# ---- maxpool_stream ----
maxpool_stream/logic_types.png
Scale bar: 20 microns.
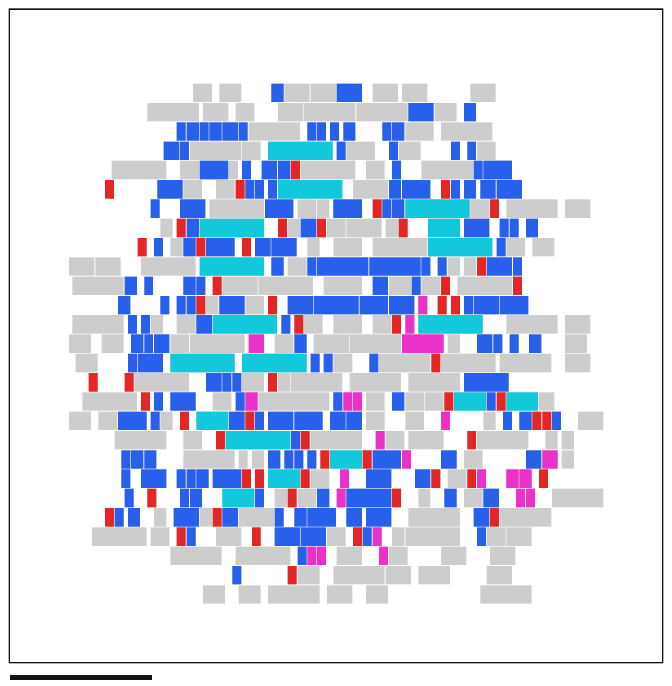

[config.mk]
export PLATFORM = sky130hd
export DESIGN_NAME = maxpool_stream
export DESIGN_NICKNAME = d
export VERILOG_FILES = /design/src/rtl/maxpool_stream.sv
export SDC_FILE = /design/constraint.sdc
export NUM_CORES = 1
export LEC_CHECK = 0
export ABC_AREA = 1
export CORE_MARGIN = 8
export CORE_UTILIZATION = 40
export DETAILED_ROUTE_END_ITERATION = 16
export GPL_TIMING_DRIVEN = 1
export PLACE_DENSITY = 0.65
export SYNTH_ARGS = -nofsm -noshare
export SYNTH_HDL_FRONTEND = slang
export SYNTH_SLANG_ARGS = --single-unit
[constraint.sdc]
create_clock -name clk -period 2 [get_ports clk]
set_clock_uncertainty 0.05 [all_clocks]
set_input_delay 0.4 -clock clk [delete_from_list [all_inputs] [get_ports clk]]
set_output_delay 0.4 -clock clk [all_outputs]
set_load 0.05 [all_outputs]
[src/rtl/maxpool_stream.sv]
// Streaming 1-D max-pooling stage: signed max over non-overlapping windows of P
// elements in vectors of N elements. The last window of a vector may be partial.
module maxpool_stream #(
  parameter int N = 25,
  parameter int P = 2,
  parameter int W = 16
) (
  input  logic                clk,
  input  logic                reset,
  input  logic signed [W-1:0] x_data,
  input  logic                x_valid,
  output logic                x_ready,
  output logic signed [W-1:0] y_data,
  output logic                y_valid,
  input  logic                y_ready,
  output logic                y_last
);

  localparam int WC_W = (P > 1) ? $clog2(P) : 1;
  localparam int EC_W = (N > 1) ? $clog2(N) : 1;
  localparam logic [WC_W-1:0] WIN_MAX  = WC_W'(P - 1);
  localparam logic [EC_W-1:0] ELEM_MAX = EC_W'(N - 1);

  logic [WC_W-1:0]     win_cnt;
  logic [EC_W-1:0]     elem_cnt;
  logic signed [W-1:0] max_r;
  logic signed [W-1:0] cand;
  logic                accept;
  logic                consume;
  logic                elem_last;
  logic                win_end;

  // Single output register; a stalled result blocks new input so nothing is lost.
  assign x_ready   = !y_valid || y_ready;
  assign accept    = x_valid && x_ready;
  assign consume   = y_valid && y_ready;
  assign elem_last = (elem_cnt == ELEM_MAX);
  assign win_end   = (win_cnt == WIN_MAX) || elem_last;

  always_comb begin
    cand = x_data;
    if (win_cnt != '0 && !(x_data > max_r)) begin
      cand = max_r;
    end
  end

  always_ff @(posedge clk) begin
    if (reset) begin
      win_cnt  <= '0;
      elem_cnt <= '0;
      max_r    <= '0;
      y_data   <= '0;
      y_valid  <= 1'b0;
      y_last   <= 1'b0;
    end else begin
      if (accept) begin
        max_r    <= cand;
        win_cnt  <= win_end ? '0 : win_cnt + WC_W'(1);
        elem_cnt <= elem_last ? '0 : elem_cnt + EC_W'(1);
      end
      // A load in the same cycle as a consume replaces the drained result.
      if (accept && win_end) begin
        y_data  <= cand;
        y_valid <= 1'b1;
        y_last  <= elem_last;
      end else if (consume) begin
        y_valid <= 1'b0;
        y_last  <= 1'b0;
      end
    end
  end

endmodule
# ---- fb_rect_writer_flat ----
## src/rtl/fb_rect_writer_if.sv

```systemverilog
// Command handshake and frame-buffer port of the rectangle engine.
// master = command issuer / frame-buffer owner, slave = the engine.
interface fb_rect_writer_if;
   logic       req_valid;
   logic       req_ready;
   logic [8:0] req_x;
   logic [7:0] req_y;
   logic [8:0] req_w;
   logic [7:0] req_h;
   logic [1:0] req_op;
   logic       busy;
   logic       done;
   logic [8:0] fb_x;
   logic [7:0] fb_y;
   logic       fb_read_en;
   logic       fb_write_en;
   logic       fb_write_value;
   logic       fb_read_value;

   modport master (
      output req_valid, req_x, req_y, req_w, req_h, req_op, fb_read_value,
      input  req_ready, busy, done, fb_x, fb_y, fb_read_en, fb_write_en, fb_write_value
   );

   modport slave (
      input  req_valid, req_x, req_y, req_w, req_h, req_op, fb_read_value,
      output req_ready, busy, done, fb_x, fb_y, fb_read_en, fb_write_en, fb_write_value
   );
endinterface

```

## src/rtl/fb_rect_writer.sv

```systemverilog
// Rectangle clear/set/invert engine for the 1-bit frame buffer, with clipping.
//
// state  | meaning
// IDLE   | waiting for a command, req_ready high
// FILL   | one clear/set write per cycle
// RD     | invert: read current pixel
// WR     | invert: write inverted read data to the same pixel
// DONE   | one-cycle done pulse
module fb_rect_writer #(
   parameter int WIDTH  = 320,
   parameter int HEIGHT = 200
) (
   input logic           clk,
   input logic           rst_n,
   fb_rect_writer_if.slave bus
);
   typedef enum logic [2:0] {S_IDLE, S_FILL, S_RD, S_WR, S_DONE} state_t;

   localparam logic [9:0] X_LIM = 10'(WIDTH);
   localparam logic [8:0] Y_LIM = 9'(HEIGHT);

   state_t     state_q, state_d;
   logic [8:0] x_q, x_d, w_q, w_d, cx_q, cx_d, fb_x_q, fb_x_d;
   logic [7:0] y_q, y_d, h_q, h_d, cy_q, cy_d, fb_y_q, fb_y_d;
   logic [1:0] op_q, op_d;
   logic       rd_en_q, rd_en_d, wr_en_q, wr_en_d;
   logic       wr_val_q, wr_val_d, wr_inv_q, wr_inv_d;
   logic       done_q, done_d, busy_q, busy_d, ready_q, ready_d;
   logic       last, issue_rd, issue_wr, in_bounds;
   logic [9:0] x_abs;
   logic [8:0] y_abs;

   always_comb begin
      state_d  = state_q;
      x_d      = x_q;
      y_d      = y_q;
      w_d      = w_q;
      h_d      = h_q;
      op_d     = op_q;
      cx_d     = cx_q;
      cy_d     = cy_q;
      fb_x_d   = fb_x_q;
      fb_y_d   = fb_y_q;
      wr_val_d = wr_val_q;
      rd_en_d  = 1'b0;
      wr_en_d  = 1'b0;
      wr_inv_d = 1'b0;
      done_d   = 1'b0;
      issue_rd = 1'b0;
      issue_wr = 1'b0;
      last     = (cx_q == w_q - 9'd1) && (cy_q == h_q - 8'd1);

      case (state_q)
         S_IDLE: begin
            if (bus.req_valid) begin
               x_d  = bus.req_x;
               y_d  = bus.req_y;
               w_d  = bus.req_w;
               h_d  = bus.req_h;
               op_d = bus.req_op;
               cx_d = 9'd0;
               cy_d = 8'd0;
               if (bus.req_w == 9'd0 || bus.req_h == 8'd0) begin
                  state_d = S_DONE;
                  done_d  = 1'b1;
               end else if (bus.req_op[1]) begin
                  state_d  = S_RD;
                  issue_rd = 1'b1;
               end else begin
                  state_d  = S_FILL;
                  issue_wr = 1'b1;
                  wr_val_d = bus.req_op[0];
               end
            end
         end
         S_FILL, S_WR: begin
            if (last) begin
               state_d = S_DONE;
               done_d  = 1'b1;
            end else begin
               if (cx_q == w_q - 9'd1) begin
                  cx_d = 9'd0;
                  cy_d = cy_q + 8'd1;
               end else begin
                  cx_d = cx_q + 9'd1;
               end
               state_d  = (state_q == S_WR) ? S_RD : S_FILL;
               issue_rd = (state_q == S_WR);
               issue_wr = (state_q == S_FILL);
            end
         end
         S_RD: begin
            state_d  = S_WR;
            issue_wr = 1'b1;
            wr_inv_d = 1'b1;
         end
         S_DONE:  state_d = S_IDLE;
         default: state_d = S_IDLE;
      endcase

      // Outputs are registered, so address and enables follow the pixel of the next state.
      x_abs     = {1'b0, x_d} + {1'b0, cx_d};
      y_abs     = {1'b0, y_d} + {1'b0, cy_d};
      in_bounds = (x_abs < X_LIM) && (y_abs < Y_LIM);
      if ((issue_rd || issue_wr) && in_bounds) begin
         fb_x_d  = x_abs[8:0];
         fb_y_d  = y_abs[7:0];
         rd_en_d = issue_rd;
         wr_en_d = issue_wr;
      end
      busy_d  = (state_d != S_IDLE);
      ready_d = (state_d == S_IDLE);
   end

   always_ff @(posedge clk or negedge rst_n) begin
      if (!rst_n) begin
         state_q  <= S_IDLE;
         x_q      <= '0;
         y_q      <= '0;
         w_q      <= '0;
         h_q      <= '0;
         op_q     <= '0;
         cx_q     <= '0;
         cy_q     <= '0;
         fb_x_q   <= '0;
         fb_y_q   <= '0;
         rd_en_q  <= 1'b0;
         wr_en_q  <= 1'b0;
         wr_val_q <= 1'b0;
         wr_inv_q <= 1'b0;
         done_q   <= 1'b0;
         busy_q   <= 1'b0;
         ready_q  <= 1'b1;
      end else begin
         state_q  <= state_d;
         x_q      <= x_d;
         y_q      <= y_d;
         w_q      <= w_d;
         h_q      <= h_d;
         op_q     <= op_d;
         cx_q     <= cx_d;
         cy_q     <= cy_d;
         fb_x_q   <= fb_x_d;
         fb_y_q   <= fb_y_d;
         rd_en_q  <= rd_en_d;
         wr_en_q  <= wr_en_d;
         wr_val_q <= wr_val_d;
         wr_inv_q <= wr_inv_d;
         done_q   <= done_d;
         busy_q   <= busy_d;
         ready_q  <= ready_d;
      end
   end

   assign bus.req_ready   = ready_q;
   assign bus.busy        = busy_q;
   assign bus.done        = done_q;
   assign bus.fb_x        = fb_x_q;
   assign bus.fb_y        = fb_y_q;
   assign bus.fb_read_en  = rd_en_q;
   assign bus.fb_write_en = wr_en_q;
   // Read data only arrives during the WR cycle, so the inverted value cannot be registered.
   assign bus.fb_write_value = wr_inv_q ? ~bus.fb_read_value : wr_val_q;
endmodule

```

## src/flat_wrapper.sv

```systemverilog
// flat-port wrapper written by rule: the top's interface ports become plain ports
module fb_rect_writer_flat 
#(
   parameter int WIDTH  = 320,
   parameter int HEIGHT = 200
)
  (clk, rst_n, bus_req_valid, bus_req_x, bus_req_y, bus_req_w, bus_req_h, bus_req_op, bus_fb_read_value, bus_req_ready, bus_busy, bus_done, bus_fb_x, bus_fb_y, bus_fb_read_en, bus_fb_write_en, bus_fb_write_value);
  fb_rect_writer_if bus_i ();
  input logic clk;
  input logic rst_n;
  input wire logic [$bits(bus_i.req_valid)-1:0] bus_req_valid;
  input wire logic [$bits(bus_i.req_x)-1:0] bus_req_x;
  input wire logic [$bits(bus_i.req_y)-1:0] bus_req_y;
  input wire logic [$bits(bus_i.req_w)-1:0] bus_req_w;
  input wire logic [$bits(bus_i.req_h)-1:0] bus_req_h;
  input wire logic [$bits(bus_i.req_op)-1:0] bus_req_op;
  input wire logic [$bits(bus_i.fb_read_value)-1:0] bus_fb_read_value;
  output wire logic [$bits(bus_i.req_ready)-1:0] bus_req_ready;
  output wire logic [$bits(bus_i.busy)-1:0] bus_busy;
  output wire logic [$bits(bus_i.done)-1:0] bus_done;
  output wire logic [$bits(bus_i.fb_x)-1:0] bus_fb_x;
  output wire logic [$bits(bus_i.fb_y)-1:0] bus_fb_y;
  output wire logic [$bits(bus_i.fb_read_en)-1:0] bus_fb_read_en;
  output wire logic [$bits(bus_i.fb_write_en)-1:0] bus_fb_write_en;
  output wire logic [$bits(bus_i.fb_write_value)-1:0] bus_fb_write_value;
  assign bus_i.req_valid = bus_req_valid;
  assign bus_i.req_x = bus_req_x;
  assign bus_i.req_y = bus_req_y;
  assign bus_i.req_w = bus_req_w;
  assign bus_i.req_h = bus_req_h;
  assign bus_i.req_op = bus_req_op;
  assign bus_i.fb_read_value = bus_fb_read_value;
  assign bus_req_ready = bus_i.req_ready;
  assign bus_busy = bus_i.busy;
  assign bus_done = bus_i.done;
  assign bus_fb_x = bus_i.fb_x;
  assign bus_fb_y = bus_i.fb_y;
  assign bus_fb_read_en = bus_i.fb_read_en;
  assign bus_fb_write_en = bus_i.fb_write_en;
  assign bus_fb_write_value = bus_i.fb_write_value;
  fb_rect_writer #(.WIDTH(WIDTH), .HEIGHT(HEIGHT)) u_core (.clk(clk), .rst_n(rst_n), .bus(bus_i));
endmodule
```

## config.mk

```make
export PLATFORM = sky130hd
export DESIGN_NAME = fb_rect_writer_flat
export DESIGN_NICKNAME = d
export VERILOG_FILES = /design/src/rtl/fb_rect_writer_if.sv /design/src/rtl/fb_rect_writer.sv /design/src/flat_wrapper.sv
export SDC_FILE = /design/constraint.sdc
export NUM_CORES = 1
export LEC_CHECK = 0
export CAP_MARGIN = 20
export CORE_AREA = 8 8 141 90
export DETAILED_ROUTE_END_ITERATION = 12
export DIE_AREA = 0 0 149 98
export PLACE_DENSITY = 0.63
export SYNTH_ARGS = -nofsm -noshare
export SYNTH_HDL_FRONTEND = slang
export SYNTH_SLANG_ARGS = --single-unit
export TNS_END_PERCENT = 50
```

## constraint.sdc

```tcl
create_clock -name clk -period 7.18 [get_ports clk]
set_input_delay 0.718 -clock clk [delete_from_list [all_inputs] [get_ports clk]]
set_output_delay 0.718 -clock clk [all_outputs]
set_load 0.005 [all_outputs]
```

# ---- buff_uart_host_flat ----
<file path="config.mk">
export PLATFORM = sky130hd
export DESIGN_NAME = buff_uart_host_flat
export DESIGN_NICKNAME = d
export VERILOG_FILES = /design/src/rtl/buff_uart_host_if.sv /design/src/rtl/buff_uart_host.sv /design/src/flat_wrapper.sv
export SDC_FILE = /design/constraint.sdc
export NUM_CORES = 1
export LEC_CHECK = 0
export ABC_CLOCK_PERIOD_IN_PS = 4900
export CELL_PAD_IN_SITES_DETAIL_PLACEMENT = 1
export CELL_PAD_IN_SITES_GLOBAL_PLACEMENT = 2
export CORE_UTILIZATION = 40
export DETAILED_ROUTE_END_ITERATION = 10
export PLACE_DENSITY_LB_ADDON = 0.1
export SETUP_SLACK_MARGIN = 0.05
export SLEW_MARGIN = 20
export SYNTH_ARGS = -nofsm -noshare
export SYNTH_HDL_FRONTEND = slang
export SYNTH_SLANG_ARGS = --single-unit
export TNS_END_PERCENT = 50
</file>
<file path="constraint.sdc">
create_clock -name clock -period 4.9 [get_ports clock]
set_clock_uncertainty 0.1 [all_clocks]
set_input_delay 0.49 -clock clock [delete_from_list [all_inputs] [get_ports clock]]
set_output_delay 0.49 -clock clock [all_outputs]
set_load 0.1 [all_outputs]
</file>
<file path="src/rtl/buff_uart_host_if.sv">
// Signal bundle between buff_uart_host and its neighbours: the local byte stream
// and the buffered UART peripheral's address/enable/data register bus.
interface buff_uart_host_if #(
  parameter int WIDTH      = 8,
  parameter int ADDR_WIDTH = 8
);

  // Local producer/consumer side
  logic                  in_valid;
  logic [WIDTH-1:0]      in_data;
  logic                  in_ready;
  logic                  rd_req;
  logic                  out_valid;
  logic [WIDTH-1:0]      out_data;

  // Peripheral register bus
  logic [ADDR_WIDTH-1:0] active_address;
  logic                  read_enable;
  logic                  write_enable;
  logic [WIDTH-1:0]      bus_data_out;
  logic [WIDTH-1:0]      bus_data_in;

  modport master (
    input  in_valid, in_data, rd_req, bus_data_in,
    output in_ready, out_valid, out_data,
           active_address, read_enable, write_enable, bus_data_out
  );

  modport slave (
    output in_valid, in_data, rd_req, bus_data_in,
    input  in_ready, out_valid, out_data,
           active_address, read_enable, write_enable, bus_data_out
  );

endinterface

</file>
<file path="src/rtl/buff_uart_host.sv">
// Bus initiator for the buffered UART: queues local bytes and writes them to the TX
// register one frame apart, and performs RX-register reads on request.
module buff_uart_host #(
  parameter int WIDTH       = 8,
  parameter int ADDR_WIDTH  = 8,
  parameter int TX_ADDR     = 4,
  parameter int RX_ADDR     = 3,
  parameter int CLOCK_FREQ  = 50_000_000,
  parameter int BAUD_RATE   = 115_200,
  parameter int GUARD_TICKS = 2,
  parameter int FIFO_DEPTH  = 4
) (
  input  logic                clock,
  input  logic                reset,
  buff_uart_host_if.master    bus,
  output logic                busy
);

  localparam int TICKS_PER_BIT = CLOCK_FREQ / BAUD_RATE;
  localparam int FRAME_TICKS   = (WIDTH + 2) * TICKS_PER_BIT + GUARD_TICKS;
  localparam int CNT_W         = $clog2(FRAME_TICKS) + 1;
  localparam int PTR_W         = $clog2(FIFO_DEPTH);
  localparam int LVL_W         = PTR_W + 1;

  typedef enum logic [2:0] {
    S_IDLE,
    S_TX_CMD,
    S_TX_WAIT,
    S_RX_CMD,
    S_RX_SAMPLE
  } state_t;

  state_t                r_state;
  state_t                w_state_next;

  logic [WIDTH-1:0]      r_mem [FIFO_DEPTH];
  logic [PTR_W-1:0]      r_wr_ptr;
  logic [PTR_W-1:0]      r_rd_ptr;
  logic [LVL_W-1:0]      r_count;
  logic [LVL_W-1:0]      w_count_next;
  logic                  r_in_ready;
  logic                  w_push;
  logic                  w_pop;

  logic                  r_rd_pending;
  logic [CNT_W-1:0]      r_frame_cnt;

  logic [WIDTH-1:0]      r_bus_data_out;
  logic [WIDTH-1:0]      r_out_data;
  logic                  r_out_valid;

  logic [ADDR_WIDTH-1:0] w_address;
  logic                  w_read_enable;
  logic                  w_write_enable;

  // ---------------------------------------------------------------------------
  // TX byte FIFO
  // ---------------------------------------------------------------------------
  assign w_push = bus.in_valid && r_in_ready;

  // NOTE: every signal assigned in an always_comb gets a default first, so no path
  // leaves it unassigned and no latch is inferred.
  always_comb begin
    w_count_next = r_count;
    case ({w_push, w_pop})
      2'b10:   w_count_next = r_count + LVL_W'(1);
      2'b01:   w_count_next = r_count - LVL_W'(1);
      default: w_count_next = r_count;
    endcase
  end

  // NOTE: the storage array has no reset; the pointers and count alone decide
  // which entries are meaningful, which keeps the array mappable to plain RAM.
  always_ff @(posedge clock) begin
    if (w_push) begin
      r_mem[r_wr_ptr] <= bus.in_data;
    end
  end

  // NOTE: sequential state uses non-blocking assignments so every register
  // samples the pre-edge values of its neighbours.
  always_ff @(posedge clock or posedge reset) begin
    if (reset) begin
      r_wr_ptr       <= '0;
      r_rd_ptr       <= '0;
      r_count        <= '0;
      r_in_ready     <= 1'b1;
      r_bus_data_out <= '0;
    end else begin
      if (w_push) begin
        r_wr_ptr <= r_wr_ptr + PTR_W'(1);
      end
      if (w_pop) begin
        r_rd_ptr       <= r_rd_ptr + PTR_W'(1);
        r_bus_data_out <= r_mem[r_rd_ptr];
      end
      r_count    <= w_count_next;
      // Registered from the updated level so in_ready always equals count < depth
      r_in_ready <= (w_count_next < LVL_W'(FIFO_DEPTH));
    end
  end

  // ---------------------------------------------------------------------------
  // Pending read request and frame pacing counter
  // ---------------------------------------------------------------------------
  always_ff @(posedge clock or posedge reset) begin
    if (reset) begin
      r_rd_pending <= 1'b0;
    end else if ((r_state == S_IDLE) && r_rd_pending) begin
      r_rd_pending <= 1'b0;
    end else if (bus.rd_req) begin
      r_rd_pending <= 1'b1;
    end
  end

  always_ff @(posedge clock or posedge reset) begin
    if (reset) begin
      r_frame_cnt <= '0;
    end else if (r_state == S_TX_CMD) begin
      r_frame_cnt <= CNT_W'(FRAME_TICKS - 1);
    end else if ((r_state == S_TX_WAIT) && (r_frame_cnt != '0)) begin
      r_frame_cnt <= r_frame_cnt - CNT_W'(1);
    end
  end

  // ---------------------------------------------------------------------------
  // Bus sequencing FSM
  // ---------------------------------------------------------------------------
  always_ff @(posedge clock or posedge reset) begin
    if (reset) begin
      r_state <= S_IDLE;
    end else begin
      r_state <= w_state_next;
    end
  end

  always_comb begin
    w_state_next   = r_state;
    w_pop          = 1'b0;
    w_address      = '0;
    w_read_enable  = 1'b0;
    w_write_enable = 1'b0;
    case (r_state)
      S_IDLE: begin
        // A pending read outranks queued transmit bytes
        if (r_rd_pending) begin
          w_state_next = S_RX_CMD;
        end else if (r_count != '0) begin
          w_pop        = 1'b1;
          w_state_next = S_TX_CMD;
        end
      end
      S_TX_CMD: begin
        w_address     = ADDR_WIDTH'(TX_ADDR);
        w_read_enable = 1'b1;
        w_state_next  = S_TX_WAIT;
      end
      S_TX_WAIT: begin
        if (r_frame_cnt == '0) begin
          w_state_next = S_IDLE;
        end
      end
      S_RX_CMD: begin
        w_address      = ADDR_WIDTH'(RX_ADDR);
        w_write_enable = 1'b1;
        w_state_next   = S_RX_SAMPLE;
      end
      S_RX_SAMPLE: begin
        w_address      = ADDR_WIDTH'(RX_ADDR);
        w_write_enable = 1'b1;
        w_state_next   = S_IDLE;
      end
      default: begin
        w_state_next = S_IDLE;
      end
    endcase
  end

  // ---------------------------------------------------------------------------
  // RX capture and one-cycle result strobe
  // ---------------------------------------------------------------------------
  always_ff @(posedge clock or posedge reset) begin
    if (reset) begin
      r_out_valid <= 1'b0;
      r_out_data  <= '0;
    end else begin
      r_out_valid <= (r_state == S_RX_SAMPLE);
      if (r_state == S_RX_SAMPLE) begin
        r_out_data <= bus.bus_data_in;
      end
    end
  end

  assign bus.in_ready       = r_in_ready;
  assign bus.out_valid      = r_out_valid;
  assign bus.out_data       = r_out_data;
  assign bus.active_address = w_address;
  assign bus.read_enable    = w_read_enable;
  assign bus.write_enable   = w_write_enable;
  assign bus.bus_data_out   = r_bus_data_out;
  assign busy               = (r_state != S_IDLE) || (r_count != '0);

endmodule

</file>
<file path="src/flat_wrapper.sv">
// flat-port wrapper written by rule: the top's interface ports become plain ports
module buff_uart_host_flat 
#(
  parameter int WIDTH       = 8,
  parameter int ADDR_WIDTH  = 8,
  parameter int TX_ADDR     = 4,
  parameter int RX_ADDR     = 3,
  parameter int CLOCK_FREQ  = 50_000_000,
  parameter int BAUD_RATE   = 115_200,
  parameter int GUARD_TICKS = 2,
  parameter int FIFO_DEPTH  = 4
)
  (clock, reset, busy, bus_in_valid, bus_in_data, bus_rd_req, bus_bus_data_in, bus_in_ready, bus_out_valid, bus_out_data, bus_active_address, bus_read_enable, bus_write_enable, bus_bus_data_out);
  buff_uart_host_if #(.WIDTH(WIDTH), .ADDR_WIDTH(ADDR_WIDTH)) bus_i ();
  input  logic clock;
  input  logic reset;
  output logic busy;
  input wire logic [$bits(bus_i.in_valid)-1:0] bus_in_valid;
  input wire logic [$bits(bus_i.in_data)-1:0] bus_in_data;
  input wire logic [$bits(bus_i.rd_req)-1:0] bus_rd_req;
  input wire logic [$bits(bus_i.bus_data_in)-1:0] bus_bus_data_in;
  output wire logic [$bits(bus_i.in_ready)-1:0] bus_in_ready;
  output wire logic [$bits(bus_i.out_valid)-1:0] bus_out_valid;
  output wire logic [$bits(bus_i.out_data)-1:0] bus_out_data;
  output wire logic [$bits(bus_i.active_address)-1:0] bus_active_address;
  output wire logic [$bits(bus_i.read_enable)-1:0] bus_read_enable;
  output wire logic [$bits(bus_i.write_enable)-1:0] bus_write_enable;
  output wire logic [$bits(bus_i.bus_data_out)-1:0] bus_bus_data_out;
  assign bus_i.in_valid = bus_in_valid;
  assign bus_i.in_data = bus_in_data;
  assign bus_i.rd_req = bus_rd_req;
  assign bus_i.bus_data_in = bus_bus_data_in;
  assign bus_in_ready = bus_i.in_ready;
  assign bus_out_valid = bus_i.out_valid;
  assign bus_out_data = bus_i.out_data;
  assign bus_active_address = bus_i.active_address;
  assign bus_read_enable = bus_i.read_enable;
  assign bus_write_enable = bus_i.write_enable;
  assign bus_bus_data_out = bus_i.bus_data_out;
  buff_uart_host #(.WIDTH(WIDTH), .ADDR_WIDTH(ADDR_WIDTH), .TX_ADDR(TX_ADDR), .RX_ADDR(RX_ADDR), .CLOCK_FREQ(CLOCK_FREQ), .BAUD_RATE(BAUD_RATE), .GUARD_TICKS(GUARD_TICKS), .FIFO_DEPTH(FIFO_DEPTH)) u_core (.clock(clock), .reset(reset), .bus(bus_i), .busy(busy));
endmodule
</file>
# ---- mc_control_fsm ----
--- src/rtl/mc_isa_pkg.sv ---
// Shared ISA, ALU-op, select and state definitions for the TSC multi-cycle controller.
package mc_isa_pkg;

  localparam logic [3:0] OP_BNE   = 4'd0;
  localparam logic [3:0] OP_BEQ   = 4'd1;
  localparam logic [3:0] OP_BGZ   = 4'd2;
  localparam logic [3:0] OP_BLZ   = 4'd3;
  localparam logic [3:0] OP_ADI   = 4'd4;
  localparam logic [3:0] OP_ORI   = 4'd5;
  localparam logic [3:0] OP_LHI   = 4'd6;
  localparam logic [3:0] OP_LWD   = 4'd7;
  localparam logic [3:0] OP_SWD   = 4'd8;
  localparam logic [3:0] OP_JMP   = 4'd9;
  localparam logic [3:0] OP_JAL   = 4'd10;
  localparam logic [3:0] OP_RTYPE = 4'd15;

  localparam logic [5:0] FN_ALU_LAST = 6'd7;
  localparam logic [5:0] FN_JPR      = 6'd25;
  localparam logic [5:0] FN_JRL      = 6'd26;
  localparam logic [5:0] FN_WWD      = 6'd28;
  localparam logic [5:0] FN_HLT      = 6'd29;

  localparam logic [3:0] ALU_ADD   = 4'd0;
  localparam logic [3:0] ALU_SUB   = 4'd1;
  localparam logic [3:0] ALU_AND   = 4'd2;
  localparam logic [3:0] ALU_ORR   = 4'd3;
  localparam logic [3:0] ALU_NOT   = 4'd4;
  localparam logic [3:0] ALU_TCP   = 4'd5;
  localparam logic [3:0] ALU_SHL   = 4'd6;
  localparam logic [3:0] ALU_SHR   = 4'd7;
  localparam logic [3:0] ALU_LHI   = 4'd8;
  localparam logic [3:0] ALU_BNE   = 4'd9;
  localparam logic [3:0] ALU_BEQ   = 4'd10;
  localparam logic [3:0] ALU_BGZ   = 4'd11;
  localparam logic [3:0] ALU_BLZ   = 4'd12;
  localparam logic [3:0] ALU_PASSA = 4'd13;

  localparam logic [1:0] PCS_ALU    = 2'b00;
  localparam logic [1:0] PCS_ALUOUT = 2'b01;
  localparam logic [1:0] PCS_TARGET = 2'b10;
  localparam logic [1:0] PCS_REG    = 2'b11;

  localparam logic [1:0] SRCB_B    = 2'b00;
  localparam logic [1:0] SRCB_ONE  = 2'b01;
  localparam logic [1:0] SRCB_SEXT = 2'b10;
  localparam logic [1:0] SRCB_ZEXT = 2'b11;

  localparam logic [1:0] DST_RT = 2'b00;
  localparam logic [1:0] DST_RD = 2'b01;
  localparam logic [1:0] DST_R2 = 2'b10;

  // JPR/JRL share the JMP/JAL execute states (PCSource then comes from the
  // instruction), which keeps all sixteen states inside a 4-bit encoding.
  typedef enum logic [3:0] {
    S_IF     = 4'd0,
    S_ID     = 4'd1,
    S_EX_R   = 4'd2,
    S_WB_R   = 4'd3,
    S_EX_I   = 4'd4,
    S_WB_I   = 4'd5,
    S_EX_ADR = 4'd6,
    S_MEM_RD = 4'd7,
    S_WB_M   = 4'd8,
    S_MEM_WR = 4'd9,
    S_EX_BR  = 4'd10,
    S_EX_J   = 4'd11,
    S_EX_JAL = 4'd12,
    S_WB_L   = 4'd13,
    S_EX_W   = 4'd14,
    S_HALT   = 4'd15
  } state_e;

endpackage

--- src/rtl/mc_inst_class.sv ---
// Combinational opcode/func classifier: ID next-state target and execute-stage ALUOp.
module mc_inst_class
  import mc_isa_pkg::*;
(
  input  logic [3:0] opcode,
  input  logic [5:0] func,
  output state_e     id_next,
  output logic [3:0] ex_alu_op,
  output logic       jump_reg
);

  always_comb begin
    id_next   = S_IF;
    ex_alu_op = ALU_ADD;
    jump_reg  = 1'b0;
    case (opcode)
      OP_BNE, OP_BEQ, OP_BGZ, OP_BLZ: begin
        id_next   = S_EX_BR;
        ex_alu_op = ALU_BNE + opcode;
      end
      OP_ADI: id_next = S_EX_I;
      OP_ORI: begin
        id_next   = S_EX_I;
        ex_alu_op = ALU_ORR;
      end
      OP_LHI: begin
        id_next   = S_EX_I;
        ex_alu_op = ALU_LHI;
      end
      OP_LWD, OP_SWD: id_next = S_EX_ADR;
      OP_JMP: id_next = S_EX_J;
      OP_JAL: begin
        id_next   = S_EX_JAL;
        ex_alu_op = ALU_PASSA;
      end
      OP_RTYPE: begin
        if (func <= FN_ALU_LAST) begin
          id_next   = S_EX_R;
          ex_alu_op = func[3:0];
        end else begin
          case (func)
            FN_JPR: begin
              id_next  = S_EX_J;
              jump_reg = 1'b1;
            end
            FN_JRL: begin
              id_next   = S_EX_JAL;
              ex_alu_op = ALU_PASSA;
              jump_reg  = 1'b1;
            end
            FN_WWD: begin
              id_next   = S_EX_W;
              ex_alu_op = ALU_PASSA;
            end
            FN_HLT:  id_next = S_HALT;
            default: id_next = S_IF;
          endcase
        end
      end
      default: id_next = S_IF;
    endcase
  end

endmodule

--- src/rtl/mc_control_fsm.sv ---
// Multi-cycle control FSM for the 16-bit TSC CPU; Moore outputs held at 0 while reset_n is low.
// Optional MC_CTRL_STATE_DBG_EN adds a state_dbg[3:0] output mirroring the state register.
module mc_control_fsm
  import mc_isa_pkg::*;
#(
  parameter int WORD_SIZE = 16
) (
  input  logic                 clk,
  input  logic                 reset_n,
  input  logic [WORD_SIZE-1:0] inst,
  output logic                 PCWrite,
  output logic                 PCWriteCond,
  output logic [1:0]           PCSource,
  output logic                 IorD,
  output logic                 MemRead,
  output logic                 MemWrite,
  output logic                 IRWrite,
  output logic                 MemtoReg,
  output logic                 RegWrite,
  output logic [1:0]           RegDst,
  output logic                 ALUSrcA,
  output logic [1:0]           ALUSrcB,
  output logic [3:0]           ALUOp,
  output logic [5:0]           func,
  output logic                 is_halted
`ifdef MC_CTRL_STATE_DBG_EN
  ,
  output logic [3:0]           state_dbg
`endif
);

  state_e     state_q, state_d;
  state_e     cls_next;
  logic [3:0] cls_alu_op;
  logic       cls_jump_reg;
  logic [3:0] opcode;
  logic       unused_inst_bits;

  logic       pc_write, pc_write_cond, iord, mem_read, mem_write;
  logic       ir_write, mem_to_reg, reg_write, alu_src_a, halted;
  logic [1:0] pc_source, reg_dst, alu_src_b;
  logic [3:0] alu_op;

  assign opcode           = inst[WORD_SIZE-1 -: 4];
  assign unused_inst_bits = ^inst[WORD_SIZE-5:6];

  mc_inst_class u_class (
    .opcode    (opcode),
    .func      (inst[5:0]),
    .id_next   (cls_next),
    .ex_alu_op (cls_alu_op),
    .jump_reg  (cls_jump_reg)
  );

  always_ff @(posedge clk or negedge reset_n) begin
    if (!reset_n) state_q <= S_IF;
    else          state_q <= state_d;
  end

  always_comb begin
    state_d       = state_q;
    pc_write      = 1'b0;
    pc_write_cond = 1'b0;
    pc_source     = PCS_ALU;
    iord          = 1'b0;
    mem_read      = 1'b0;
    mem_write     = 1'b0;
    ir_write      = 1'b0;
    mem_to_reg    = 1'b0;
    reg_write     = 1'b0;
    reg_dst       = DST_RT;
    alu_src_a     = 1'b0;
    alu_src_b     = SRCB_B;
    alu_op        = ALU_ADD;
    halted        = 1'b0;
    case (state_q)
      S_IF: begin
        mem_read  = 1'b1;
        ir_write  = 1'b1;
        alu_src_b = SRCB_ONE;
        pc_write  = 1'b1;
        state_d   = S_ID;
      end
      S_ID: begin
        alu_src_b = SRCB_SEXT;
        state_d   = cls_next;
      end
      S_EX_R: begin
        alu_src_a = 1'b1;
        alu_op    = cls_alu_op;
        state_d   = S_WB_R;
      end
      S_WB_R: begin
        reg_write = 1'b1;
        reg_dst   = DST_RD;
        state_d   = S_IF;
      end
      S_EX_I: begin
        alu_src_a = 1'b1;
        alu_src_b = (opcode == OP_ADI) ? SRCB_SEXT : SRCB_ZEXT;
        alu_op    = cls_alu_op;
        state_d   = S_WB_I;
      end
      S_WB_I: begin
        reg_write = 1'b1;
        state_d   = S_IF;
      end
      S_EX_ADR: begin
        alu_src_a = 1'b1;
        alu_src_b = SRCB_SEXT;
        state_d   = (opcode == OP_LWD) ? S_MEM_RD : S_MEM_WR;
      end
      S_MEM_RD: begin
        mem_read = 1'b1;
        iord     = 1'b1;
        state_d  = S_WB_M;
      end
      S_WB_M: begin
        reg_write  = 1'b1;
        mem_to_reg = 1'b1;
        state_d    = S_IF;
      end
      S_MEM_WR: begin
        mem_write = 1'b1;
        iord      = 1'b1;
        state_d   = S_IF;
      end
      S_EX_BR: begin
        alu_src_a     = 1'b1;
        alu_op        = cls_alu_op;
        pc_write_cond = 1'b1;
        pc_source     = PCS_ALUOUT;
        state_d       = S_IF;
      end
      S_EX_J: begin
        pc_write  = 1'b1;
        pc_source = cls_jump_reg ? PCS_REG : PCS_TARGET;
        state_d   = S_IF;
      end
      S_EX_JAL: begin
        pc_write  = 1'b1;
        pc_source = cls_jump_reg ? PCS_REG : PCS_TARGET;
        alu_op    = ALU_PASSA;
        state_d   = S_WB_L;
      end
      S_WB_L: begin
        reg_write = 1'b1;
        reg_dst   = DST_R2;
        state_d   = S_IF;
      end
      S_EX_W: begin
        alu_src_a = 1'b1;
        alu_op    = ALU_PASSA;
        state_d   = S_IF;
      end
      S_HALT: halted = 1'b1;
      default: state_d = S_IF;
    endcase
  end

  // Async reset forces IF, whose decode would strobe memory; mask everything instead.
  assign PCWrite     = reset_n & pc_write;
  assign PCWriteCond = reset_n & pc_write_cond;
  assign PCSource    = reset_n ? pc_source : 2'b00;
  assign IorD        = reset_n & iord;
  assign MemRead     = reset_n & mem_read;
  assign MemWrite    = reset_n & mem_write;
  assign IRWrite     = reset_n & ir_write;
  assign MemtoReg    = reset_n & mem_to_reg;
  assign RegWrite    = reset_n & reg_write;
  assign RegDst      = reset_n ? reg_dst : 2'b00;
  assign ALUSrcA     = reset_n & alu_src_a;
  assign ALUSrcB     = reset_n ? alu_src_b : 2'b00;
  assign ALUOp       = reset_n ? alu_op : 4'd0;
  assign is_halted   = reset_n & halted;
  assign func        = (opcode == OP_RTYPE) ? inst[5:0] : 6'd0;

`ifdef MC_CTRL_STATE_DBG_EN
  assign state_dbg = reset_n ? state_q : 4'd0;
`endif

endmodule

--- config.mk ---
export PLATFORM = sky130hd
export DESIGN_NAME = mc_control_fsm
export DESIGN_NICKNAME = d
export VERILOG_FILES = /design/src/rtl/mc_isa_pkg.sv /design/src/rtl/mc_inst_class.sv /design/src/rtl/mc_control_fsm.sv
export SDC_FILE = /design/constraint.sdc
export NUM_CORES = 1
export LEC_CHECK = 0
export ABC_AREA = 1
export CORE_UTILIZATION = 46
export CTS_CLUSTER_SIZE = 40
export DETAILED_ROUTE_END_ITERATION = 10
export PLACE_DENSITY = 0.86
export SYNTH_ARGS = -nofsm -noshare
export SYNTH_HDL_FRONTEND = slang
export SYNTH_HIERARCHICAL = 1
export SYNTH_SLANG_ARGS = --single-unit
export TNS_END_PERCENT = 10
--- constraint.sdc ---
create_clock -name clk -period 5.4 [get_ports clk]
set_input_delay 1.62 -clock clk [delete_from_list [all_inputs] [get_ports clk]]
set_output_delay 1.62 -clock clk [all_outputs]
set_load 0.05 [all_outputs]
maxpool_stream/layer_met1.png
Scale bar: 20 microns. Supply wires on this layer in gray.
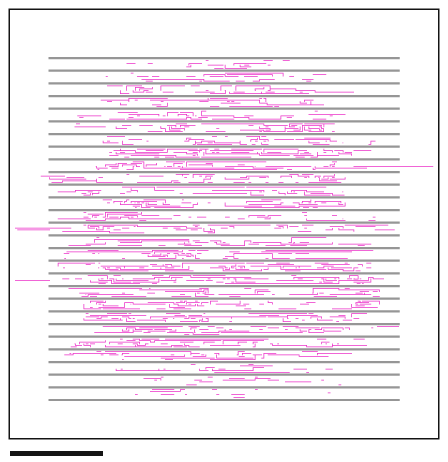
414 nets have wire on it. The wires run mostly horizontal. The layer holds 45% of the routed length. The longest straight run is 24.4 microns.

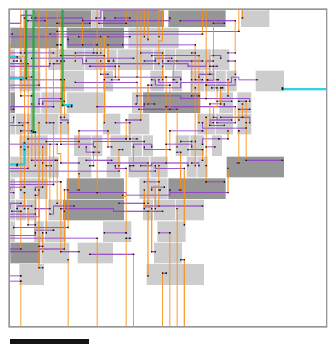
maxpool_stream/detail.png
Scale bar: 10 microns. Region (49, 3) to (89, 43) microns. Cells in gray, sequential cells in the stronger gray; small squares are vias.
Key: orange = metal 2; cyan = metal 3; green = metal 4; purple = metal 1
Most frequent: inv_1 (11), buf_4 (10), dfxtp_1 (9). 84 logic cells have their middle in the window. Sequential cells in the window: 11. Netlist names of flops here include `elem_cnt` (5), `y_data` (2).

About maxpool_stream/logic_types.png:
Key: red = inverters [cells 55, most used inv_1]; cyan = adder and majority cells [cells 18, most used ha_4]; magenta = NOR gates [cells 22, most used nor2_1]; blue = NAND gates [cells 165, most used nand2_1]
top logic cell by instance count in the layout: nand2_1
Comb area share: 45.6%
non-filler cells, final: 488

==> GITHUB_STEP_SUMMARY, maxpool_stream <==
### Flow metrics

| Metric | Value |
|---|---|
| Status | finished with violations |
| Post-CTS Resized | 87 |
| Crit path DRT | about 2.2 ns |
| Critical R2R Launch | max_r[11]$_SDFFE_PP0P_ |
| Inserted Clock Buffers | 5 |
| Die y size | ~92 microns |
| Pre-Repair DR Iteration Count | 4 |
| Hold Crit Start | elem_cnt[4]$_SDFFE_PP0P_ |
| Syn-to-layout area delta | 55.3% |
| ANT nets after route | 0 |
| Setup ws final | -0.144 ns |
| DR WL/cell | approximately 14 microns |
| F_max | roughly 0.47 GHz |
| Hold Path End | elem_cnt[4]$_SDFFE_PP0P_ |
| Number of cells in Yosys stat | 340 |
| Worst path depth | 12 |
| Slew headroom | around 33% |
| Max_cap viols | 0 |
| Worst-Skew Late Latency | ~0.30 ns |
| Failing checks | setup timing |
| Netlist cell types | 25 |
| Arrival time worst endpoint | about 2.3 ns |
| Final Setup Violations | 32 |
| GR peak layer | met2 |
| Yosys simple share | between 30% and 40% |
| Syn Nets | 378 |
| Count of final max-slew check failures | 0 |
| Post-CTS Repair Setup Buffers | 12 |
| Biggest combinational cell group after synthesis | simple AND/OR/NAND/NOR gates |
| Routed WL | about 7000 microns |
| Setup crit end | max_r[11]$_SDFFE_PP0P_ |
==> maxpool_stream: state kept, by name (all words and copies together), names as in the netlist <==
signal,cells
max_r,16
y_last,1
y_valid,1
y_data,16
win_cnt,1
elem_cnt,5
==> maxpool_stream: layout make-up <==
| class | instances | area [sq um] |
|---|---|---|
| fill | 468 | 1960 |
| inverter | 55 | 206 |
| sequential | 40 | 818 |
| clock buffer | 8 | 90.1 |
| timing repair buffer | 80 | 742 |
| tap | 72 | 90.1 |
| multi-input combinational | 233 | 1630 |
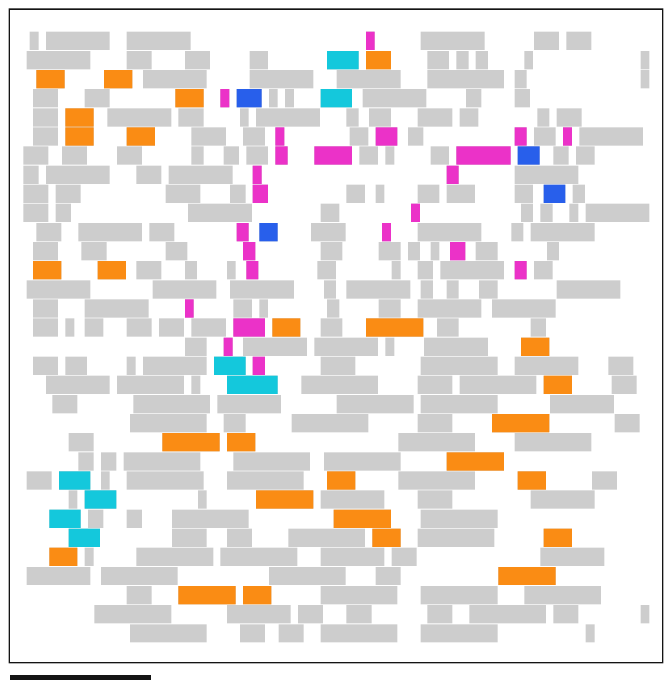
buff_uart_host_flat/logic_types.png
Scale bar: 20 microns.
Key: magenta = NOR gates [cells 23, most used nor2_1]; blue = AND-OR and OR-AND gates [cells 4]; orange = multiplexers [cells 27, most used mux2_2, where widely spread]; cyan = adder and majority cells [cells 8, most used ha_1]
top logic cell by instance count in the layout: clkdlybuf4s50_1
Comb area share: 29.0%
non-filler cells, final: 380

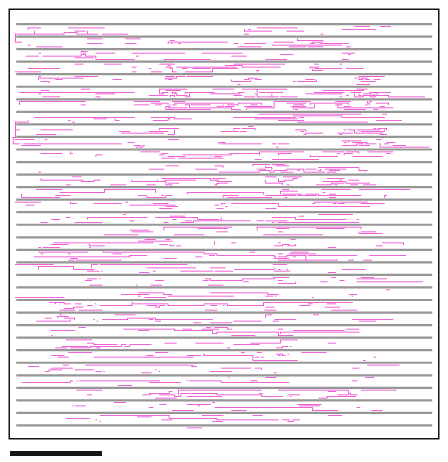
buff_uart_host_flat/layer_met1.png
Scale bar: 20 microns. Supply wires on this layer in gray.
261 nets have wire on it. The wires run mostly horizontal. The longest straight run is 24.8 microns. The layer carries 3020 microns of wire. The layer holds 47% of the routed length.
met1 Usage GRT: 22.2%
via count: 2040
Routed WL: 6430 microns

==> GITHUB_STEP_SUMMARY, buff_uart_host_flat <==
### Flow metrics

| Metric | Value |
|---|---|
| Fin crit period | 3.46 ns |
| Number of port buffers | 43 |
| Htree depth | 3 |
| Critical R2R Launch | u_core.r_state[2]$_DFFE_PP0P_ |
| Place WS | around 1.8 ns |
| Post-CTS Resized | 0 |
| Total GRT Usage | 16.7% |
| Seq/total area | 51.3% |
| Registers | around 75 |
| Setup ws final | around 1.4 ns |
| Crit Path Max Fanout | 12 |
| Placed Cells | approximately 370 |
| Syn-to-layout area delta | 20.4% |
| Status | finished clean |
| Chip area | roughly 8600 sq um |
-- buff_uart_host_flat: worst paths after layout --
| kind | end | slack, ns | cells after the start |
|---|---|---|---|
| setup / recovery | bus_active_address[2] | 1.44 | 3 |
| hold / removal | flip-flop | 0.40 | 1 |
| min in group asynchronous | u_core.r_wr_ptr[1]$_DFFE_PP0P_ | 0.49 | 3 |
| max in group asynchronous | u_core.bus.in_ready$_DFF_PP1_ | 3.83 | 3 |
| hold reg to reg | flip-flop | 0.40 | 1 |
| setup reg to reg | u_core.r_count[1]$_DFFE_PP0N_ | 1.95 | 5 |
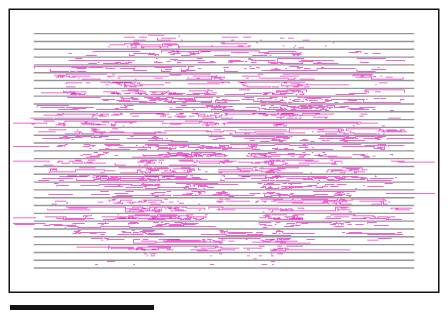
fb_rect_writer_flat/layer_met1.png
Scale bar: 50 microns. Supply wires on this layer in gray.
The longest straight run is 47.4 microns. The wires run mostly horizontal. The layer holds 49% of the routed length.
Routed WL: 11700 microns
met1 Usage GRT: 22.3%

==> GITHUB_STEP_SUMMARY, fb_rect_writer_flat <==
### Flow metrics

| Metric | Value |
|---|---|
| Comb gates | just under 400 |
| Top post-synthesis cells by count | 107 x nand2_1, 77 x dfrtp_1, 39 x o21ai_0, 23 x nor2_1 |
| Worst Setup Start Kind | flip-flop |
| Yosys aoi share | around 15% |
| Post-CTS Resized | 0 |
| Setup ws final | between 1 and 1.5 ns |
| Yosys top cell by area | dfrtp_1 |
| Gr ovfl total | 0 |
| Global-route wire length before repair | approximately 20000 microns |
| Root Buffer | clkbuf_16 |
| Area-dominant class | combinational gates |
| Clock buf count | 10 |
| Hold bufs inserted after CTS | 0 |
| Max-area cell share | 41.6% |
| Clock-cell share of area | between 4 and 5% |
| Comb area share | between 40 and 50% |
| Worst R2R Setup Slack | between 1 and 1.5 ns |
| Post-synth area from yosys stat | approximately 4600 sq um |
| Log Warnings | 26 |
| Arrival time worst endpoint | approximately 6 ns |
| Largest cells by area after synthesis | dfrtp_1 42%, nand2_1 8.7%, ha_1 5.7% |
| # diodes | 0 |
| Htree depth | 3 |
| Synth async-reset ratio | 100% |
| RSZ-0062 raised after global routing | false |
| Number of global-route vias before repair | roughly 4000 |
| Slowest stage delay, CP | 0.78 ns |
| HP Class | in -> async |
| Die y size | about 98 microns |
| Number of port buffers | just over 60 |
| Chip area | ~15000 sq um |
| Worst-Skew Late Latency | 0.34 ns |
| Syn-to-layout area delta | 22.4% |
| Status | finished clean |
| Synth Flop Type | dfrtp_1 |
| Xor/xnor share | ~6% |
| Crit Path Max Fanout | 18 |
-- fb_rect_writer_flat: registers in the layout, summed over array words and instances, names as in the netlist --
signal	flops
u_core.bus.busy	1
u_core.bus.done	1
u_core.bus.fb_read_en	1
u_core.bus.fb_write_en	1
u_core.bus.fb_x	9
u_core.bus.fb_y	8
u_core.bus.req_ready	1
u_core.cx_q	9
u_core.cy_q	8
u_core.h_q	8
u_core.state_q	3
u_core.w_q	9
u_core.wr_inv_q	1
u_core.wr_val_q	1
u_core.x_q	9
u_core.y_q	8
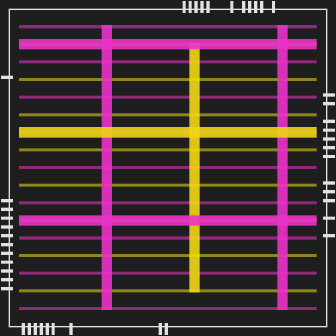
mc_control_fsm/power_grid.png
Pins as bars on the die edge.
Key: magenta = VSS; yellow = VDD
3 straps on met5. The core has 16 rows. 3 straps on met4. 17 met1 rails follow the rows. 44 signal pins sit on the boundary.
die y size: 48.8 microns

==> GITHUB_STEP_SUMMARY, mc_control_fsm <==
### Flow metrics

| Metric | Value |
|---|---|
| Fa+ha+maj area frac | 4.96% |
| Post-synthesis average cell area | between 4 and 5 sq um |
| Yosys simple share | between 60% and 70% |
| Crit path DRT | between 3 and 4 ns |
| Number of cells in Yosys stat | between 200 and 250 |
| Synthesized registers | 4 |
| 1st-iter DRT viols | 63 |
| Pre-Repair DR Iteration Count | 5 |
| # diodes | 0 |
| Root Buffer | clkbuf_4 |
| Critical R2R Launch | state_q[3]$_DFFE_PN0P_ |
| WL met1 | around 1300 microns |
| Area post-placement | ~1400 sq um |
| Fill cells | 191 |
| HP Class | reg -> reg |
| Most frequent cells in the layout | 62 x nand2_1, 40 x nor2_1, 32 x inv_1 |
| F_max | about 0.2 GHz |
| Syn Nets | 229 |
| Met1 Usage GRT | between 30 and 40% |
| Post-synth area from yosys stat | between 1000 and 1500 sq um |
| Status | finished clean |
| Place WS | about 0.38 ns |
| Hold slack | ~0.67 ns |
| Hold Path End | state_q[2]$_DFFE_PN0P_ |
| Cell area after synthesis | between 1000 and 1500 sq um |
| Chip area | ~2400 sq um |
| Max FFs per register | 4 |
| ANT nets after route | 0 |
| Setup ws final | between 0.3 and 0.4 ns |
| Tcrit/Tclk final | ~93% |
[mc_control_fsm: synthesized netlist by cell type (all sizes together)]
library cell,number,area [sq um]
nand2,67,264
nor2,44,180
inv,39,146
nand3,25,135
a21oi,8,40.0
o21ai,5,32.5
dfrtp,4,100
ha,4,50.1
nand4,4,25.0
nor3,3,15.0
clkinv,2,7.51
buf,1,5.00
nand3b,1,7.51
[mc_control_fsm: final cells by class]
type,instances,area share [%]
flip-flops and latches,4,6.95
clock buffers,3,1.56
repair buffers,38,26.4
well taps,27,2.35
multi-input cells,161,52.0
inverters,41,10.7

==> notes/layouts.md <==
Pictures saved along the way, in no particular order.

M3 wires.
panel A
Scale bar: 10 microns.
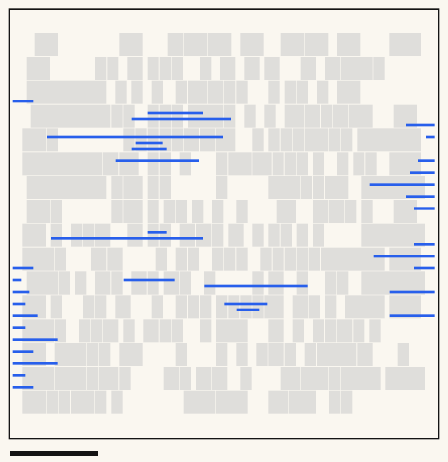
panel B
Scale bar: 20 microns.
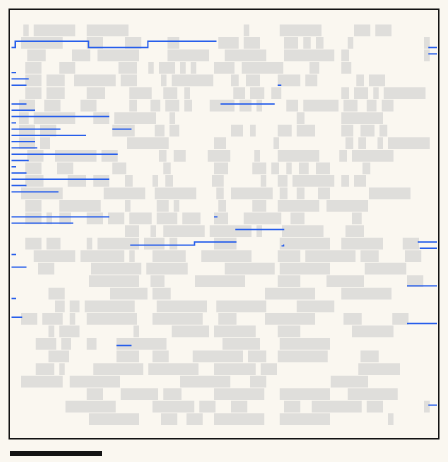
panel C
Scale bar: 20 microns.
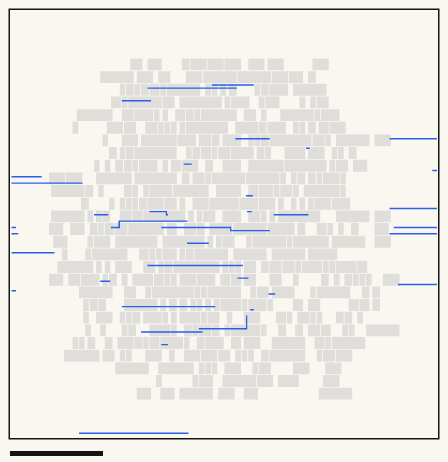
panel D
Scale bar: 50 microns.
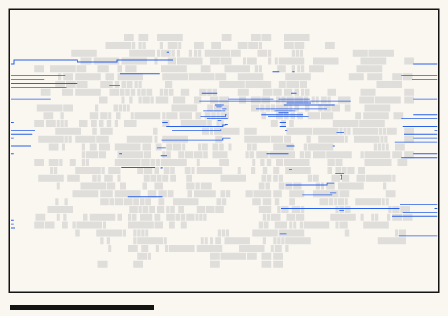
mc_control_fsm is panel A.
buff_uart_host_flat is panel B.
fb_rect_writer_flat is panel D.
maxpool_stream is panel C.

Key to panel C:
26 nets have wire on it. The wires run mostly horizontal. The layer carries 279 microns of wire.


# ---- rpn_stack_driver ----
rpn_stack_driver/detail.png
Scale bar: 10 microns. Region (113, 16) to (153, 56) microns. Cells in gray, sequential cells in the stronger gray; small squares are vias.
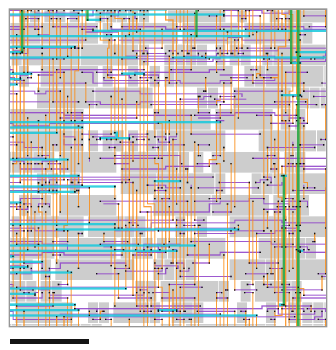

--- src/rtl/rpn_stack_driver.sv ---
// rpn_stack_driver: evaluates an RPN token stream on an external 23-bit stack.
//
// Ports
//   clk, rst             : clock, synchronous active-high reset
//   tok_valid/tok_ready  : token handshake; accepted when both are 1 at a rising edge
//   tok_is_op            : 1 = operator (code in tok_data[1:0]), 0 = operand
//   tok_data             : operand value or operator code
//   tok_last             : token ends the expression
//   stk_in               : data written to the stack on stk_push
//   stk_push/stk_pop     : one-cycle stack commands
//   stk_top              : unused stack command, held 0
//   stk_clr              : one-cycle stack clear
//   stk_out              : stack read data, valid the cycle after stk_pop
//   res_valid/res        : result pulse and held result value
//   err                  : high while the block is draining an erroneous expression
module rpn_stack_driver (
   input  logic        clk,
   input  logic        rst,
   input  logic        tok_valid,
   output logic        tok_ready,
   input  logic        tok_is_op,
   input  logic [22:0] tok_data,
   input  logic        tok_last,
   output logic [22:0] stk_in,
   output logic        stk_push,
   output logic        stk_pop,
   output logic        stk_top,
   output logic        stk_clr,
   input  logic [22:0] stk_out,
   output logic        res_valid,
   output logic [22:0] res,
   output logic        err
);

   typedef enum logic [3:0] {
      IDLE, PUSH, POP1, POP2, CALC, PUSHR, FIN, GET, ERR, CLR
   } state_t;

   localparam logic [7:0] DEPTH_MAX = 8'd128;

   state_t      state_q, state_d;
   logic        tok_ready_q, tok_ready_d;
   logic [22:0] stk_in_q, stk_in_d;
   logic        stk_push_q, stk_push_d;
   logic        stk_pop_q, stk_pop_d;
   logic        stk_clr_q, stk_clr_d;
   logic [22:0] res_q, res_d;
   logic        res_valid_q, res_valid_d;
   logic        err_q, err_d;
   logic [7:0]  depth_q, depth_d;
   logic [1:0]  op_q, op_d;
   logic        last_q, last_d;
   logic [22:0] b_q, b_d;
   logic        accept;

   assign accept = tok_valid && tok_ready_q;

   always_comb begin
      state_d     = state_q;
      stk_in_d    = stk_in_q;
      res_d       = res_q;
      op_d        = op_q;
      last_d      = last_q;
      b_d         = b_q;
      // Depth follows the pulses actually on the stack port this cycle.
      depth_d     = depth_q + 8'(stk_push_q) - 8'(stk_pop_q);
      res_valid_d = (state_q == GET);

      case (state_q)
         IDLE: begin
            if (accept) begin
               last_d = tok_last;
               if (!tok_is_op) begin
                  if (depth_q == DEPTH_MAX) begin
                     state_d = ERR;
                  end else begin
                     stk_in_d = tok_data;
                     state_d  = PUSH;
                  end
               end else begin
                  op_d = tok_data[1:0];
                  if (depth_q < 8'd2 || tok_data[1:0] == 2'b11) state_d = ERR;
                  else                                           state_d = POP1;
               end
            end
         end
         PUSH, PUSHR: state_d = last_q ? FIN : IDLE;
         POP1:        state_d = POP2;
         POP2: begin
            b_d     = stk_out;
            state_d = CALC;
         end
         CALC: begin
            // stk_out now holds a (the deeper operand); arithmetic wraps at 23 bits.
            case (op_q)
               2'b00:   stk_in_d = stk_out + b_q;
               2'b01:   stk_in_d = stk_out - b_q;
               default: stk_in_d = stk_out * b_q;
            endcase
            state_d = PUSHR;
         end
         FIN:  state_d = (depth_q == 8'd1) ? GET : ERR;
         GET: begin
            res_d   = stk_out;
            state_d = IDLE;
         end
         ERR: begin
            // last_q set means the expression already ended with the faulty
            // token (or at FIN), so there is nothing left to drain.
            if (last_q || (accept && tok_last)) state_d = CLR;
         end
         CLR: begin
            depth_d = '0;
            // Right after reset no clear pulse has gone out yet; stay one more
            // cycle so exactly one stk_clr is issued.
            if (stk_clr_q) state_d = IDLE;
         end
         default: state_d = CLR;
      endcase

      // Moore-style registered outputs decoded from the next state.
      stk_push_d  = (state_d == PUSH) || (state_d == PUSHR);
      stk_pop_d   = (state_d == POP1) || (state_d == POP2) ||
                    ((state_d == FIN) && (depth_d == 8'd1));
      stk_clr_d   = (state_d == CLR) && !stk_clr_q;
      err_d       = (state_d == ERR);
      tok_ready_d = (state_d == IDLE) || ((state_d == ERR) && !last_d);
   end

   always_ff @(posedge clk) begin
      if (rst) begin
         state_q     <= CLR;
         tok_ready_q <= 1'b0;
         stk_in_q    <= '0;
         stk_push_q  <= 1'b0;
         stk_pop_q   <= 1'b0;
         stk_clr_q   <= 1'b0;
         res_q       <= '0;
         res_valid_q <= 1'b0;
         err_q       <= 1'b0;
         depth_q     <= '0;
         op_q        <= '0;
         last_q      <= 1'b0;
         b_q         <= '0;
      end else begin
         state_q     <= state_d;
         tok_ready_q <= tok_ready_d;
         stk_in_q    <= stk_in_d;
         stk_push_q  <= stk_push_d;
         stk_pop_q   <= stk_pop_d;
         stk_clr_q   <= stk_clr_d;
         res_q       <= res_d;
         res_valid_q <= res_valid_d;
         err_q       <= err_d;
         depth_q     <= depth_d;
         op_q        <= op_d;
         last_q      <= last_d;
         b_q         <= b_d;
      end
   end

   assign tok_ready = tok_ready_q;
   assign stk_in    = stk_in_q;
   assign stk_push  = stk_push_q;
   assign stk_pop   = stk_pop_q;
   assign stk_top   = 1'b0;
   assign stk_clr   = stk_clr_q;
   assign res       = res_q;
   assign res_valid = res_valid_q;
   assign err       = err_q;

endmodule

--- config.mk ---
export PLATFORM = sky130hd
export DESIGN_NAME = rpn_stack_driver
export DESIGN_NICKNAME = d
export VERILOG_FILES = /design/src/rtl/rpn_stack_driver.sv
export SDC_FILE = /design/constraint.sdc
export NUM_CORES = 1
export LEC_CHECK = 0
export ABC_AREA = 1
export ABC_CLOCK_PERIOD_IN_PS = 9110
export CORE_AREA = 2 2 175 143
export CTS_BUF_LIST = sky130_fd_sc_hd__clkbuf_16
export DETAILED_ROUTE_END_ITERATION = 10
export DIE_AREA = 0 0 177 145
export PLACE_DENSITY = 0.8
export SLEW_MARGIN = 20
export SYNTH_ARGS = -nofsm -noshare
export SYNTH_HDL_FRONTEND = slang
export SYNTH_SLANG_ARGS = --single-unit
--- constraint.sdc ---
create_clock -name clk -period 9.11 [get_ports clk]
set_input_delay 1.822 -clock clk [delete_from_list [all_inputs] [get_ports clk]]
set_output_delay 1.822 -clock clk [all_outputs]
set_load 0.02 [all_outputs]
# ---- alu_issue_queue_flat ----
===== src/rtl/alu_issue_pkg.sv =====
// alu_issue_pkg: FSM encoding, default widths and command record layout for the ALU issue queue.
package alu_issue_pkg;
  localparam int DATA_W_DEF  = 32;
  localparam int OP_W_DEF    = 4;
  localparam int DEPTH_DEF   = 4;
  localparam int ALU_LAT_DEF = 1;
  localparam int CNT_W_DEF   = 16;
  typedef enum logic [1:0] {IDLE, WAIT, HOLD} state_t;
  // Command record is packed as {op, b, a}, a in the LSBs.
  function automatic int cmd_w(input int data_w, input int op_w);
    return 2 * data_w + op_w;
  endfunction
endpackage


===== src/rtl/alu_issue_if.sv =====
// alu_issue_if: command, ALU-pin and result bundle; slave is the issue queue, master its environment.
interface alu_issue_if import alu_issue_pkg::*; #(
  parameter int DATA_W = DATA_W_DEF,
  parameter int OP_W   = OP_W_DEF
);
  logic              cmd_valid, cmd_ready;
  logic [DATA_W-1:0] cmd_a, cmd_b;
  logic [OP_W-1:0]   cmd_op;
  logic [DATA_W-1:0] alu_a, alu_b, alu_r;
  logic [OP_W-1:0]   alu_op;
  logic              alu_z;
  logic              res_valid, res_ready, res_zero, busy;
  logic [DATA_W-1:0] res_data;
  logic [OP_W-1:0]   res_op;
  modport master(
    output cmd_valid, cmd_a, cmd_b, cmd_op, alu_r, alu_z, res_ready,
    input  cmd_ready, alu_a, alu_b, alu_op, res_valid, res_data, res_zero, res_op, busy
  );
  modport slave(
    input  cmd_valid, cmd_a, cmd_b, cmd_op, alu_r, alu_z, res_ready,
    output cmd_ready, alu_a, alu_b, alu_op, res_valid, res_data, res_zero, res_op, busy
  );
endinterface


===== src/rtl/alu_cmd_fifo.sv =====
// alu_cmd_fifo: synchronous command FIFO; pointers carry an extra wrap bit to tell full from empty.
module alu_cmd_fifo import alu_issue_pkg::*; #(
  parameter int W     = cmd_w(DATA_W_DEF, OP_W_DEF),
  parameter int DEPTH = DEPTH_DEF
) (
  input  logic         clk,
  input  logic         rst_n,
  input  logic         push,
  input  logic         pop,
  input  logic [W-1:0] din,
  output logic [W-1:0] dout,
  output logic         full,
  output logic         empty
);
  localparam int AW = $clog2(DEPTH);
  logic [W-1:0] mem [DEPTH];
  logic [AW:0]  wptr, rptr;
  assign full  = (wptr[AW] != rptr[AW]) && (wptr[AW-1:0] == rptr[AW-1:0]);
  assign empty = wptr == rptr;
  assign dout  = mem[rptr[AW-1:0]];
  always_ff @(posedge clk or negedge rst_n)
    if (!rst_n) begin
      wptr <= '0;
      rptr <= '0;
    end else begin
      if (push && !full) wptr <= wptr + (AW+1)'(1);
      if (pop && !empty) rptr <= rptr + (AW+1)'(1);
    end
  always_ff @(posedge clk)
    if (push && !full) mem[wptr[AW-1:0]] <= din;
endmodule


===== src/rtl/alu_issue_queue.sv =====
// alu_issue_queue: buffers ALU commands, issues one at a time, returns r/z on a valid/ready port.
// Optional statistics counters are enabled with ALU_ISSUE_STATS_EN.
module alu_issue_queue import alu_issue_pkg::*; #(
  parameter int DATA_W  = DATA_W_DEF,
  parameter int OP_W    = OP_W_DEF,
  parameter int DEPTH   = DEPTH_DEF,
  parameter int ALU_LAT = ALU_LAT_DEF
`ifdef ALU_ISSUE_STATS_EN
  , parameter int CNT_W = CNT_W_DEF
`endif
) (
  input logic        clk,
  input logic        rst_n,
  alu_issue_if.slave bus
`ifdef ALU_ISSUE_STATS_EN
  , output logic [CNT_W-1:0] stat_issued
  , output logic [CNT_W-1:0] stat_zero
`endif
);
  localparam int CW = $clog2(ALU_LAT + 2);
  localparam int FW = cmd_w(DATA_W, OP_W);
  state_t        state, state_n;
  logic [CW-1:0] cnt;
  logic [FW-1:0] head;
  logic          full, empty, pop, accept, capture;
  alu_cmd_fifo #(.W(FW), .DEPTH(DEPTH)) u_fifo (
    .clk  (clk),
    .rst_n(rst_n),
    .push (bus.cmd_valid && !full),
    .pop  (pop),
    .din  ({bus.cmd_op, bus.cmd_b, bus.cmd_a}),
    .dout (head),
    .full (full),
    .empty(empty)
  );
  assign bus.cmd_ready = !full;
  assign bus.busy      = state != IDLE || !empty;
  assign accept        = state == HOLD && bus.res_ready;
  assign capture       = state == WAIT && cnt == '0;
  always_comb begin
    pop     = !empty && (state == IDLE || accept);
    state_n = pop ? WAIT : capture ? HOLD : accept ? IDLE : state;
  end
  always_ff @(posedge clk or negedge rst_n)
    if (!rst_n) state <= IDLE;
    else state <= state_n;
  // ALU pins only change on a pop, so they hold the last issued command between commands.
  always_ff @(posedge clk or negedge rst_n)
    if (!rst_n) begin
      cnt           <= '0;
      bus.alu_a     <= '0;
      bus.alu_b     <= '0;
      bus.alu_op    <= '0;
      bus.res_valid <= 1'b0;
      bus.res_data  <= '0;
      bus.res_zero  <= 1'b0;
      bus.res_op    <= '0;
    end else begin
      if (pop) begin
        {bus.alu_op, bus.alu_b, bus.alu_a} <= head;
        cnt <= CW'(ALU_LAT);
      end else if (state == WAIT && cnt != '0) cnt <= cnt - CW'(1);
      if (capture) begin
        bus.res_data  <= bus.alu_r;
        bus.res_zero  <= bus.alu_z;
        bus.res_op    <= bus.alu_op;
        bus.res_valid <= 1'b1;
      end else if (accept) bus.res_valid <= 1'b0;
    end
`ifdef ALU_ISSUE_STATS_EN
  always_ff @(posedge clk or negedge rst_n)
    if (!rst_n) begin
      stat_issued <= '0;
      stat_zero   <= '0;
    end else begin
      if (pop && !(&stat_issued)) stat_issued <= stat_issued + CNT_W'(1);
      if (accept && bus.res_zero && !(&stat_zero)) stat_zero <= stat_zero + CNT_W'(1);
    end
`endif
endmodule

===== src/flat_wrapper.sv =====
// flat-port wrapper written by rule: the top's interface ports become plain ports
module alu_issue_queue_flat import alu_issue_pkg::*;
#(
  parameter int DATA_W  = DATA_W_DEF,
  parameter int OP_W    = OP_W_DEF,
  parameter int DEPTH   = DEPTH_DEF,
  parameter int ALU_LAT = ALU_LAT_DEF

)
  (clk, rst_n, bus_cmd_valid, bus_cmd_a, bus_cmd_b, bus_cmd_op, bus_alu_r, bus_alu_z, bus_res_ready, bus_cmd_ready, bus_alu_a, bus_alu_b, bus_alu_op, bus_res_valid, bus_res_data, bus_res_zero, bus_res_op, bus_busy);
  alu_issue_if #(.DATA_W(DATA_W), .OP_W(OP_W)) bus_i ();
  input logic clk;
  input logic rst_n;
  input wire logic [$bits(bus_i.cmd_valid)-1:0] bus_cmd_valid;
  input wire logic [$bits(bus_i.cmd_a)-1:0] bus_cmd_a;
  input wire logic [$bits(bus_i.cmd_b)-1:0] bus_cmd_b;
  input wire logic [$bits(bus_i.cmd_op)-1:0] bus_cmd_op;
  input wire logic [$bits(bus_i.alu_r)-1:0] bus_alu_r;
  input wire logic [$bits(bus_i.alu_z)-1:0] bus_alu_z;
  input wire logic [$bits(bus_i.res_ready)-1:0] bus_res_ready;
  output wire logic [$bits(bus_i.cmd_ready)-1:0] bus_cmd_ready;
  output wire logic [$bits(bus_i.alu_a)-1:0] bus_alu_a;
  output wire logic [$bits(bus_i.alu_b)-1:0] bus_alu_b;
  output wire logic [$bits(bus_i.alu_op)-1:0] bus_alu_op;
  output wire logic [$bits(bus_i.res_valid)-1:0] bus_res_valid;
  output wire logic [$bits(bus_i.res_data)-1:0] bus_res_data;
  output wire logic [$bits(bus_i.res_zero)-1:0] bus_res_zero;
  output wire logic [$bits(bus_i.res_op)-1:0] bus_res_op;
  output wire logic [$bits(bus_i.busy)-1:0] bus_busy;
  assign bus_i.cmd_valid = bus_cmd_valid;
  assign bus_i.cmd_a = bus_cmd_a;
  assign bus_i.cmd_b = bus_cmd_b;
  assign bus_i.cmd_op = bus_cmd_op;
  assign bus_i.alu_r = bus_alu_r;
  assign bus_i.alu_z = bus_alu_z;
  assign bus_i.res_ready = bus_res_ready;
  assign bus_cmd_ready = bus_i.cmd_ready;
  assign bus_alu_a = bus_i.alu_a;
  assign bus_alu_b = bus_i.alu_b;
  assign bus_alu_op = bus_i.alu_op;
  assign bus_res_valid = bus_i.res_valid;
  assign bus_res_data = bus_i.res_data;
  assign bus_res_zero = bus_i.res_zero;
  assign bus_res_op = bus_i.res_op;
  assign bus_busy = bus_i.busy;
  alu_issue_queue #(.DATA_W(DATA_W), .OP_W(OP_W), .DEPTH(DEPTH), .ALU_LAT(ALU_LAT)) u_core (.clk(clk), .rst_n(rst_n), .bus(bus_i));
endmodule

===== config.mk =====
export PLATFORM = sky130hd
export DESIGN_NAME = alu_issue_queue_flat
export DESIGN_NICKNAME = d
export VERILOG_FILES = /design/src/rtl/alu_issue_pkg.sv /design/src/rtl/alu_issue_if.sv /design/src/rtl/alu_cmd_fifo.sv /design/src/rtl/alu_issue_queue.sv /design/src/flat_wrapper.sv
export SDC_FILE = /design/constraint.sdc
export NUM_CORES = 1
export LEC_CHECK = 0
export ABC_AREA = 1
export ABC_CLOCK_PERIOD_IN_PS = 5900
export CAP_MARGIN = 0
export CORE_UTILIZATION = 55
export CTS_CLUSTER_SIZE = 8
export DETAILED_ROUTE_END_ITERATION = 6
export PLACE_DENSITY = 0.82
export SLEW_MARGIN = 20
export SYNTH_ARGS = -nofsm -noshare
export SYNTH_HDL_FRONTEND = slang
export SYNTH_SLANG_ARGS = --single-unit

===== constraint.sdc =====
create_clock -name clk -period 5.9 [get_ports clk]
set_input_delay 1.475 -clock clk [delete_from_list [all_inputs] [get_ports clk]]
set_output_delay 1.475 -clock clk [all_outputs]
set_load 0.05 [all_outputs]

# ---- opsel_mux_hold_flat ----
$ cat config.mk
export PLATFORM = sky130hd
export DESIGN_NAME = opsel_mux_hold_flat
export DESIGN_NICKNAME = d
export VERILOG_FILES = /design/src/rtl/opsel_mux_hold_if.sv /design/src/rtl/opsel_mux_hold.sv /design/src/flat_wrapper.sv
export SDC_FILE = /design/constraint.sdc
export NUM_CORES = 1
export LEC_CHECK = 0
export CAP_MARGIN = 20
export CORE_MARGIN = 10
export CORE_UTILIZATION = 50
export DETAILED_ROUTE_END_ITERATION = 6
export PLACE_DENSITY = 0.84
export SLEW_MARGIN = 10
export SYNTH_ARGS = -nofsm -noshare
export SYNTH_HDL_FRONTEND = slang
export SYNTH_SLANG_ARGS = --single-unit
$ cat constraint.sdc
create_clock -name clk -period 2.2 [get_ports clk]
set_input_delay 0.66 -clock clk [delete_from_list [all_inputs] [get_ports clk]]
set_output_delay 0.66 -clock clk [all_outputs]
set_load 0.02 [all_outputs]
$ cat src/rtl/opsel_mux_hold_if.sv
// Operand-select bus bundle for opsel_mux_hold: direct buses, select, hold capture and outputs.
// The master modport drives requests; the slave modport is the mux itself.
interface opsel_mux_hold_if #(
  parameter int WIDTH      = 16,
  parameter int NUM_IN     = 2,
  parameter int HOLD_DEPTH = 2,
  parameter int SEL_W      = 2
);

  logic [NUM_IN*WIDTH-1:0] in_bus;
  logic [SEL_W-1:0]        sel;
  logic                    sel_valid;
  logic                    cap_strobe;
  logic [2:0]              cap_idx;
  logic [WIDTH-1:0]        cap_data;
  logic                    clr_hold;

  logic [WIDTH-1:0]        out;
  logic                    out_valid;
  logic                    sel_err;
  logic [HOLD_DEPTH-1:0]   hold_valid;

  modport master (
    output in_bus,
    output sel,
    output sel_valid,
    output cap_strobe,
    output cap_idx,
    output cap_data,
    output clr_hold,
    input  out,
    input  out_valid,
    input  sel_err,
    input  hold_valid
  );

  modport slave (
    input  in_bus,
    input  sel,
    input  sel_valid,
    input  cap_strobe,
    input  cap_idx,
    input  cap_data,
    input  clr_hold,
    output out,
    output out_valid,
    output sel_err,
    output hold_valid
  );

endinterface

$ cat src/rtl/opsel_mux_hold.sv
// Registered operand mux: NUM_IN direct buses plus a bank of HOLD_DEPTH edge-captured hold slots.
// Optional macro OPSEL_CAP_FWD_EN forwards a same-cycle capture straight to a select of that slot.
module opsel_mux_hold #(
  parameter int WIDTH      = 16,
  parameter int NUM_IN     = 2,
  parameter int HOLD_DEPTH = 2,
  parameter int SEL_W      = 2
) (
  input logic               clk,
  input logic               rst,
  opsel_mux_hold_if.slave   bus
);

  localparam int NUM_SRC = NUM_IN + HOLD_DEPTH;

  logic                  cap_q;
  logic [WIDTH-1:0]      slot_q [HOLD_DEPTH];
  logic [WIDTH-1:0]      slot_d [HOLD_DEPTH];
  logic [HOLD_DEPTH-1:0] holdValid_q;
  logic [HOLD_DEPTH-1:0] holdValid_d;
  logic [WIDTH-1:0]      out_q;
  logic [WIDTH-1:0]      out_d;
  logic                  outValid_q;
  logic                  outValid_d;
  logic                  selErr_q;
  logic                  selErr_d;

  logic [31:0]           selNum;
  logic [31:0]           capNum;
  logic                  capRise;
  logic                  capHit;
  logic                  selDirect;
  logic                  selHold;
  logic [WIDTH-1:0]      directVal;
  logic [WIDTH-1:0]      slotVal;
  logic                  slotOk;

  // Widen select and capture index once so every range test is a plain unsigned compare.
  always_comb begin
    selNum    = 32'(bus.sel);
    capNum    = 32'(bus.cap_idx);
    capRise   = bus.cap_strobe & ~cap_q;
    capHit    = capRise && (capNum < 32'(HOLD_DEPTH));
    selDirect = selNum < 32'(NUM_IN);
    selHold   = !selDirect && (selNum < 32'(NUM_SRC));
  end

  always_comb begin
    directVal = '0;
    for (int k = 0; k < NUM_IN; k++) begin
      if (selNum == 32'(k)) begin
        directVal = bus.in_bus[k*WIDTH +: WIDTH];
      end
    end
  end

  // Slot read sees the registered value unless forwarding lets a same-cycle capture bypass it.
  always_comb begin
    slotVal = '0;
    slotOk  = 1'b0;
    for (int h = 0; h < HOLD_DEPTH; h++) begin
      if (selNum == 32'(NUM_IN + h)) begin
        slotVal = slot_q[h];
        slotOk  = holdValid_q[h];
`ifdef OPSEL_CAP_FWD_EN
        if (capHit && (capNum == 32'(h))) begin
          slotVal = bus.cap_data;
          slotOk  = 1'b1;
        end
`endif
      end
    end
  end

  always_comb begin
    out_d      = out_q;
    outValid_d = 1'b0;
    selErr_d   = 1'b0;
    if (bus.sel_valid) begin
      if (selDirect) begin
        out_d      = directVal;
        outValid_d = 1'b1;
      end else if (selHold) begin
        out_d      = slotOk ? slotVal : '0;
        outValid_d = 1'b1;
        selErr_d   = ~slotOk;
      end else begin
        selErr_d   = 1'b1;
      end
    end
  end

  // Clear is applied first so a capture in the same cycle leaves its slot flagged valid.
  always_comb begin
    holdValid_d = bus.clr_hold ? '0 : holdValid_q;
    for (int h = 0; h < HOLD_DEPTH; h++) begin
      slot_d[h] = slot_q[h];
      if (capHit && (capNum == 32'(h))) begin
        slot_d[h]      = bus.cap_data;
        holdValid_d[h] = 1'b1;
      end
    end
  end

  always_ff @(posedge clk) begin
    if (rst) begin
      cap_q       <= 1'b0;
      holdValid_q <= '0;
      out_q       <= '0;
      outValid_q  <= 1'b0;
      selErr_q    <= 1'b0;
      for (int h = 0; h < HOLD_DEPTH; h++) begin
        slot_q[h] <= '0;
      end
    end else begin
      cap_q       <= bus.cap_strobe;
      holdValid_q <= holdValid_d;
      out_q       <= out_d;
      outValid_q  <= outValid_d;
      selErr_q    <= selErr_d;
      for (int h = 0; h < HOLD_DEPTH; h++) begin
        slot_q[h] <= slot_d[h];
      end
    end
  end

  assign bus.out        = out_q;
  assign bus.out_valid  = outValid_q;
  assign bus.sel_err    = selErr_q;
  assign bus.hold_valid = holdValid_q;

endmodule

$ cat src/flat_wrapper.sv
// flat-port wrapper written by rule: the top's interface ports become plain ports
module opsel_mux_hold_flat 
#(
  parameter int WIDTH      = 16,
  parameter int NUM_IN     = 2,
  parameter int HOLD_DEPTH = 2,
  parameter int SEL_W      = 2
)
  (clk, rst, bus_in_bus, bus_sel, bus_sel_valid, bus_cap_strobe, bus_cap_idx, bus_cap_data, bus_clr_hold, bus_out, bus_out_valid, bus_sel_err, bus_hold_valid);
  opsel_mux_hold_if #(.WIDTH(WIDTH), .NUM_IN(NUM_IN), .HOLD_DEPTH(HOLD_DEPTH), .SEL_W(SEL_W)) bus_i ();
  input logic clk;
  input logic rst;
  input wire logic [$bits(bus_i.in_bus)-1:0] bus_in_bus;
  input wire logic [$bits(bus_i.sel)-1:0] bus_sel;
  input wire logic [$bits(bus_i.sel_valid)-1:0] bus_sel_valid;
  input wire logic [$bits(bus_i.cap_strobe)-1:0] bus_cap_strobe;
  input wire logic [$bits(bus_i.cap_idx)-1:0] bus_cap_idx;
  input wire logic [$bits(bus_i.cap_data)-1:0] bus_cap_data;
  input wire logic [$bits(bus_i.clr_hold)-1:0] bus_clr_hold;
  output wire logic [$bits(bus_i.out)-1:0] bus_out;
  output wire logic [$bits(bus_i.out_valid)-1:0] bus_out_valid;
  output wire logic [$bits(bus_i.sel_err)-1:0] bus_sel_err;
  output wire logic [$bits(bus_i.hold_valid)-1:0] bus_hold_valid;
  assign bus_i.in_bus = bus_in_bus;
  assign bus_i.sel = bus_sel;
  assign bus_i.sel_valid = bus_sel_valid;
  assign bus_i.cap_strobe = bus_cap_strobe;
  assign bus_i.cap_idx = bus_cap_idx;
  assign bus_i.cap_data = bus_cap_data;
  assign bus_i.clr_hold = bus_clr_hold;
  assign bus_out = bus_i.out;
  assign bus_out_valid = bus_i.out_valid;
  assign bus_sel_err = bus_i.sel_err;
  assign bus_hold_valid = bus_i.hold_valid;
  opsel_mux_hold #(.WIDTH(WIDTH), .NUM_IN(NUM_IN), .HOLD_DEPTH(HOLD_DEPTH), .SEL_W(SEL_W)) u_core (.clk(clk), .rst(rst), .bus(bus_i));
endmodule
alu_issue_queue_flat/layer_met3.png
Scale bar: 50 microns.
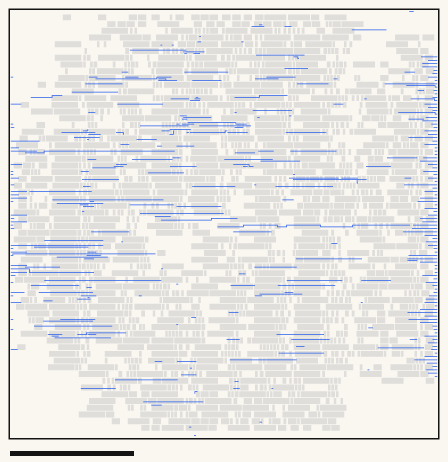
The layer carries 2530 microns of wire. The layer holds 7.1% of the routed length.
via count: 11300
met3 usage: 3.61%
Routed WL: 35700 microns

==> GITHUB_STEP_SUMMARY, alu_issue_queue_flat <==
### Flow metrics

| Metric | Value |
|---|---|
| Status | finished clean |
| Die X | 173 microns |
| Final hold viol count | 0 |
| Syn Nets | between 1500 and 2000 |
| Root Buffer | clkbuf_16 |
| Comb gates | 850 |
| Arrival time worst endpoint | about 3.3 ns |
| Tcrit/Tclk final | 80.3% |
| Slowest-stage cell, CP | dfrtp_4 |
| Top post-synthesis cells by count | 616 x nand2_1, 289 x inv_1, 272 x edfxtp_1, 212 x nand3_1, 116 x dfrtp_1 |
| Setup_tns | 0 ns |
| WP buf/inv | 2 |
| Global Route met2 Usage | between 40 and 50% |
| Largest cells by area after synthesis | edfxtp_1 51%, dfrtp_1 18%, nand2_1 14% |
| Setup ws final | 1.16 ns |
| Sequential share of power | a little under 50% |
| Inverters excl. clock | 291 |
| Yosys aoi share | less than 1% |
| Mux share | 0% |
| Worst R2R Setup Slack | about 2.2 ns |
| Yosys simple share | between 20% and 30% |
| PwrDens | roughly 350 nW/um^2 |
| Number of non-clock buffers in the layout | 225 |
| Non-filler cells, final | 2238 |
| Max-area cell share | between 50% and 60% |
| Most frequent cells in the layout | 615 x nand2_1, 288 x inv_1, 272 x edfxtp_1 |
| Hold Crit Start | u_core.bus.alu_a[0]$_DFFE_PN0P_ |
| Clock power share | about 40% |
| Critical path endpoint category | output pin |
| Clock Path Buffers | 3 |
| Cell area after layout | approximately 20000 sq um |
| Area post-placement | 18500 sq um |
| Post-synth area from yosys stat | about 16000 sq um |
| Setup crit end | bus_cmd_ready |
| Met2 routed WL | about 18000 microns |
| I/O pin count | 213 |
| NonClk Buf Share | between 10% and 20% |
| Core utilization at floorplan | a little under three fifths |
| Leak | 9.28 nW |
| Top sig layer | met4 |
| Total GRT Usage | between 20% and 30% |
| Placed Cells | between 2000 and 2500 |
| Nets | just under 2000 |
| F_max | ~0.21 GHz |
| Worst path depth | 5 |
| Max FFs per register | 272 |
| Max power group | registers |
| Core area | approximately 29000 sq um |
| Fin crit period | between 4 and 5 ns |
| RSZ-0062 raised after global routing | false |
| Pre-Repair DR Iteration Count | 5 |
-- alu_issue_queue_flat: per-stage QoR --
step                hold WS [ns]  utilization [%]  power, mW
floorplan                  0.512                -       3.99
global placement           0.452             64.4       4.27
detailed placement         0.457             64.4       4.32
CTS                        0.469             69.9       7.16
global route               0.489             70.0       7.39
finish                     0.467             70.0       7.11
-- alu_issue_queue_flat: worst reg2reg max path: cells and delay by family, from the launching register on --
| family | cells | cell delay [ns] |
|---|---|---|
| flip-flops | 1 | 0.93 |
| AND/OR/NAND/NOR | 6 | 1.50 |
| buffers and inverters | 2 | 1.20 |
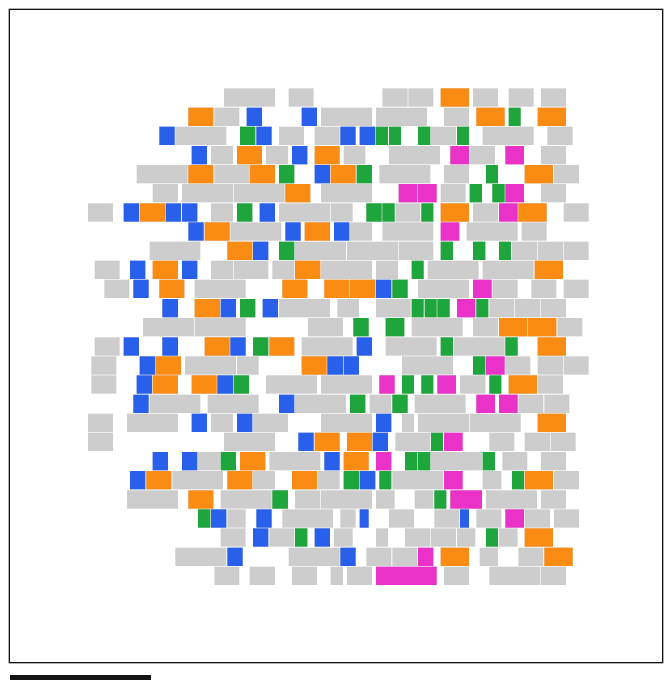
opsel_mux_hold_flat/logic_types.png
Scale bar: 20 microns.
Key: blue = NAND gates [cells 53, most used nand2b_1]; magenta = NOR gates [cells 21, most used nor3b_1]; green = inverting AOI/OAI gates [cells 51, most used a21oi_1]; orange = multiplexers [cells 48, most used mux2i_1]
Comb area share: 40.5%
top logic cell by instance count in the layout: clkdlybuf4s50_1
non-filler cells, final: 408

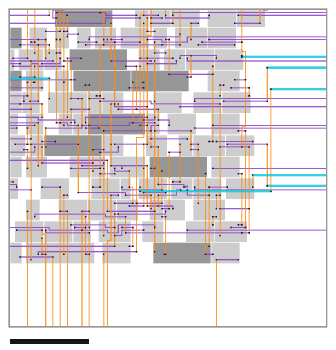
opsel_mux_hold_flat/detail.png
Scale bar: 10 microns. Region (50, 3) to (90, 43) microns. Cells in gray, sequential cells in the stronger gray; small squares are vias.
Key: orange = metal 2; cyan = metal 3; purple = metal 1
80 logic cells have their middle in the window. Most frequent: clkdlybuf4s50_1 (26), dfxtp_1 (8), nor3b_1 (7). Netlist names of flops here include `u_core.bus.out` (6). Sequential cells in the window: 8.

==> GITHUB_STEP_SUMMARY, opsel_mux_hold_flat <==
### Flow metrics

| Metric | Value |
|---|---|
| CTS sink count | roughly 53 |
| Clock buf count | 7 |
| Post-CTS Repair Setup Buffers | 0 |
| Tapcells | approximately 70 |
| Inverters excl. clock | 0 |
| Fin crit period | slightly below 2 ns |
| Status | finished clean |
| Max FFs per register | 32 |
| Worst slew pin tran | between 0.4 and 0.5 ns |
| Number of global-route vias before repair | ~2200 |
| Die X | 92.7 microns |
| Number of flops mapped to enable cells by yosys | 0 |
| Critical R2R Launch | u_core.cap_q$_SDFF_PP0_ |
| Log Warnings | 26 |
| Inserted Clock Buffers | 5 |
| Area post-placement | 3440 sq um |
| Cell area after layout | between 3000 and 4000 sq um |
| Seq/total area | roughly 30% |
| Seq. pwr | ~1 mW |
| Switching Fraction | a little under a quarter |
| CP Cell Sequence | clkdlybuf4s50_1 |
| Initial antenna violation count | 0 |
| Clock power share | between 30% and 40% |
| CTS clk-pin slew, worst paths | approximately 0.090 ns |
| Area-dominant class | combinational gates |
| Global-route wire length before repair | roughly 11000 microns |
opsel_mux_hold_flat: layer usage:
| metal | wire length (microns) | up-vias | track usage, % |
|---|---|---|---|
| met5 | 0 | - | 0 |
| li1 | - | 1080 | - |
| met1 | 3240 | 993 | 19.0 |
| met4 | 72 | 0 | 5.01 |
| met2 | 3010 | 57 | 24.8 |
| met3 | 276 | 6 | 2.74 |
opsel_mux_hold_flat: kinds of logic after synthesis:
group,count (synthesis)
multiplexers,48
buffers and inverters,23
AND-OR/OR-AND,51
flip-flops,53
AND/OR/NAND/NOR,92
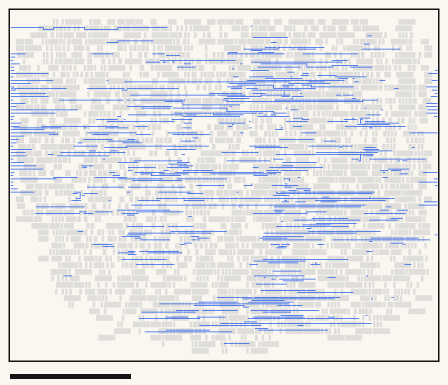
rpn_stack_driver/layer_met3.png
Scale bar: 50 microns.
The wires run mostly horizontal. The layer carries 4730 microns of wire. The longest straight run is 98.4 microns.
via count: 13900
met3 usage: 6.87%
Routed WL: 42900 microns

Notes on rpn_stack_driver/detail.png above:
Key: cyan = metal 3; purple = metal 1; orange = metal 2; green = metal 4
154 logic cells have their middle in the window. Most frequent: inv_1 (55), nand2_1 (52), fa_1 (39). Sequential cells in the window: 0.

==> GITHUB_STEP_SUMMARY, rpn_stack_driver <==
### Flow metrics

| Metric | Value |
|---|---|
| NonClk Buf Share | 8.04% |
| Post-CTS Repair Setup Buffers | 0 |
| Power Internal | between 0.6 and 0.7 mW |
| Placed Cells | between 2000 and 2500 |
| Clock buf count | 9 |
| Slew headroom | around 22% |
| Worst R2R Setup Slack | 2.25 ns |
| Area post-placement | 15900 sq um |
| Hold slack | approximately 0.46 ns |
| Seq. pwr | ~0.41 mW |
| Seq/total area | 11.1% |
| Clock power share | between 30% and 40% |
| GR peak layer | met2 |
| PwrDens | 64.0 nW/um^2 |
| Pin count of the biggest net entering global routing | 56 |
| Status | finished clean |
| CTS tree | built |
| Fill cells | slightly above 2000 |
| Top logic cell by instance count in the layout | nand2_1 |
| CTS clk-pin slew, worst paths | around 0.070 ns |
| Global-route wire length before repair | between 70000 and 80000 microns |
| Leak | around 8.7 nW |
| # diodes | 0 |
| Number of flops mapped to enable cells by yosys | 0 |
| Netlist cell types | between 40 and 50 |
| Root Buffer | clkbuf_16 |
| I/O pin count | 104 |
| Number of non-clock buffers in the layout | ~130 |
| Comb area share | around two thirds |
| Post-synth area from yosys stat | 14600 sq um |
| Critical R2R Launch | b_q[3]$_SDFFE_PP0N_ |
| Max power group | registers |
| Gr ovfl total | 0 |
## rpn_stack_driver: worst max-delay path: stages
cell and delay, ns:
clkdlybuf4s50_1 1.05, nand2_1 0.18, fa_1 0.52, fa_1 0.53, fa_1 0.47, fa_1 0.52
fa_1 0.56, inv_1 0.05, fa_1 0.51, inv_1 0.06, fa_1 0.50, inv_1 0.05
ha_1 0.38, nand2_1 0.13, o21ai_0 0.29, a21oi_1 0.07, nand2_1 0.09, xor2_1 0.24
a21oi_1 0.10, a21oi_1 0.16, o21ai_1 0.09, a21oi_1 0.12

==> screenshots <==
Routing congestion map.
image #1
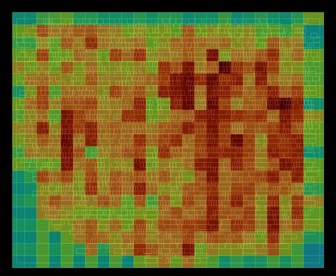
image #2
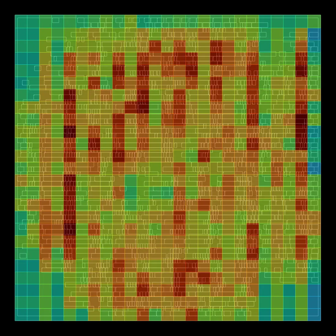
image #3
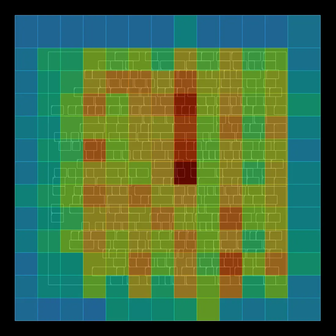
alu_issue_queue_flat is image #2.
rpn_stack_driver is image #1.
opsel_mux_hold_flat is image #3.


# ---- mem_access_ctrl ----
mem_access_ctrl/congestion.png
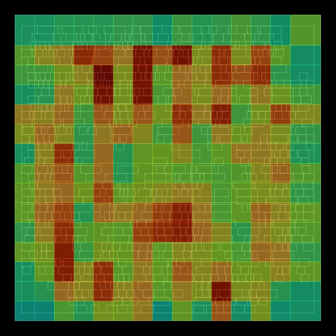

==> config.mk <==
export PLATFORM = sky130hd
export DESIGN_NAME = mem_access_ctrl
export DESIGN_NICKNAME = d
export VERILOG_FILES = /design/src/rtl/mem_access_ctrl.sv
export SDC_FILE = /design/constraint.sdc
export NUM_CORES = 1
export LEC_CHECK = 0
export CORE_MARGIN = 2
export CORE_UTILIZATION = 41
export DETAILED_ROUTE_END_ITERATION = 10
export PLACE_DENSITY = 0.8
export SLEW_MARGIN = 20
export SYNTH_ARGS = -nofsm -noshare
export SYNTH_HDL_FRONTEND = slang
export SYNTH_SLANG_ARGS = --single-unit
==> constraint.sdc <==
create_clock -name clk -period 1.7 [get_ports clk]
set_input_delay 0.255 -clock clk [delete_from_list [all_inputs] [get_ports clk]]
set_output_delay 0.255 -clock clk [all_outputs]
set_load 0.05 [all_outputs]
==> src/rtl/mem_access_ctrl.sv <==
// Data-memory access controller for the MEM stage: issues one request per load/store,
// stalls the pipeline until ack or timeout, and captures load data for MEM/WB.
module mem_access_ctrl #(
   parameter int unsigned TIMEOUT = 16
) (
   input  logic        clk,
   input  logic        rst,
   input  logic        MemRead_i,
   input  logic        MemWrite_i,
   input  logic [31:0] ALU_i,
   input  logic [31:0] rt_i,
   output logic        mem_req_o,
   output logic        mem_we_o,
   output logic [31:0] mem_addr_o,
   output logic [31:0] mem_wdata_o,
   input  logic        mem_ack_i,
   input  logic [31:0] mem_rdata_i,
   output logic        stall_o,
   output logic [31:0] rdata_o,
   output logic        rdata_valid_o,
   output logic        err_o
);

   typedef enum logic [1:0] {IDLE, REQ, DONE} state_t;

   localparam logic [7:0] TIMEOUT_M1 = 8'(TIMEOUT - 1);

   state_t      state, state_nxt;
   logic [7:0]  cnt;
   logic        we_r;
   logic [31:0] addr_r;
   logic [31:0] wdata_r;
   logic [31:0] rdata_r;
   logic        rd_ok_r;
   logic        err_r;

   logic        access;
   logic        aligned;
   logic        launch;
   logic        ack_hit;
   logic        timed_out;
   logic        misaligned;

   assign access     = MemRead_i | MemWrite_i;
   assign aligned    = (ALU_i[1:0] == 2'b00);
   assign misaligned = (state == IDLE) && access && !aligned;

   always_comb begin
      state_nxt     = state;
      launch        = 1'b0;
      ack_hit       = 1'b0;
      timed_out     = 1'b0;
      mem_req_o     = 1'b0;
      stall_o       = 1'b0;
      rdata_valid_o = 1'b0;
      case (state)
         IDLE: begin
            if (access && aligned) begin
               launch    = 1'b1;
               stall_o   = rst;
               state_nxt = REQ;
            end
         end
         REQ: begin
            mem_req_o = 1'b1;
            stall_o   = rst;
            // Ack in the final allowed cycle still counts as a normal completion
            if (mem_ack_i) begin
               ack_hit   = 1'b1;
               state_nxt = DONE;
            end else if (cnt == TIMEOUT_M1) begin
               timed_out = 1'b1;
               state_nxt = DONE;
            end
         end
         DONE: begin
            rdata_valid_o = rd_ok_r;
            state_nxt     = IDLE;
         end
         default: state_nxt = IDLE;
      endcase
   end

   always_ff @(posedge clk) begin
      if (!rst) begin
         state   <= IDLE;
         cnt     <= 8'd0;
         we_r    <= 1'b0;
         addr_r  <= 32'd0;
         wdata_r <= 32'd0;
         rdata_r <= 32'd0;
         rd_ok_r <= 1'b0;
         err_r   <= 1'b0;
      end else begin
         state <= state_nxt;
         if (launch) begin
            cnt     <= 8'd0;
            we_r    <= MemWrite_i;
            addr_r  <= ALU_i;
            wdata_r <= rt_i;
            rd_ok_r <= 1'b0;
         end else if (state == REQ && !mem_ack_i) begin
            cnt <= cnt + 8'd1;
         end
         if (ack_hit && !we_r) begin
            rdata_r <= mem_rdata_i;
            rd_ok_r <= 1'b1;
         end
         if (timed_out || misaligned)
            err_r <= 1'b1;
      end
   end

   assign mem_we_o    = we_r;
   assign mem_addr_o  = addr_r;
   assign mem_wdata_o = wdata_r;
   assign rdata_o     = rdata_r;
   assign err_o       = err_r;

endmodule

# ---- uart_frame_parser ----
$ cat src/rtl/uart_frame_parser.sv
// Delineates HEADER/CMD/LEN/PAYLOAD/CHK frames from a UART byte stream, checks the additive checksum, replays good payloads.
// Latency: frame_ok and the first out_valid appear one cycle after the checksum strobe; one payload byte per accepted handshake.
// Backpressure: out_ready stalls the replay indefinitely (no timeout while stalled); bytes arriving during replay are dropped with a pulse.
module uart_frame_parser #(
  parameter logic [7:0] HEADER      = 8'hA5,
  parameter int         MAX_LEN     = 16,
  parameter int         TIMEOUT_CYC = 104_166
) (
  input  logic       clk,
  input  logic       rst_n,
  input  logic [7:0] rx_data,
  input  logic       rx_flag,
  output logic [7:0] cmd,
  output logic [7:0] len,
  output logic       frame_ok,
  output logic       frame_err,
  output logic [1:0] err_code,
  output logic [7:0] out_data,
  output logic       out_valid,
  output logic       out_last,
  input  logic       out_ready,
  output logic       drop
);

  localparam int IDX_W = (MAX_LEN > 1) ? $clog2(MAX_LEN) : 1;
  localparam int TO_W  = (TIMEOUT_CYC > 1) ? $clog2(TIMEOUT_CYC) : 1;
  localparam int MEM_D = 1 << IDX_W;

  localparam logic [7:0]      MAX_LEN_B = 8'(MAX_LEN);
  localparam logic [TO_W-1:0] TO_LAST   = TO_W'(TIMEOUT_CYC - 1);
  localparam logic [IDX_W-1:0] IDX_ZERO = '0;

  localparam logic [1:0] ERR_LEN = 2'b01;
  localparam logic [1:0] ERR_CHK = 2'b10;
  localparam logic [1:0] ERR_TO  = 2'b11;

  typedef enum logic [2:0] {
    S_IDLE,
    S_CMD,
    S_LEN,
    S_PAYLOAD,
    S_CHK,
    S_OUT
  } state_t;

  state_t           state_q,     state_d;
  logic [7:0]       cmd_sh_q,    cmd_sh_d;
  logic [7:0]       len_sh_q,    len_sh_d;
  logic [7:0]       sum_q,       sum_d;
  logic [IDX_W-1:0] wr_idx_q,    wr_idx_d;
  logic [IDX_W-1:0] rd_idx_q,    rd_idx_d;
  logic [TO_W-1:0]  to_cnt_q,    to_cnt_d;
  logic [7:0]       cmd_q,       cmd_d;
  logic [7:0]       len_q,       len_d;
  logic             frame_ok_q,  frame_ok_d;
  logic             frame_err_q, frame_err_d;
  logic [1:0]       err_code_q,  err_code_d;
  logic [7:0]       out_data_q,  out_data_d;
  logic             out_valid_q, out_valid_d;
  logic             out_last_q,  out_last_d;
  logic             drop_q,      drop_d;

  // Payload store; sized to the full index range so any index value is in bounds.
  logic [7:0]       pay_mem [MEM_D];
  logic             buf_we;
  logic [IDX_W-1:0] buf_waddr;
  logic [7:0]       buf_wdata;
  logic [IDX_W-1:0] rd_nxt;

  assign rd_nxt = rd_idx_q + 1'b1;

  // Next-state logic: byte-driven framing, inter-byte timeout and payload replay.
  always_comb begin
    state_d     = state_q;
    cmd_sh_d    = cmd_sh_q;
    len_sh_d    = len_sh_q;
    sum_d       = sum_q;
    wr_idx_d    = wr_idx_q;
    rd_idx_d    = rd_idx_q;
    to_cnt_d    = to_cnt_q;
    cmd_d       = cmd_q;
    len_d       = len_q;
    frame_ok_d  = 1'b0;
    frame_err_d = 1'b0;
    err_code_d  = err_code_q;
    out_data_d  = out_data_q;
    out_valid_d = out_valid_q;
    out_last_d  = out_last_q;
    drop_d      = 1'b0;
    buf_we      = 1'b0;
    buf_waddr   = wr_idx_q;
    buf_wdata   = rx_data;

    case (state_q)
      S_IDLE: begin
        to_cnt_d = '0;
        if (rx_flag && (rx_data == HEADER)) begin
          state_d = S_CMD;
        end
      end

      S_OUT: begin
        // Counter stays frozen so a stalled consumer never causes a timeout.
        to_cnt_d = '0;
        if (rx_flag) begin
          drop_d = 1'b1;
        end
        if (out_ready) begin
          if (out_last_q) begin
            state_d     = S_IDLE;
            out_valid_d = 1'b0;
            out_last_d  = 1'b0;
            rd_idx_d    = '0;
          end else begin
            rd_idx_d   = rd_nxt;
            out_data_d = pay_mem[rd_nxt];
            out_last_d = (8'(rd_nxt) == (len_sh_q - 8'd1));
          end
        end
      end

      default: begin
        // Frame-collection states: a consumed byte always beats an expiring timeout.
        if (rx_flag) begin
          to_cnt_d = '0;
          case (state_q)
            S_CMD: begin
              cmd_sh_d = rx_data;
              sum_d    = rx_data;
              state_d  = S_LEN;
            end
            S_LEN: begin
              if (rx_data > MAX_LEN_B) begin
                frame_err_d = 1'b1;
                err_code_d  = ERR_LEN;
                state_d     = S_IDLE;
              end else if (rx_data == 8'd0) begin
                len_sh_d = 8'd0;
                state_d  = S_CHK;
              end else begin
                len_sh_d = rx_data;
                sum_d    = sum_q + rx_data;
                wr_idx_d = '0;
                state_d  = S_PAYLOAD;
              end
            end
            S_PAYLOAD: begin
              buf_we   = 1'b1;
              sum_d    = sum_q + rx_data;
              wr_idx_d = wr_idx_q + 1'b1;
              if (8'(wr_idx_q) == (len_sh_q - 8'd1)) begin
                state_d = S_CHK;
              end
            end
            S_CHK: begin
              if (rx_data == sum_q) begin
                frame_ok_d = 1'b1;
                cmd_d      = cmd_sh_q;
                len_d      = len_sh_q;
                if (len_sh_q != 8'd0) begin
                  state_d     = S_OUT;
                  rd_idx_d    = '0;
                  out_valid_d = 1'b1;
                  out_data_d  = pay_mem[IDX_ZERO];
                  out_last_d  = (len_sh_q == 8'd1);
                end else begin
                  state_d = S_IDLE;
                end
              end else begin
                frame_err_d = 1'b1;
                err_code_d  = ERR_CHK;
                state_d     = S_IDLE;
              end
            end
            default: ;
          endcase
        end else if (to_cnt_q == TO_LAST) begin
          frame_err_d = 1'b1;
          err_code_d  = ERR_TO;
          to_cnt_d    = '0;
          state_d     = S_IDLE;
        end else begin
          to_cnt_d = to_cnt_q + 1'b1;
        end
      end
    endcase
  end

  // State and registered outputs; reset abandons any partial frame silently.
  always_ff @(posedge clk or negedge rst_n) begin
    if (!rst_n) begin
      state_q     <= S_IDLE;
      cmd_sh_q    <= '0;
      len_sh_q    <= '0;
      sum_q       <= '0;
      wr_idx_q    <= '0;
      rd_idx_q    <= '0;
      to_cnt_q    <= '0;
      cmd_q       <= '0;
      len_q       <= '0;
      frame_ok_q  <= 1'b0;
      frame_err_q <= 1'b0;
      err_code_q  <= 2'b00;
      out_data_q  <= '0;
      out_valid_q <= 1'b0;
      out_last_q  <= 1'b0;
      drop_q      <= 1'b0;
    end else begin
      state_q     <= state_d;
      cmd_sh_q    <= cmd_sh_d;
      len_sh_q    <= len_sh_d;
      sum_q       <= sum_d;
      wr_idx_q    <= wr_idx_d;
      rd_idx_q    <= rd_idx_d;
      to_cnt_q    <= to_cnt_d;
      cmd_q       <= cmd_d;
      len_q       <= len_d;
      frame_ok_q  <= frame_ok_d;
      frame_err_q <= frame_err_d;
      err_code_q  <= err_code_d;
      out_data_q  <= out_data_d;
      out_valid_q <= out_valid_d;
      out_last_q  <= out_last_d;
      drop_q      <= drop_d;
    end
  end

  // Payload write port; contents are only read after being written for the current frame, so no reset.
  always_ff @(posedge clk) begin
    if (buf_we) begin
      pay_mem[buf_waddr] <= buf_wdata;
    end
  end

  assign cmd       = cmd_q;
  assign len       = len_q;
  assign frame_ok  = frame_ok_q;
  assign frame_err = frame_err_q;
  assign err_code  = err_code_q;
  assign out_data  = out_data_q;
  assign out_valid = out_valid_q;
  assign out_last  = out_last_q;
  assign drop      = drop_q;

endmodule

$ cat config.mk
export PLATFORM = sky130hd
export DESIGN_NAME = uart_frame_parser
export DESIGN_NICKNAME = d
export VERILOG_FILES = /design/src/rtl/uart_frame_parser.sv
export SDC_FILE = /design/constraint.sdc
export NUM_CORES = 1
export LEC_CHECK = 0
export CAP_MARGIN = 0
export CORE_MARGIN = 5
export CORE_UTILIZATION = 60
export CTS_BUF_LIST = sky130_fd_sc_hd__clkbuf_8
export CTS_CLUSTER_DIAMETER = 120
export DETAILED_ROUTE_END_ITERATION = 12
export DONT_BUFFER_PORTS = 1
export PLACE_DENSITY = 0.78
export SLEW_MARGIN = 20
export SYNTH_ARGS = -nofsm -noshare
export SYNTH_HDL_FRONTEND = slang
export SYNTH_SLANG_ARGS = --single-unit
export TNS_END_PERCENT = 5
$ cat constraint.sdc
create_clock -name clk -period 2.3 [get_ports clk]
set_clock_uncertainty 0.1 [all_clocks]
set_input_delay 0.46 -clock clk [delete_from_list [all_inputs] [get_ports clk]]
set_output_delay 0.46 -clock clk [all_outputs]
set_load 0.005 [all_outputs]
# ---- uart_transceiver ----
===== config.mk =====
export PLATFORM = sky130hd
export DESIGN_NAME = uart_transceiver
export DESIGN_NICKNAME = d
export VERILOG_FILES = /design/src/rtl/uart_transceiver.sv
export SDC_FILE = /design/constraint.sdc
export NUM_CORES = 1
export LEC_CHECK = 0
export ABC_AREA = 1
export CAP_MARGIN = 20
export CORE_AREA = 5 5 78 80
export DETAILED_ROUTE_END_ITERATION = 10
export DIE_AREA = 0 0 83 85
export GPL_TIMING_DRIVEN = 0
export PLACE_DENSITY = 0.78
export SLEW_MARGIN = 20
export SYNTH_ARGS = -nofsm -noshare
export SYNTH_HDL_FRONTEND = slang
export SYNTH_SLANG_ARGS = --single-unit

===== constraint.sdc =====
create_clock -name clk -period 1.64 [get_ports clk]
set_input_delay 0.328 -clock clk [delete_from_list [all_inputs] [get_ports clk]]
set_output_delay 0.328 -clock clk [all_outputs]
set_load 0.02 [all_outputs]

===== src/rtl/uart_transceiver.sv =====
// 8N1 UART receiver and transmitter on a single clock.
// RX strobes each good byte; TX streams frames while enabled.
module uart_transceiver #(
  parameter int CLKS_PER_BIT  = 434,
  parameter int TX_GAP_CYCLES = 2
) (
  input  logic       clk,
  input  logic       reset,
  input  logic       rx,
  input  logic       rx_enable,
  output logic [7:0] rx_data,
  output logic       rx_done,
  output logic       rx_frame_err,
  input  logic       tx_enable,
  input  logic [7:0] tx_data,
  output logic       tx,
  output logic       tx_done
);

  localparam int RCW = $clog2(CLKS_PER_BIT);
  localparam int TMAX =
    (CLKS_PER_BIT > TX_GAP_CYCLES) ? CLKS_PER_BIT : TX_GAP_CYCLES;
  localparam int TCW = $clog2(TMAX);

  localparam logic [RCW-1:0] R_BIT_LAST  = RCW'(CLKS_PER_BIT - 1);
  localparam logic [RCW-1:0] R_HALF_LAST = RCW'(CLKS_PER_BIT / 2 - 1);
  localparam logic [TCW-1:0] T_BIT_LAST  = TCW'(CLKS_PER_BIT - 1);
  localparam logic [TCW-1:0] T_GAP_LAST  = TCW'(TX_GAP_CYCLES - 1);

  typedef enum logic [1:0] {
    RX_IDLE, RX_START, RX_DATA, RX_STOP
  } rx_state_t;

  typedef enum logic [2:0] {
    TX_IDLE, TX_START, TX_DATA, TX_STOP, TX_GAP
  } tx_state_t;

  // RX path
  logic           r_rx_s1, r_rx_s2;
  logic           w_rx;
  rx_state_t      r_rx_state, w_rx_state_nxt;
  logic [RCW-1:0] r_rx_cnt, w_rx_cnt_nxt;
  logic [2:0]     r_rx_bit, w_rx_bit_nxt;
  logic [7:0]     r_rx_shift, w_rx_shift_nxt;
  logic [7:0]     r_rx_data, w_rx_data_nxt;
  logic           r_rx_done, w_rx_done_nxt;
  logic           r_rx_err, w_rx_err_nxt;

  assign w_rx = r_rx_s2;

  always_ff @(posedge clk or negedge reset) begin
    if (!reset) begin
      r_rx_s1    <= 1'b1;
      r_rx_s2    <= 1'b1;
      r_rx_state <= RX_IDLE;
      r_rx_cnt   <= '0;
      r_rx_bit   <= '0;
      r_rx_shift <= '0;
      r_rx_data  <= '0;
      r_rx_done  <= 1'b0;
      r_rx_err   <= 1'b0;
    end else begin
      r_rx_s1    <= rx;
      r_rx_s2    <= r_rx_s1;
      r_rx_state <= w_rx_state_nxt;
      r_rx_cnt   <= w_rx_cnt_nxt;
      r_rx_bit   <= w_rx_bit_nxt;
      r_rx_shift <= w_rx_shift_nxt;
      r_rx_data  <= w_rx_data_nxt;
      r_rx_done  <= w_rx_done_nxt;
      r_rx_err   <= w_rx_err_nxt;
    end
  end

  always_comb begin
    w_rx_state_nxt = r_rx_state;
    w_rx_cnt_nxt   = r_rx_cnt;
    w_rx_bit_nxt   = r_rx_bit;
    w_rx_shift_nxt = r_rx_shift;
    w_rx_data_nxt  = r_rx_data;
    w_rx_done_nxt  = 1'b0;
    w_rx_err_nxt   = 1'b0;
    unique case (r_rx_state)
      RX_IDLE: begin
        if (rx_enable && !w_rx) begin
          w_rx_state_nxt = RX_START;
          w_rx_cnt_nxt   = '0;
          w_rx_bit_nxt   = '0;
        end
      end
      RX_START: begin
        if (r_rx_cnt == R_HALF_LAST) begin
          w_rx_cnt_nxt   = '0;
          w_rx_state_nxt = w_rx ? RX_IDLE : RX_DATA;
        end else begin
          w_rx_cnt_nxt = r_rx_cnt + 1'b1;
        end
      end
      RX_DATA: begin
        if (r_rx_cnt == R_BIT_LAST) begin
          w_rx_cnt_nxt   = '0;
          w_rx_shift_nxt = {w_rx, r_rx_shift[7:1]};
          w_rx_bit_nxt   = r_rx_bit + 1'b1;
          if (r_rx_bit == 3'd7) w_rx_state_nxt = RX_STOP;
        end else begin
          w_rx_cnt_nxt = r_rx_cnt + 1'b1;
        end
      end
      RX_STOP: begin
        if (r_rx_cnt == R_BIT_LAST) begin
          w_rx_cnt_nxt   = '0;
          w_rx_state_nxt = RX_IDLE;
          if (w_rx) begin
            w_rx_data_nxt = r_rx_shift;
            w_rx_done_nxt = 1'b1;
          end else begin
            w_rx_err_nxt = 1'b1;
          end
        end else begin
          w_rx_cnt_nxt = r_rx_cnt + 1'b1;
        end
      end
      default: w_rx_state_nxt = RX_IDLE;
    endcase
  end

  assign rx_data      = r_rx_data;
  assign rx_done      = r_rx_done;
  assign rx_frame_err = r_rx_err;

  // TX path
  tx_state_t      r_tx_state, w_tx_state_nxt;
  logic [TCW-1:0] r_tx_cnt, w_tx_cnt_nxt;
  logic [2:0]     r_tx_bit, w_tx_bit_nxt;
  logic [7:0]     r_tx_shift, w_tx_shift_nxt;
  logic           r_tx, w_tx_nxt;

  always_ff @(posedge clk or negedge reset) begin
    if (!reset) begin
      r_tx_state <= TX_IDLE;
      r_tx_cnt   <= '0;
      r_tx_bit   <= '0;
      r_tx_shift <= '0;
      r_tx       <= 1'b1;
    end else begin
      r_tx_state <= w_tx_state_nxt;
      r_tx_cnt   <= w_tx_cnt_nxt;
      r_tx_bit   <= w_tx_bit_nxt;
      r_tx_shift <= w_tx_shift_nxt;
      r_tx       <= w_tx_nxt;
    end
  end

  always_comb begin
    w_tx_state_nxt = r_tx_state;
    w_tx_cnt_nxt   = r_tx_cnt;
    w_tx_bit_nxt   = r_tx_bit;
    w_tx_shift_nxt = r_tx_shift;
    unique case (r_tx_state)
      TX_IDLE: begin
        if (tx_enable) begin
          w_tx_state_nxt = TX_START;
          w_tx_shift_nxt = tx_data;
          w_tx_cnt_nxt   = '0;
          w_tx_bit_nxt   = '0;
        end
      end
      TX_START: begin
        if (r_tx_cnt == T_BIT_LAST) begin
          w_tx_cnt_nxt   = '0;
          w_tx_state_nxt = TX_DATA;
        end else begin
          w_tx_cnt_nxt = r_tx_cnt + 1'b1;
        end
      end
      TX_DATA: begin
        if (r_tx_cnt == T_BIT_LAST) begin
          w_tx_cnt_nxt   = '0;
          w_tx_shift_nxt = {1'b1, r_tx_shift[7:1]};
          w_tx_bit_nxt   = r_tx_bit + 1'b1;
          if (r_tx_bit == 3'd7) w_tx_state_nxt = TX_STOP;
        end else begin
          w_tx_cnt_nxt = r_tx_cnt + 1'b1;
        end
      end
      TX_STOP: begin
        if (r_tx_cnt == T_BIT_LAST) begin
          w_tx_cnt_nxt   = '0;
          w_tx_state_nxt =
            (TX_GAP_CYCLES == 0) ? TX_IDLE : TX_GAP;
        end else begin
          w_tx_cnt_nxt = r_tx_cnt + 1'b1;
        end
      end
      TX_GAP: begin
        if (r_tx_cnt == T_GAP_LAST) begin
          w_tx_cnt_nxt   = '0;
          w_tx_state_nxt = TX_IDLE;
        end else begin
          w_tx_cnt_nxt = r_tx_cnt + 1'b1;
        end
      end
      default: w_tx_state_nxt = TX_IDLE;
    endcase
    // Line level follows the state being entered so tx stays a flop
    unique case (w_tx_state_nxt)
      TX_START: w_tx_nxt = 1'b0;
      TX_DATA:  w_tx_nxt = w_tx_shift_nxt[0];
      default:  w_tx_nxt = 1'b1;
    endcase
  end

  assign tx      = r_tx;
  assign tx_done = (r_tx_state == TX_STOP) &&
                   (r_tx_cnt == T_BIT_LAST);

endmodule



## Gallery

Selected gate families.
picture 1
Scale bar: 50 microns.
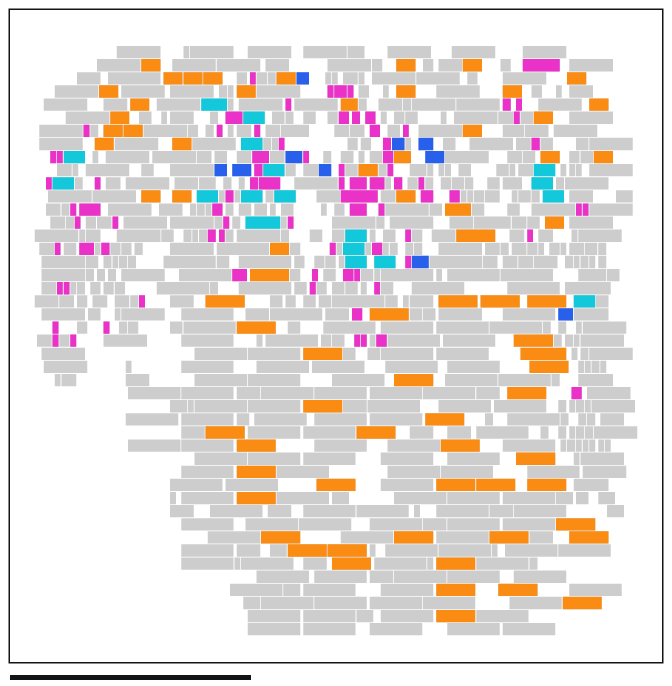
picture 2
Scale bar: 20 microns.
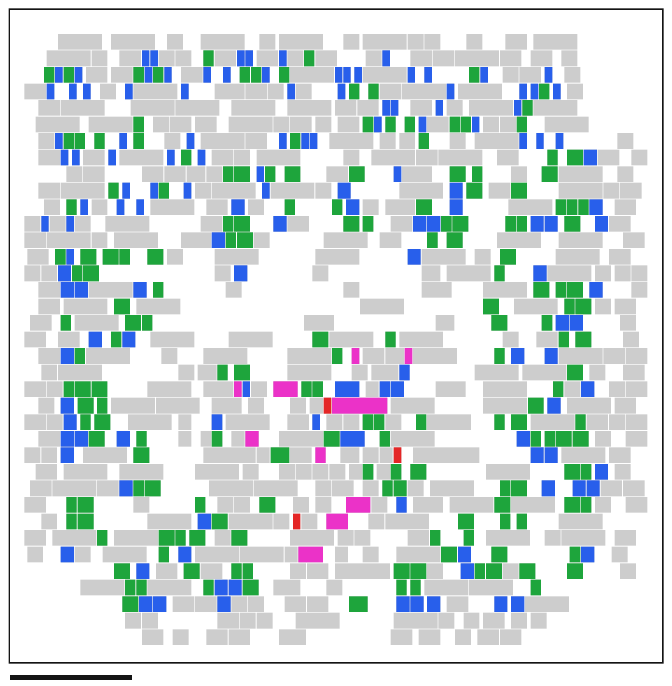
picture 3
Scale bar: 20 microns.
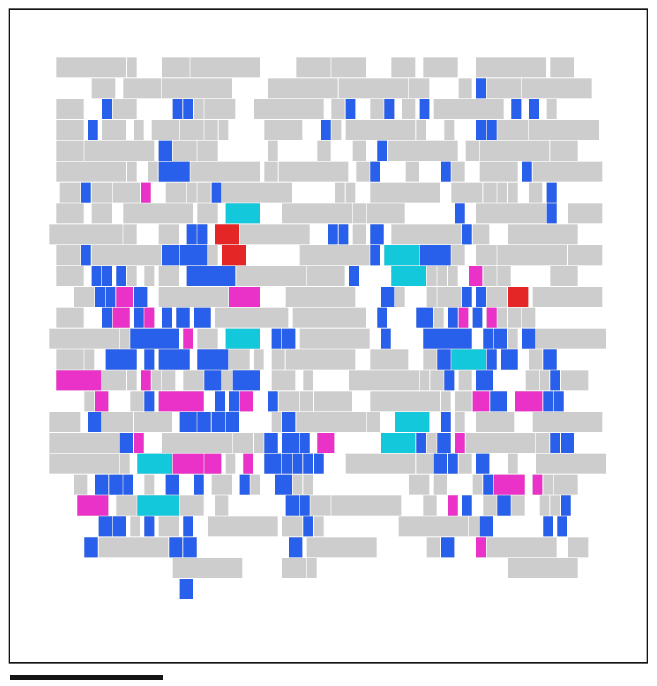
picture 1: uart_frame_parser
picture 3: uart_transceiver
picture 2: mem_access_ctrl
The one with the largest die is picture 1.

Key to picture 1:
Key: orange = multiplexers [cells 72, most used mux4_2, where widely spread]; cyan = adder and majority cells [cells 18, most used ha_1]; magenta = NOR gates [cells 81, most used nor2_1]; blue = AND-OR and OR-AND gates [cells 10, most used o21a_1, where north]

uart_transceiver/layer_met3.png
Scale bar: 20 microns.
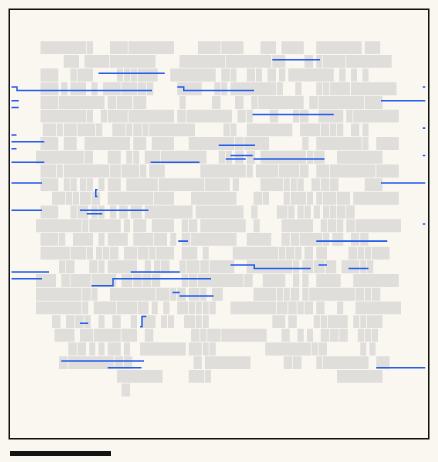
The longest straight run is 26.7 microns. The layer holds 4.9% of the routed length.

==> GITHUB_STEP_SUMMARY, uart_transceiver <==
### Flow metrics

| Metric | Value |
|---|---|
| Final Setup Violations | 1 |
| DR WL/cell | between 10 and 15 microns |
| Fa+ha+maj area frac | approximately 3.8% |
| GR peak layer | met2 |
| # diodes | 0 |
| Met2 routed WL | roughly 3100 microns |
| Post-synthesis average cell area | 8.53 sq um |
| Synth Seq Share | 49.3% |
| Mux share | 0% |
| Status | finished with violations |
| Cell area after layout | roughly 3700 sq um |
| Slowest stage delay, CP | about 0.4 ns |
| Routed WL | between 6000 and 7000 microns |
| PwrDens | 894 nW/um^2 |
| Synth warn | 0 |
| Pre-Repair DR Iteration Count | 4 |
| Failing checks | setup timing |
| Setup ws final | -0.0992 ns |
| R2R Path End | r_tx_shift[1]$_DFFE_PN0P_ |
| Worst R2R Setup Slack | 0.06 ns |
| Tapcells | 72 |
| Slowest-stage cell, CP | dfrtp_1 |
| Yosys top cell by area | dfrtp_1 |
| Core area | ~5300 sq um |
| Worst slew pin tran | approximately 0.74 ns |
| Most numerous cell in the Yosys netlist | nand2_1 |
| Logic area | about 1300 sq um |
[uart_transceiver: worst max-delay path, delay by kind of cell (launching register included)]
| kind | cells | cell delay, ns |
|---|---|---|
| adder cells (fa/ha/maj) | 1 | 0.17 |
| AND/OR/NAND/NOR | 4 | 0.34 |
| flip-flops | 1 | 0.39 |
| buffers and inverters | 2 | 0.18 |
[uart_transceiver: power by group]
| part | switching (mW) | leakage, nW | internal, mW |
|---|---|---|---|
| logic | 0.326 | 1.06 | 0.198 |
| clock network | 0.574 | 0.0896 | 0.536 |
| registers | 0.100 | 0.726 | 1.53 |
| total | 1.00 | 1.87 | 2.27 |
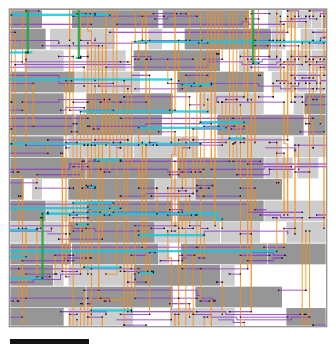
uart_frame_parser/detail.png
Scale bar: 10 microns. Region (81, 14) to (121, 54) microns. Cells in gray, sequential cells in the stronger gray; small squares are vias.
Key: orange = metal 2; green = metal 4; cyan = metal 3; purple = metal 1
Sequential cells in the window: 29. Most frequent: edfxtp_1 (29), mux4_2 (13), nand3_1 (9). Netlist names of flops here include `pay_mem` (29). 73 logic cells have their middle in the window.

==> GITHUB_STEP_SUMMARY, uart_frame_parser <==
### Flow metrics

| Metric | Value |
|---|---|
| Non-filler cells, final | 946 |
| Arrival time worst endpoint | between 2 and 3 ns |
| Post-synth area from yosys stat | about 9400 sq um |
| Clk pwr | 2.96 mW |
| Max_cap viols | 0 |
| RSZ-0062 raised after global routing | true |
| Post-synthesis average cell area | roughly 15 sq um |
| Critical R2R Launch | len_sh_q[0]$_DFFE_PN0P_ |
| Max-area cell share | between 40% and 50% |
| CP Cell Sequence | inv_1, ha_1, or4b_4, nor4_4, o31ai_2, o31ai_4, nand2_1, mux2_4 |
| Inserted Clock Buffers | 35 |
| Seq/total area | a little under three fifths |
| CTS sink count | 211 |
| # diodes | 0 |
| Power Internal | about 7.7 mW |
| CTS clk-pin slew, worst paths | approximately 0.060 ns |
| Total GRT Usage | a little under a quarter |
| Synthesized registers | about 210 |
| Seq. pwr | about 4.8 mW |
| Num rows | approximately 45 |
| WL met1 | approximately 8300 microns |
| Status | finished with violations |
| Met3 usage | around 5.7% |
| Met2 routed WL | ~10000 microns |
| Slew headroom | around 40% |
| Global-route wire length before repair | roughly 33000 microns |
| VDD IR max | between 0.0006 and 0.0007 V |
| Fill cells | slightly above 1000 |
| Met3 wire len | around 1700 microns |
| Area post-placement | roughly 10000 sq um |
| Max power group | registers |
| # DRC | 0 |
| Clock power share | around a quarter |
| Cell area after synthesis | approximately 9400 sq um |
| Netlist cell types | approximately 67 |
| Worst slew pin tran | approximately 0.89 ns |
| Number of global-route vias before repair | approximately 5900 |
| Placed Cells | 872 |
| Cell area after layout | around 11000 sq um |
| Syn Nets | a little under 700 |
| Setup ws final | roughly 0.0049 ns |
| Failing checks | hold timing |
| Tapcells | approximately 210 |
| Final hold viol count | roughly 83 |
| Worst Setup Start Kind | flip-flop |
| HP Class | in -> async |
| Power, Total | 11.3 mW |
| Largest cells by area after synthesis | edfxtp_1 41%, dfrtp_1 22%, mux4_2 8.6% |
| WS Path Type | reg -> reg |
| Layout cells sized above 1 | around a quarter |
| Hold slack | -0.459 ns |
| Yosys top cell by area | edfxtp_1 |
| Worst path depth | 8 |
| Synth Flop Type | edfxtp_1 |
| Top logic cell by instance count in the layout | edfxtp_1 |
## uart_frame_parser: repair_timing
item                       CTS  global route
hold endpoints to repair   222            84
hold buffers                11             1
setup endpoints to repair    2            32
pin swaps                    0             1
setup buffers                0             0
resized                      2             9
## uart_frame_parser: sequential cells by signal, indices dropped and copies added, names as in the netlist, 2 cells and up
register and cells:
cmd 8, pay_mem 128, state_q 3, to_cnt_q 17, sum_q 8, cmd_sh_q 8
err_code 2, out_data 8, len 8, rd_idx_q 4, buf_waddr 4, len_sh_q 8
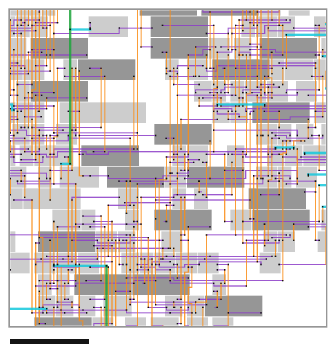
mem_access_ctrl/detail.png
Scale bar: 10 microns. Region (60, 7) to (100, 47) microns. Cells in gray, sequential cells in the stronger gray; small squares are vias.
Key: green = metal 4; purple = metal 1; cyan = metal 3; orange = metal 2
Sequential cells in the window: 19. Netlist names of flops here include `mem_wdata_o` (13), `cnt` (2), `mem_addr_o` (2). 102 logic cells have their middle in the window. Most frequent: a21oi_1 (22), dfxtp_1 (19), nand4_1 (18).

Notes on mem_access_ctrl/congestion.png above:
Total GRT Usage: 22.9%
DR WL/cell: 16.5 microns
Global Route met2 Usage: 40.9%

==> GITHUB_STEP_SUMMARY, mem_access_ctrl <==
### Flow metrics

| Metric | Value |
|---|---|
| Yosys simple share | between 10% and 20% |
| Area post-placement | between 6000 and 7000 sq um |
| Xor/xnor share | less than 1% |
| Inserted Clock Buffers | 9 |
| Top logic cell by instance count in the layout | buf_4 |
| Number of global-route vias before repair | approximately 4500 |
| Number of non-clock buffers in the layout | roughly 240 |
| Core area | ~10000 sq um |
| Synth warn | 0 |
| Worst Setup Start Kind | input pin |
| Post-CTS Repair Setup Buffers | 0 |
| Netlist cell types | 31 |
| Leak | 2.59 nW |
| Number of port buffers | 201 |
| Flop area | roughly 2200 sq um |
| Synth Flop Type | dfxtp_1 |
| Comb area share | roughly 30% |
| Yosys top cell by area | dfxtp_1 |
| Max-area cell share | between 40% and 50% |
| Syn Inst Count | 515 |
| Fa+ha+maj area frac | 0.286% |
| # DRC | 0 |
| Final hold viol count | 0 |
| Area-dominant class | sequential cells |
| Power, Total | around 5.5 mW |
| VDD IR max | a little over 0.0005 V |
| Number of vias per cell | roughly 5.6 |
| Max_cap viols | 0 |
| Slowest-stage cell, CP | clkdlybuf4s50_1 |
| Nets | between 800 and 900 |
| Util after Layout | roughly 65% |
| F_max | between 0.5 and 0.6 GHz |
| Pre-Repair DR Iteration Count | 4 |
| Die y size | 107 microns |
| Delay-heaviest family, CP | buffers and inverters |
| Combinational power share | a little over a fifth |
| I/O pin count | 202 |
| Switch Pwr | between 1.5 and 2 mW |
| DP Wirelength | roughly 10000 microns |
| CTS clk-pin slew, worst paths | 0.10 ns |
| Global-route wire length before repair | approximately 21000 microns |
| ANT nets after route | 0 |
| Crit Path Max Fanout | 3 |
| Status | finished clean |
mem_access_ctrl: final timing paths:
path,to,slack (ns),from
worst min-delay path,rdata_o[27]$_SDFFE_PN0P_,0.43,mem_rdata_i[27]
worst min register to register,rdata_o[1]$_SDFFE_PN0P_,0.46,rdata_o[1]$_SDFFE_PN0P_
worst max register to register,mem_wdata_o[9]$_SDFFE_PN0P_,0.11,state[1]$_SDFFE_PN0P_
worst max-delay path,stall_o,0.03,MemWrite_i
mem_access_ctrl: worst min-delay path: stages:
cell and delay [ns]:
clkdlybuf4s50_1 0.39, nand2_1 0.05, a21oi_1 0.05


==> gallery <==
The metal 1 layer.
Plate I
Scale bar: 50 microns. Supply wires on this layer in gray.
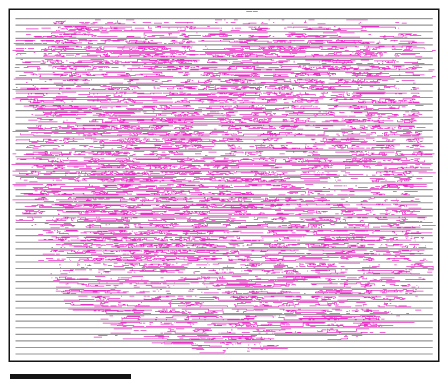
Plate II
Scale bar: 20 microns. Supply wires on this layer in gray.
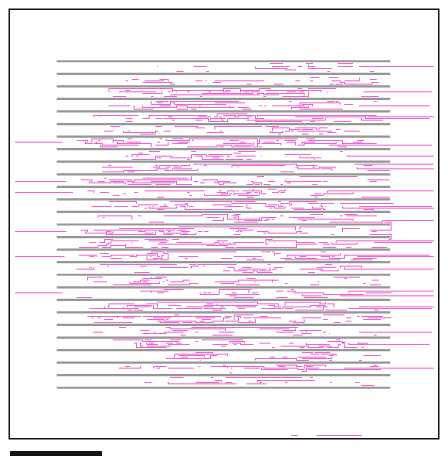
Plate III
Scale bar: 50 microns. Supply wires on this layer in gray.
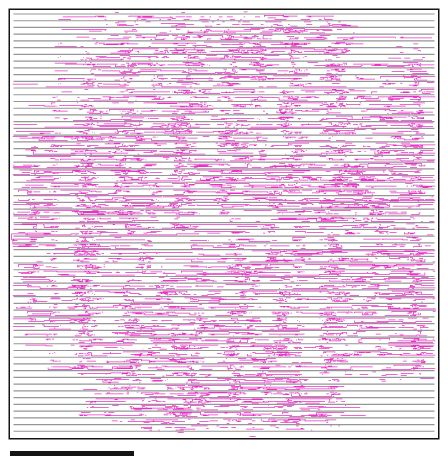
Plate IV
Scale bar: 50 microns. Supply wires on this layer in gray.
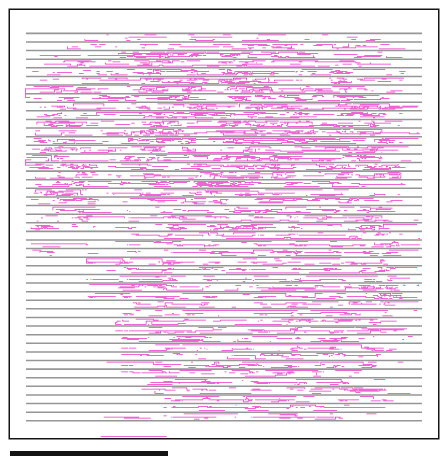
Plate V
Scale bar: 20 microns. Supply wires on this layer in gray.
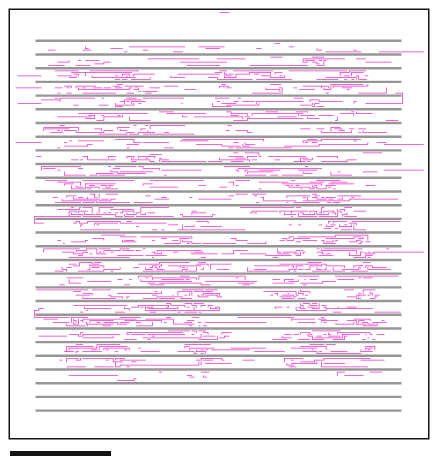
Plate VI
Scale bar: 20 microns. Supply wires on this layer in gray.
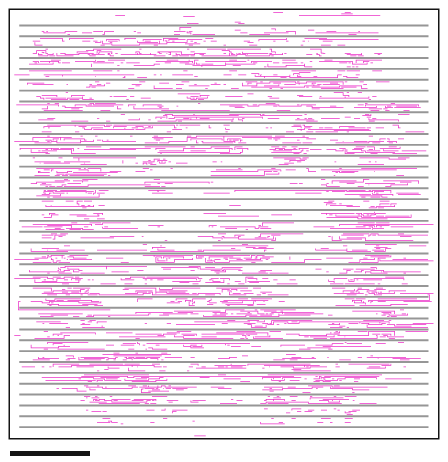
Of these, largest die: Plate III
Of these, smallest die: Plate V
For opsel_mux_hold_flat, see Plate II.
For rpn_stack_driver, see Plate I.
For uart_transceiver, see Plate V.
For alu_issue_queue_flat, see Plate III.
For uart_frame_parser, see Plate IV.
For mem_access_ctrl, see Plate VI.


==> gallery <==
Routing congestion map.
(a)
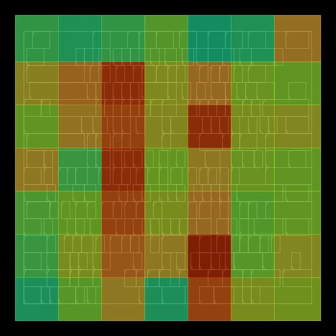
(b)
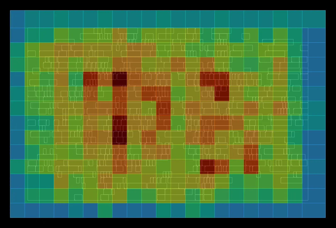
(c)
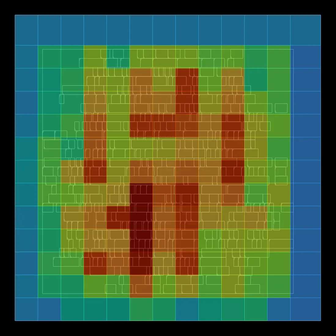
(d)
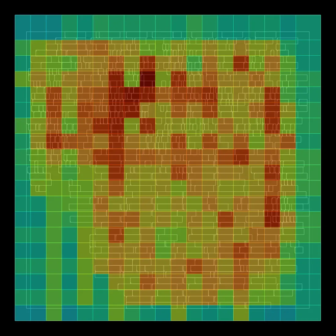
(e)
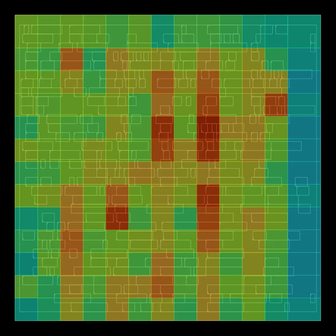
For mc_control_fsm, see (a).
For fb_rect_writer_flat, see (b).
For uart_frame_parser, see (d).
For buff_uart_host_flat, see (e).
For maxpool_stream, see (c).

Power figures rest on the tool's default switching activity, not on a simulated workload.
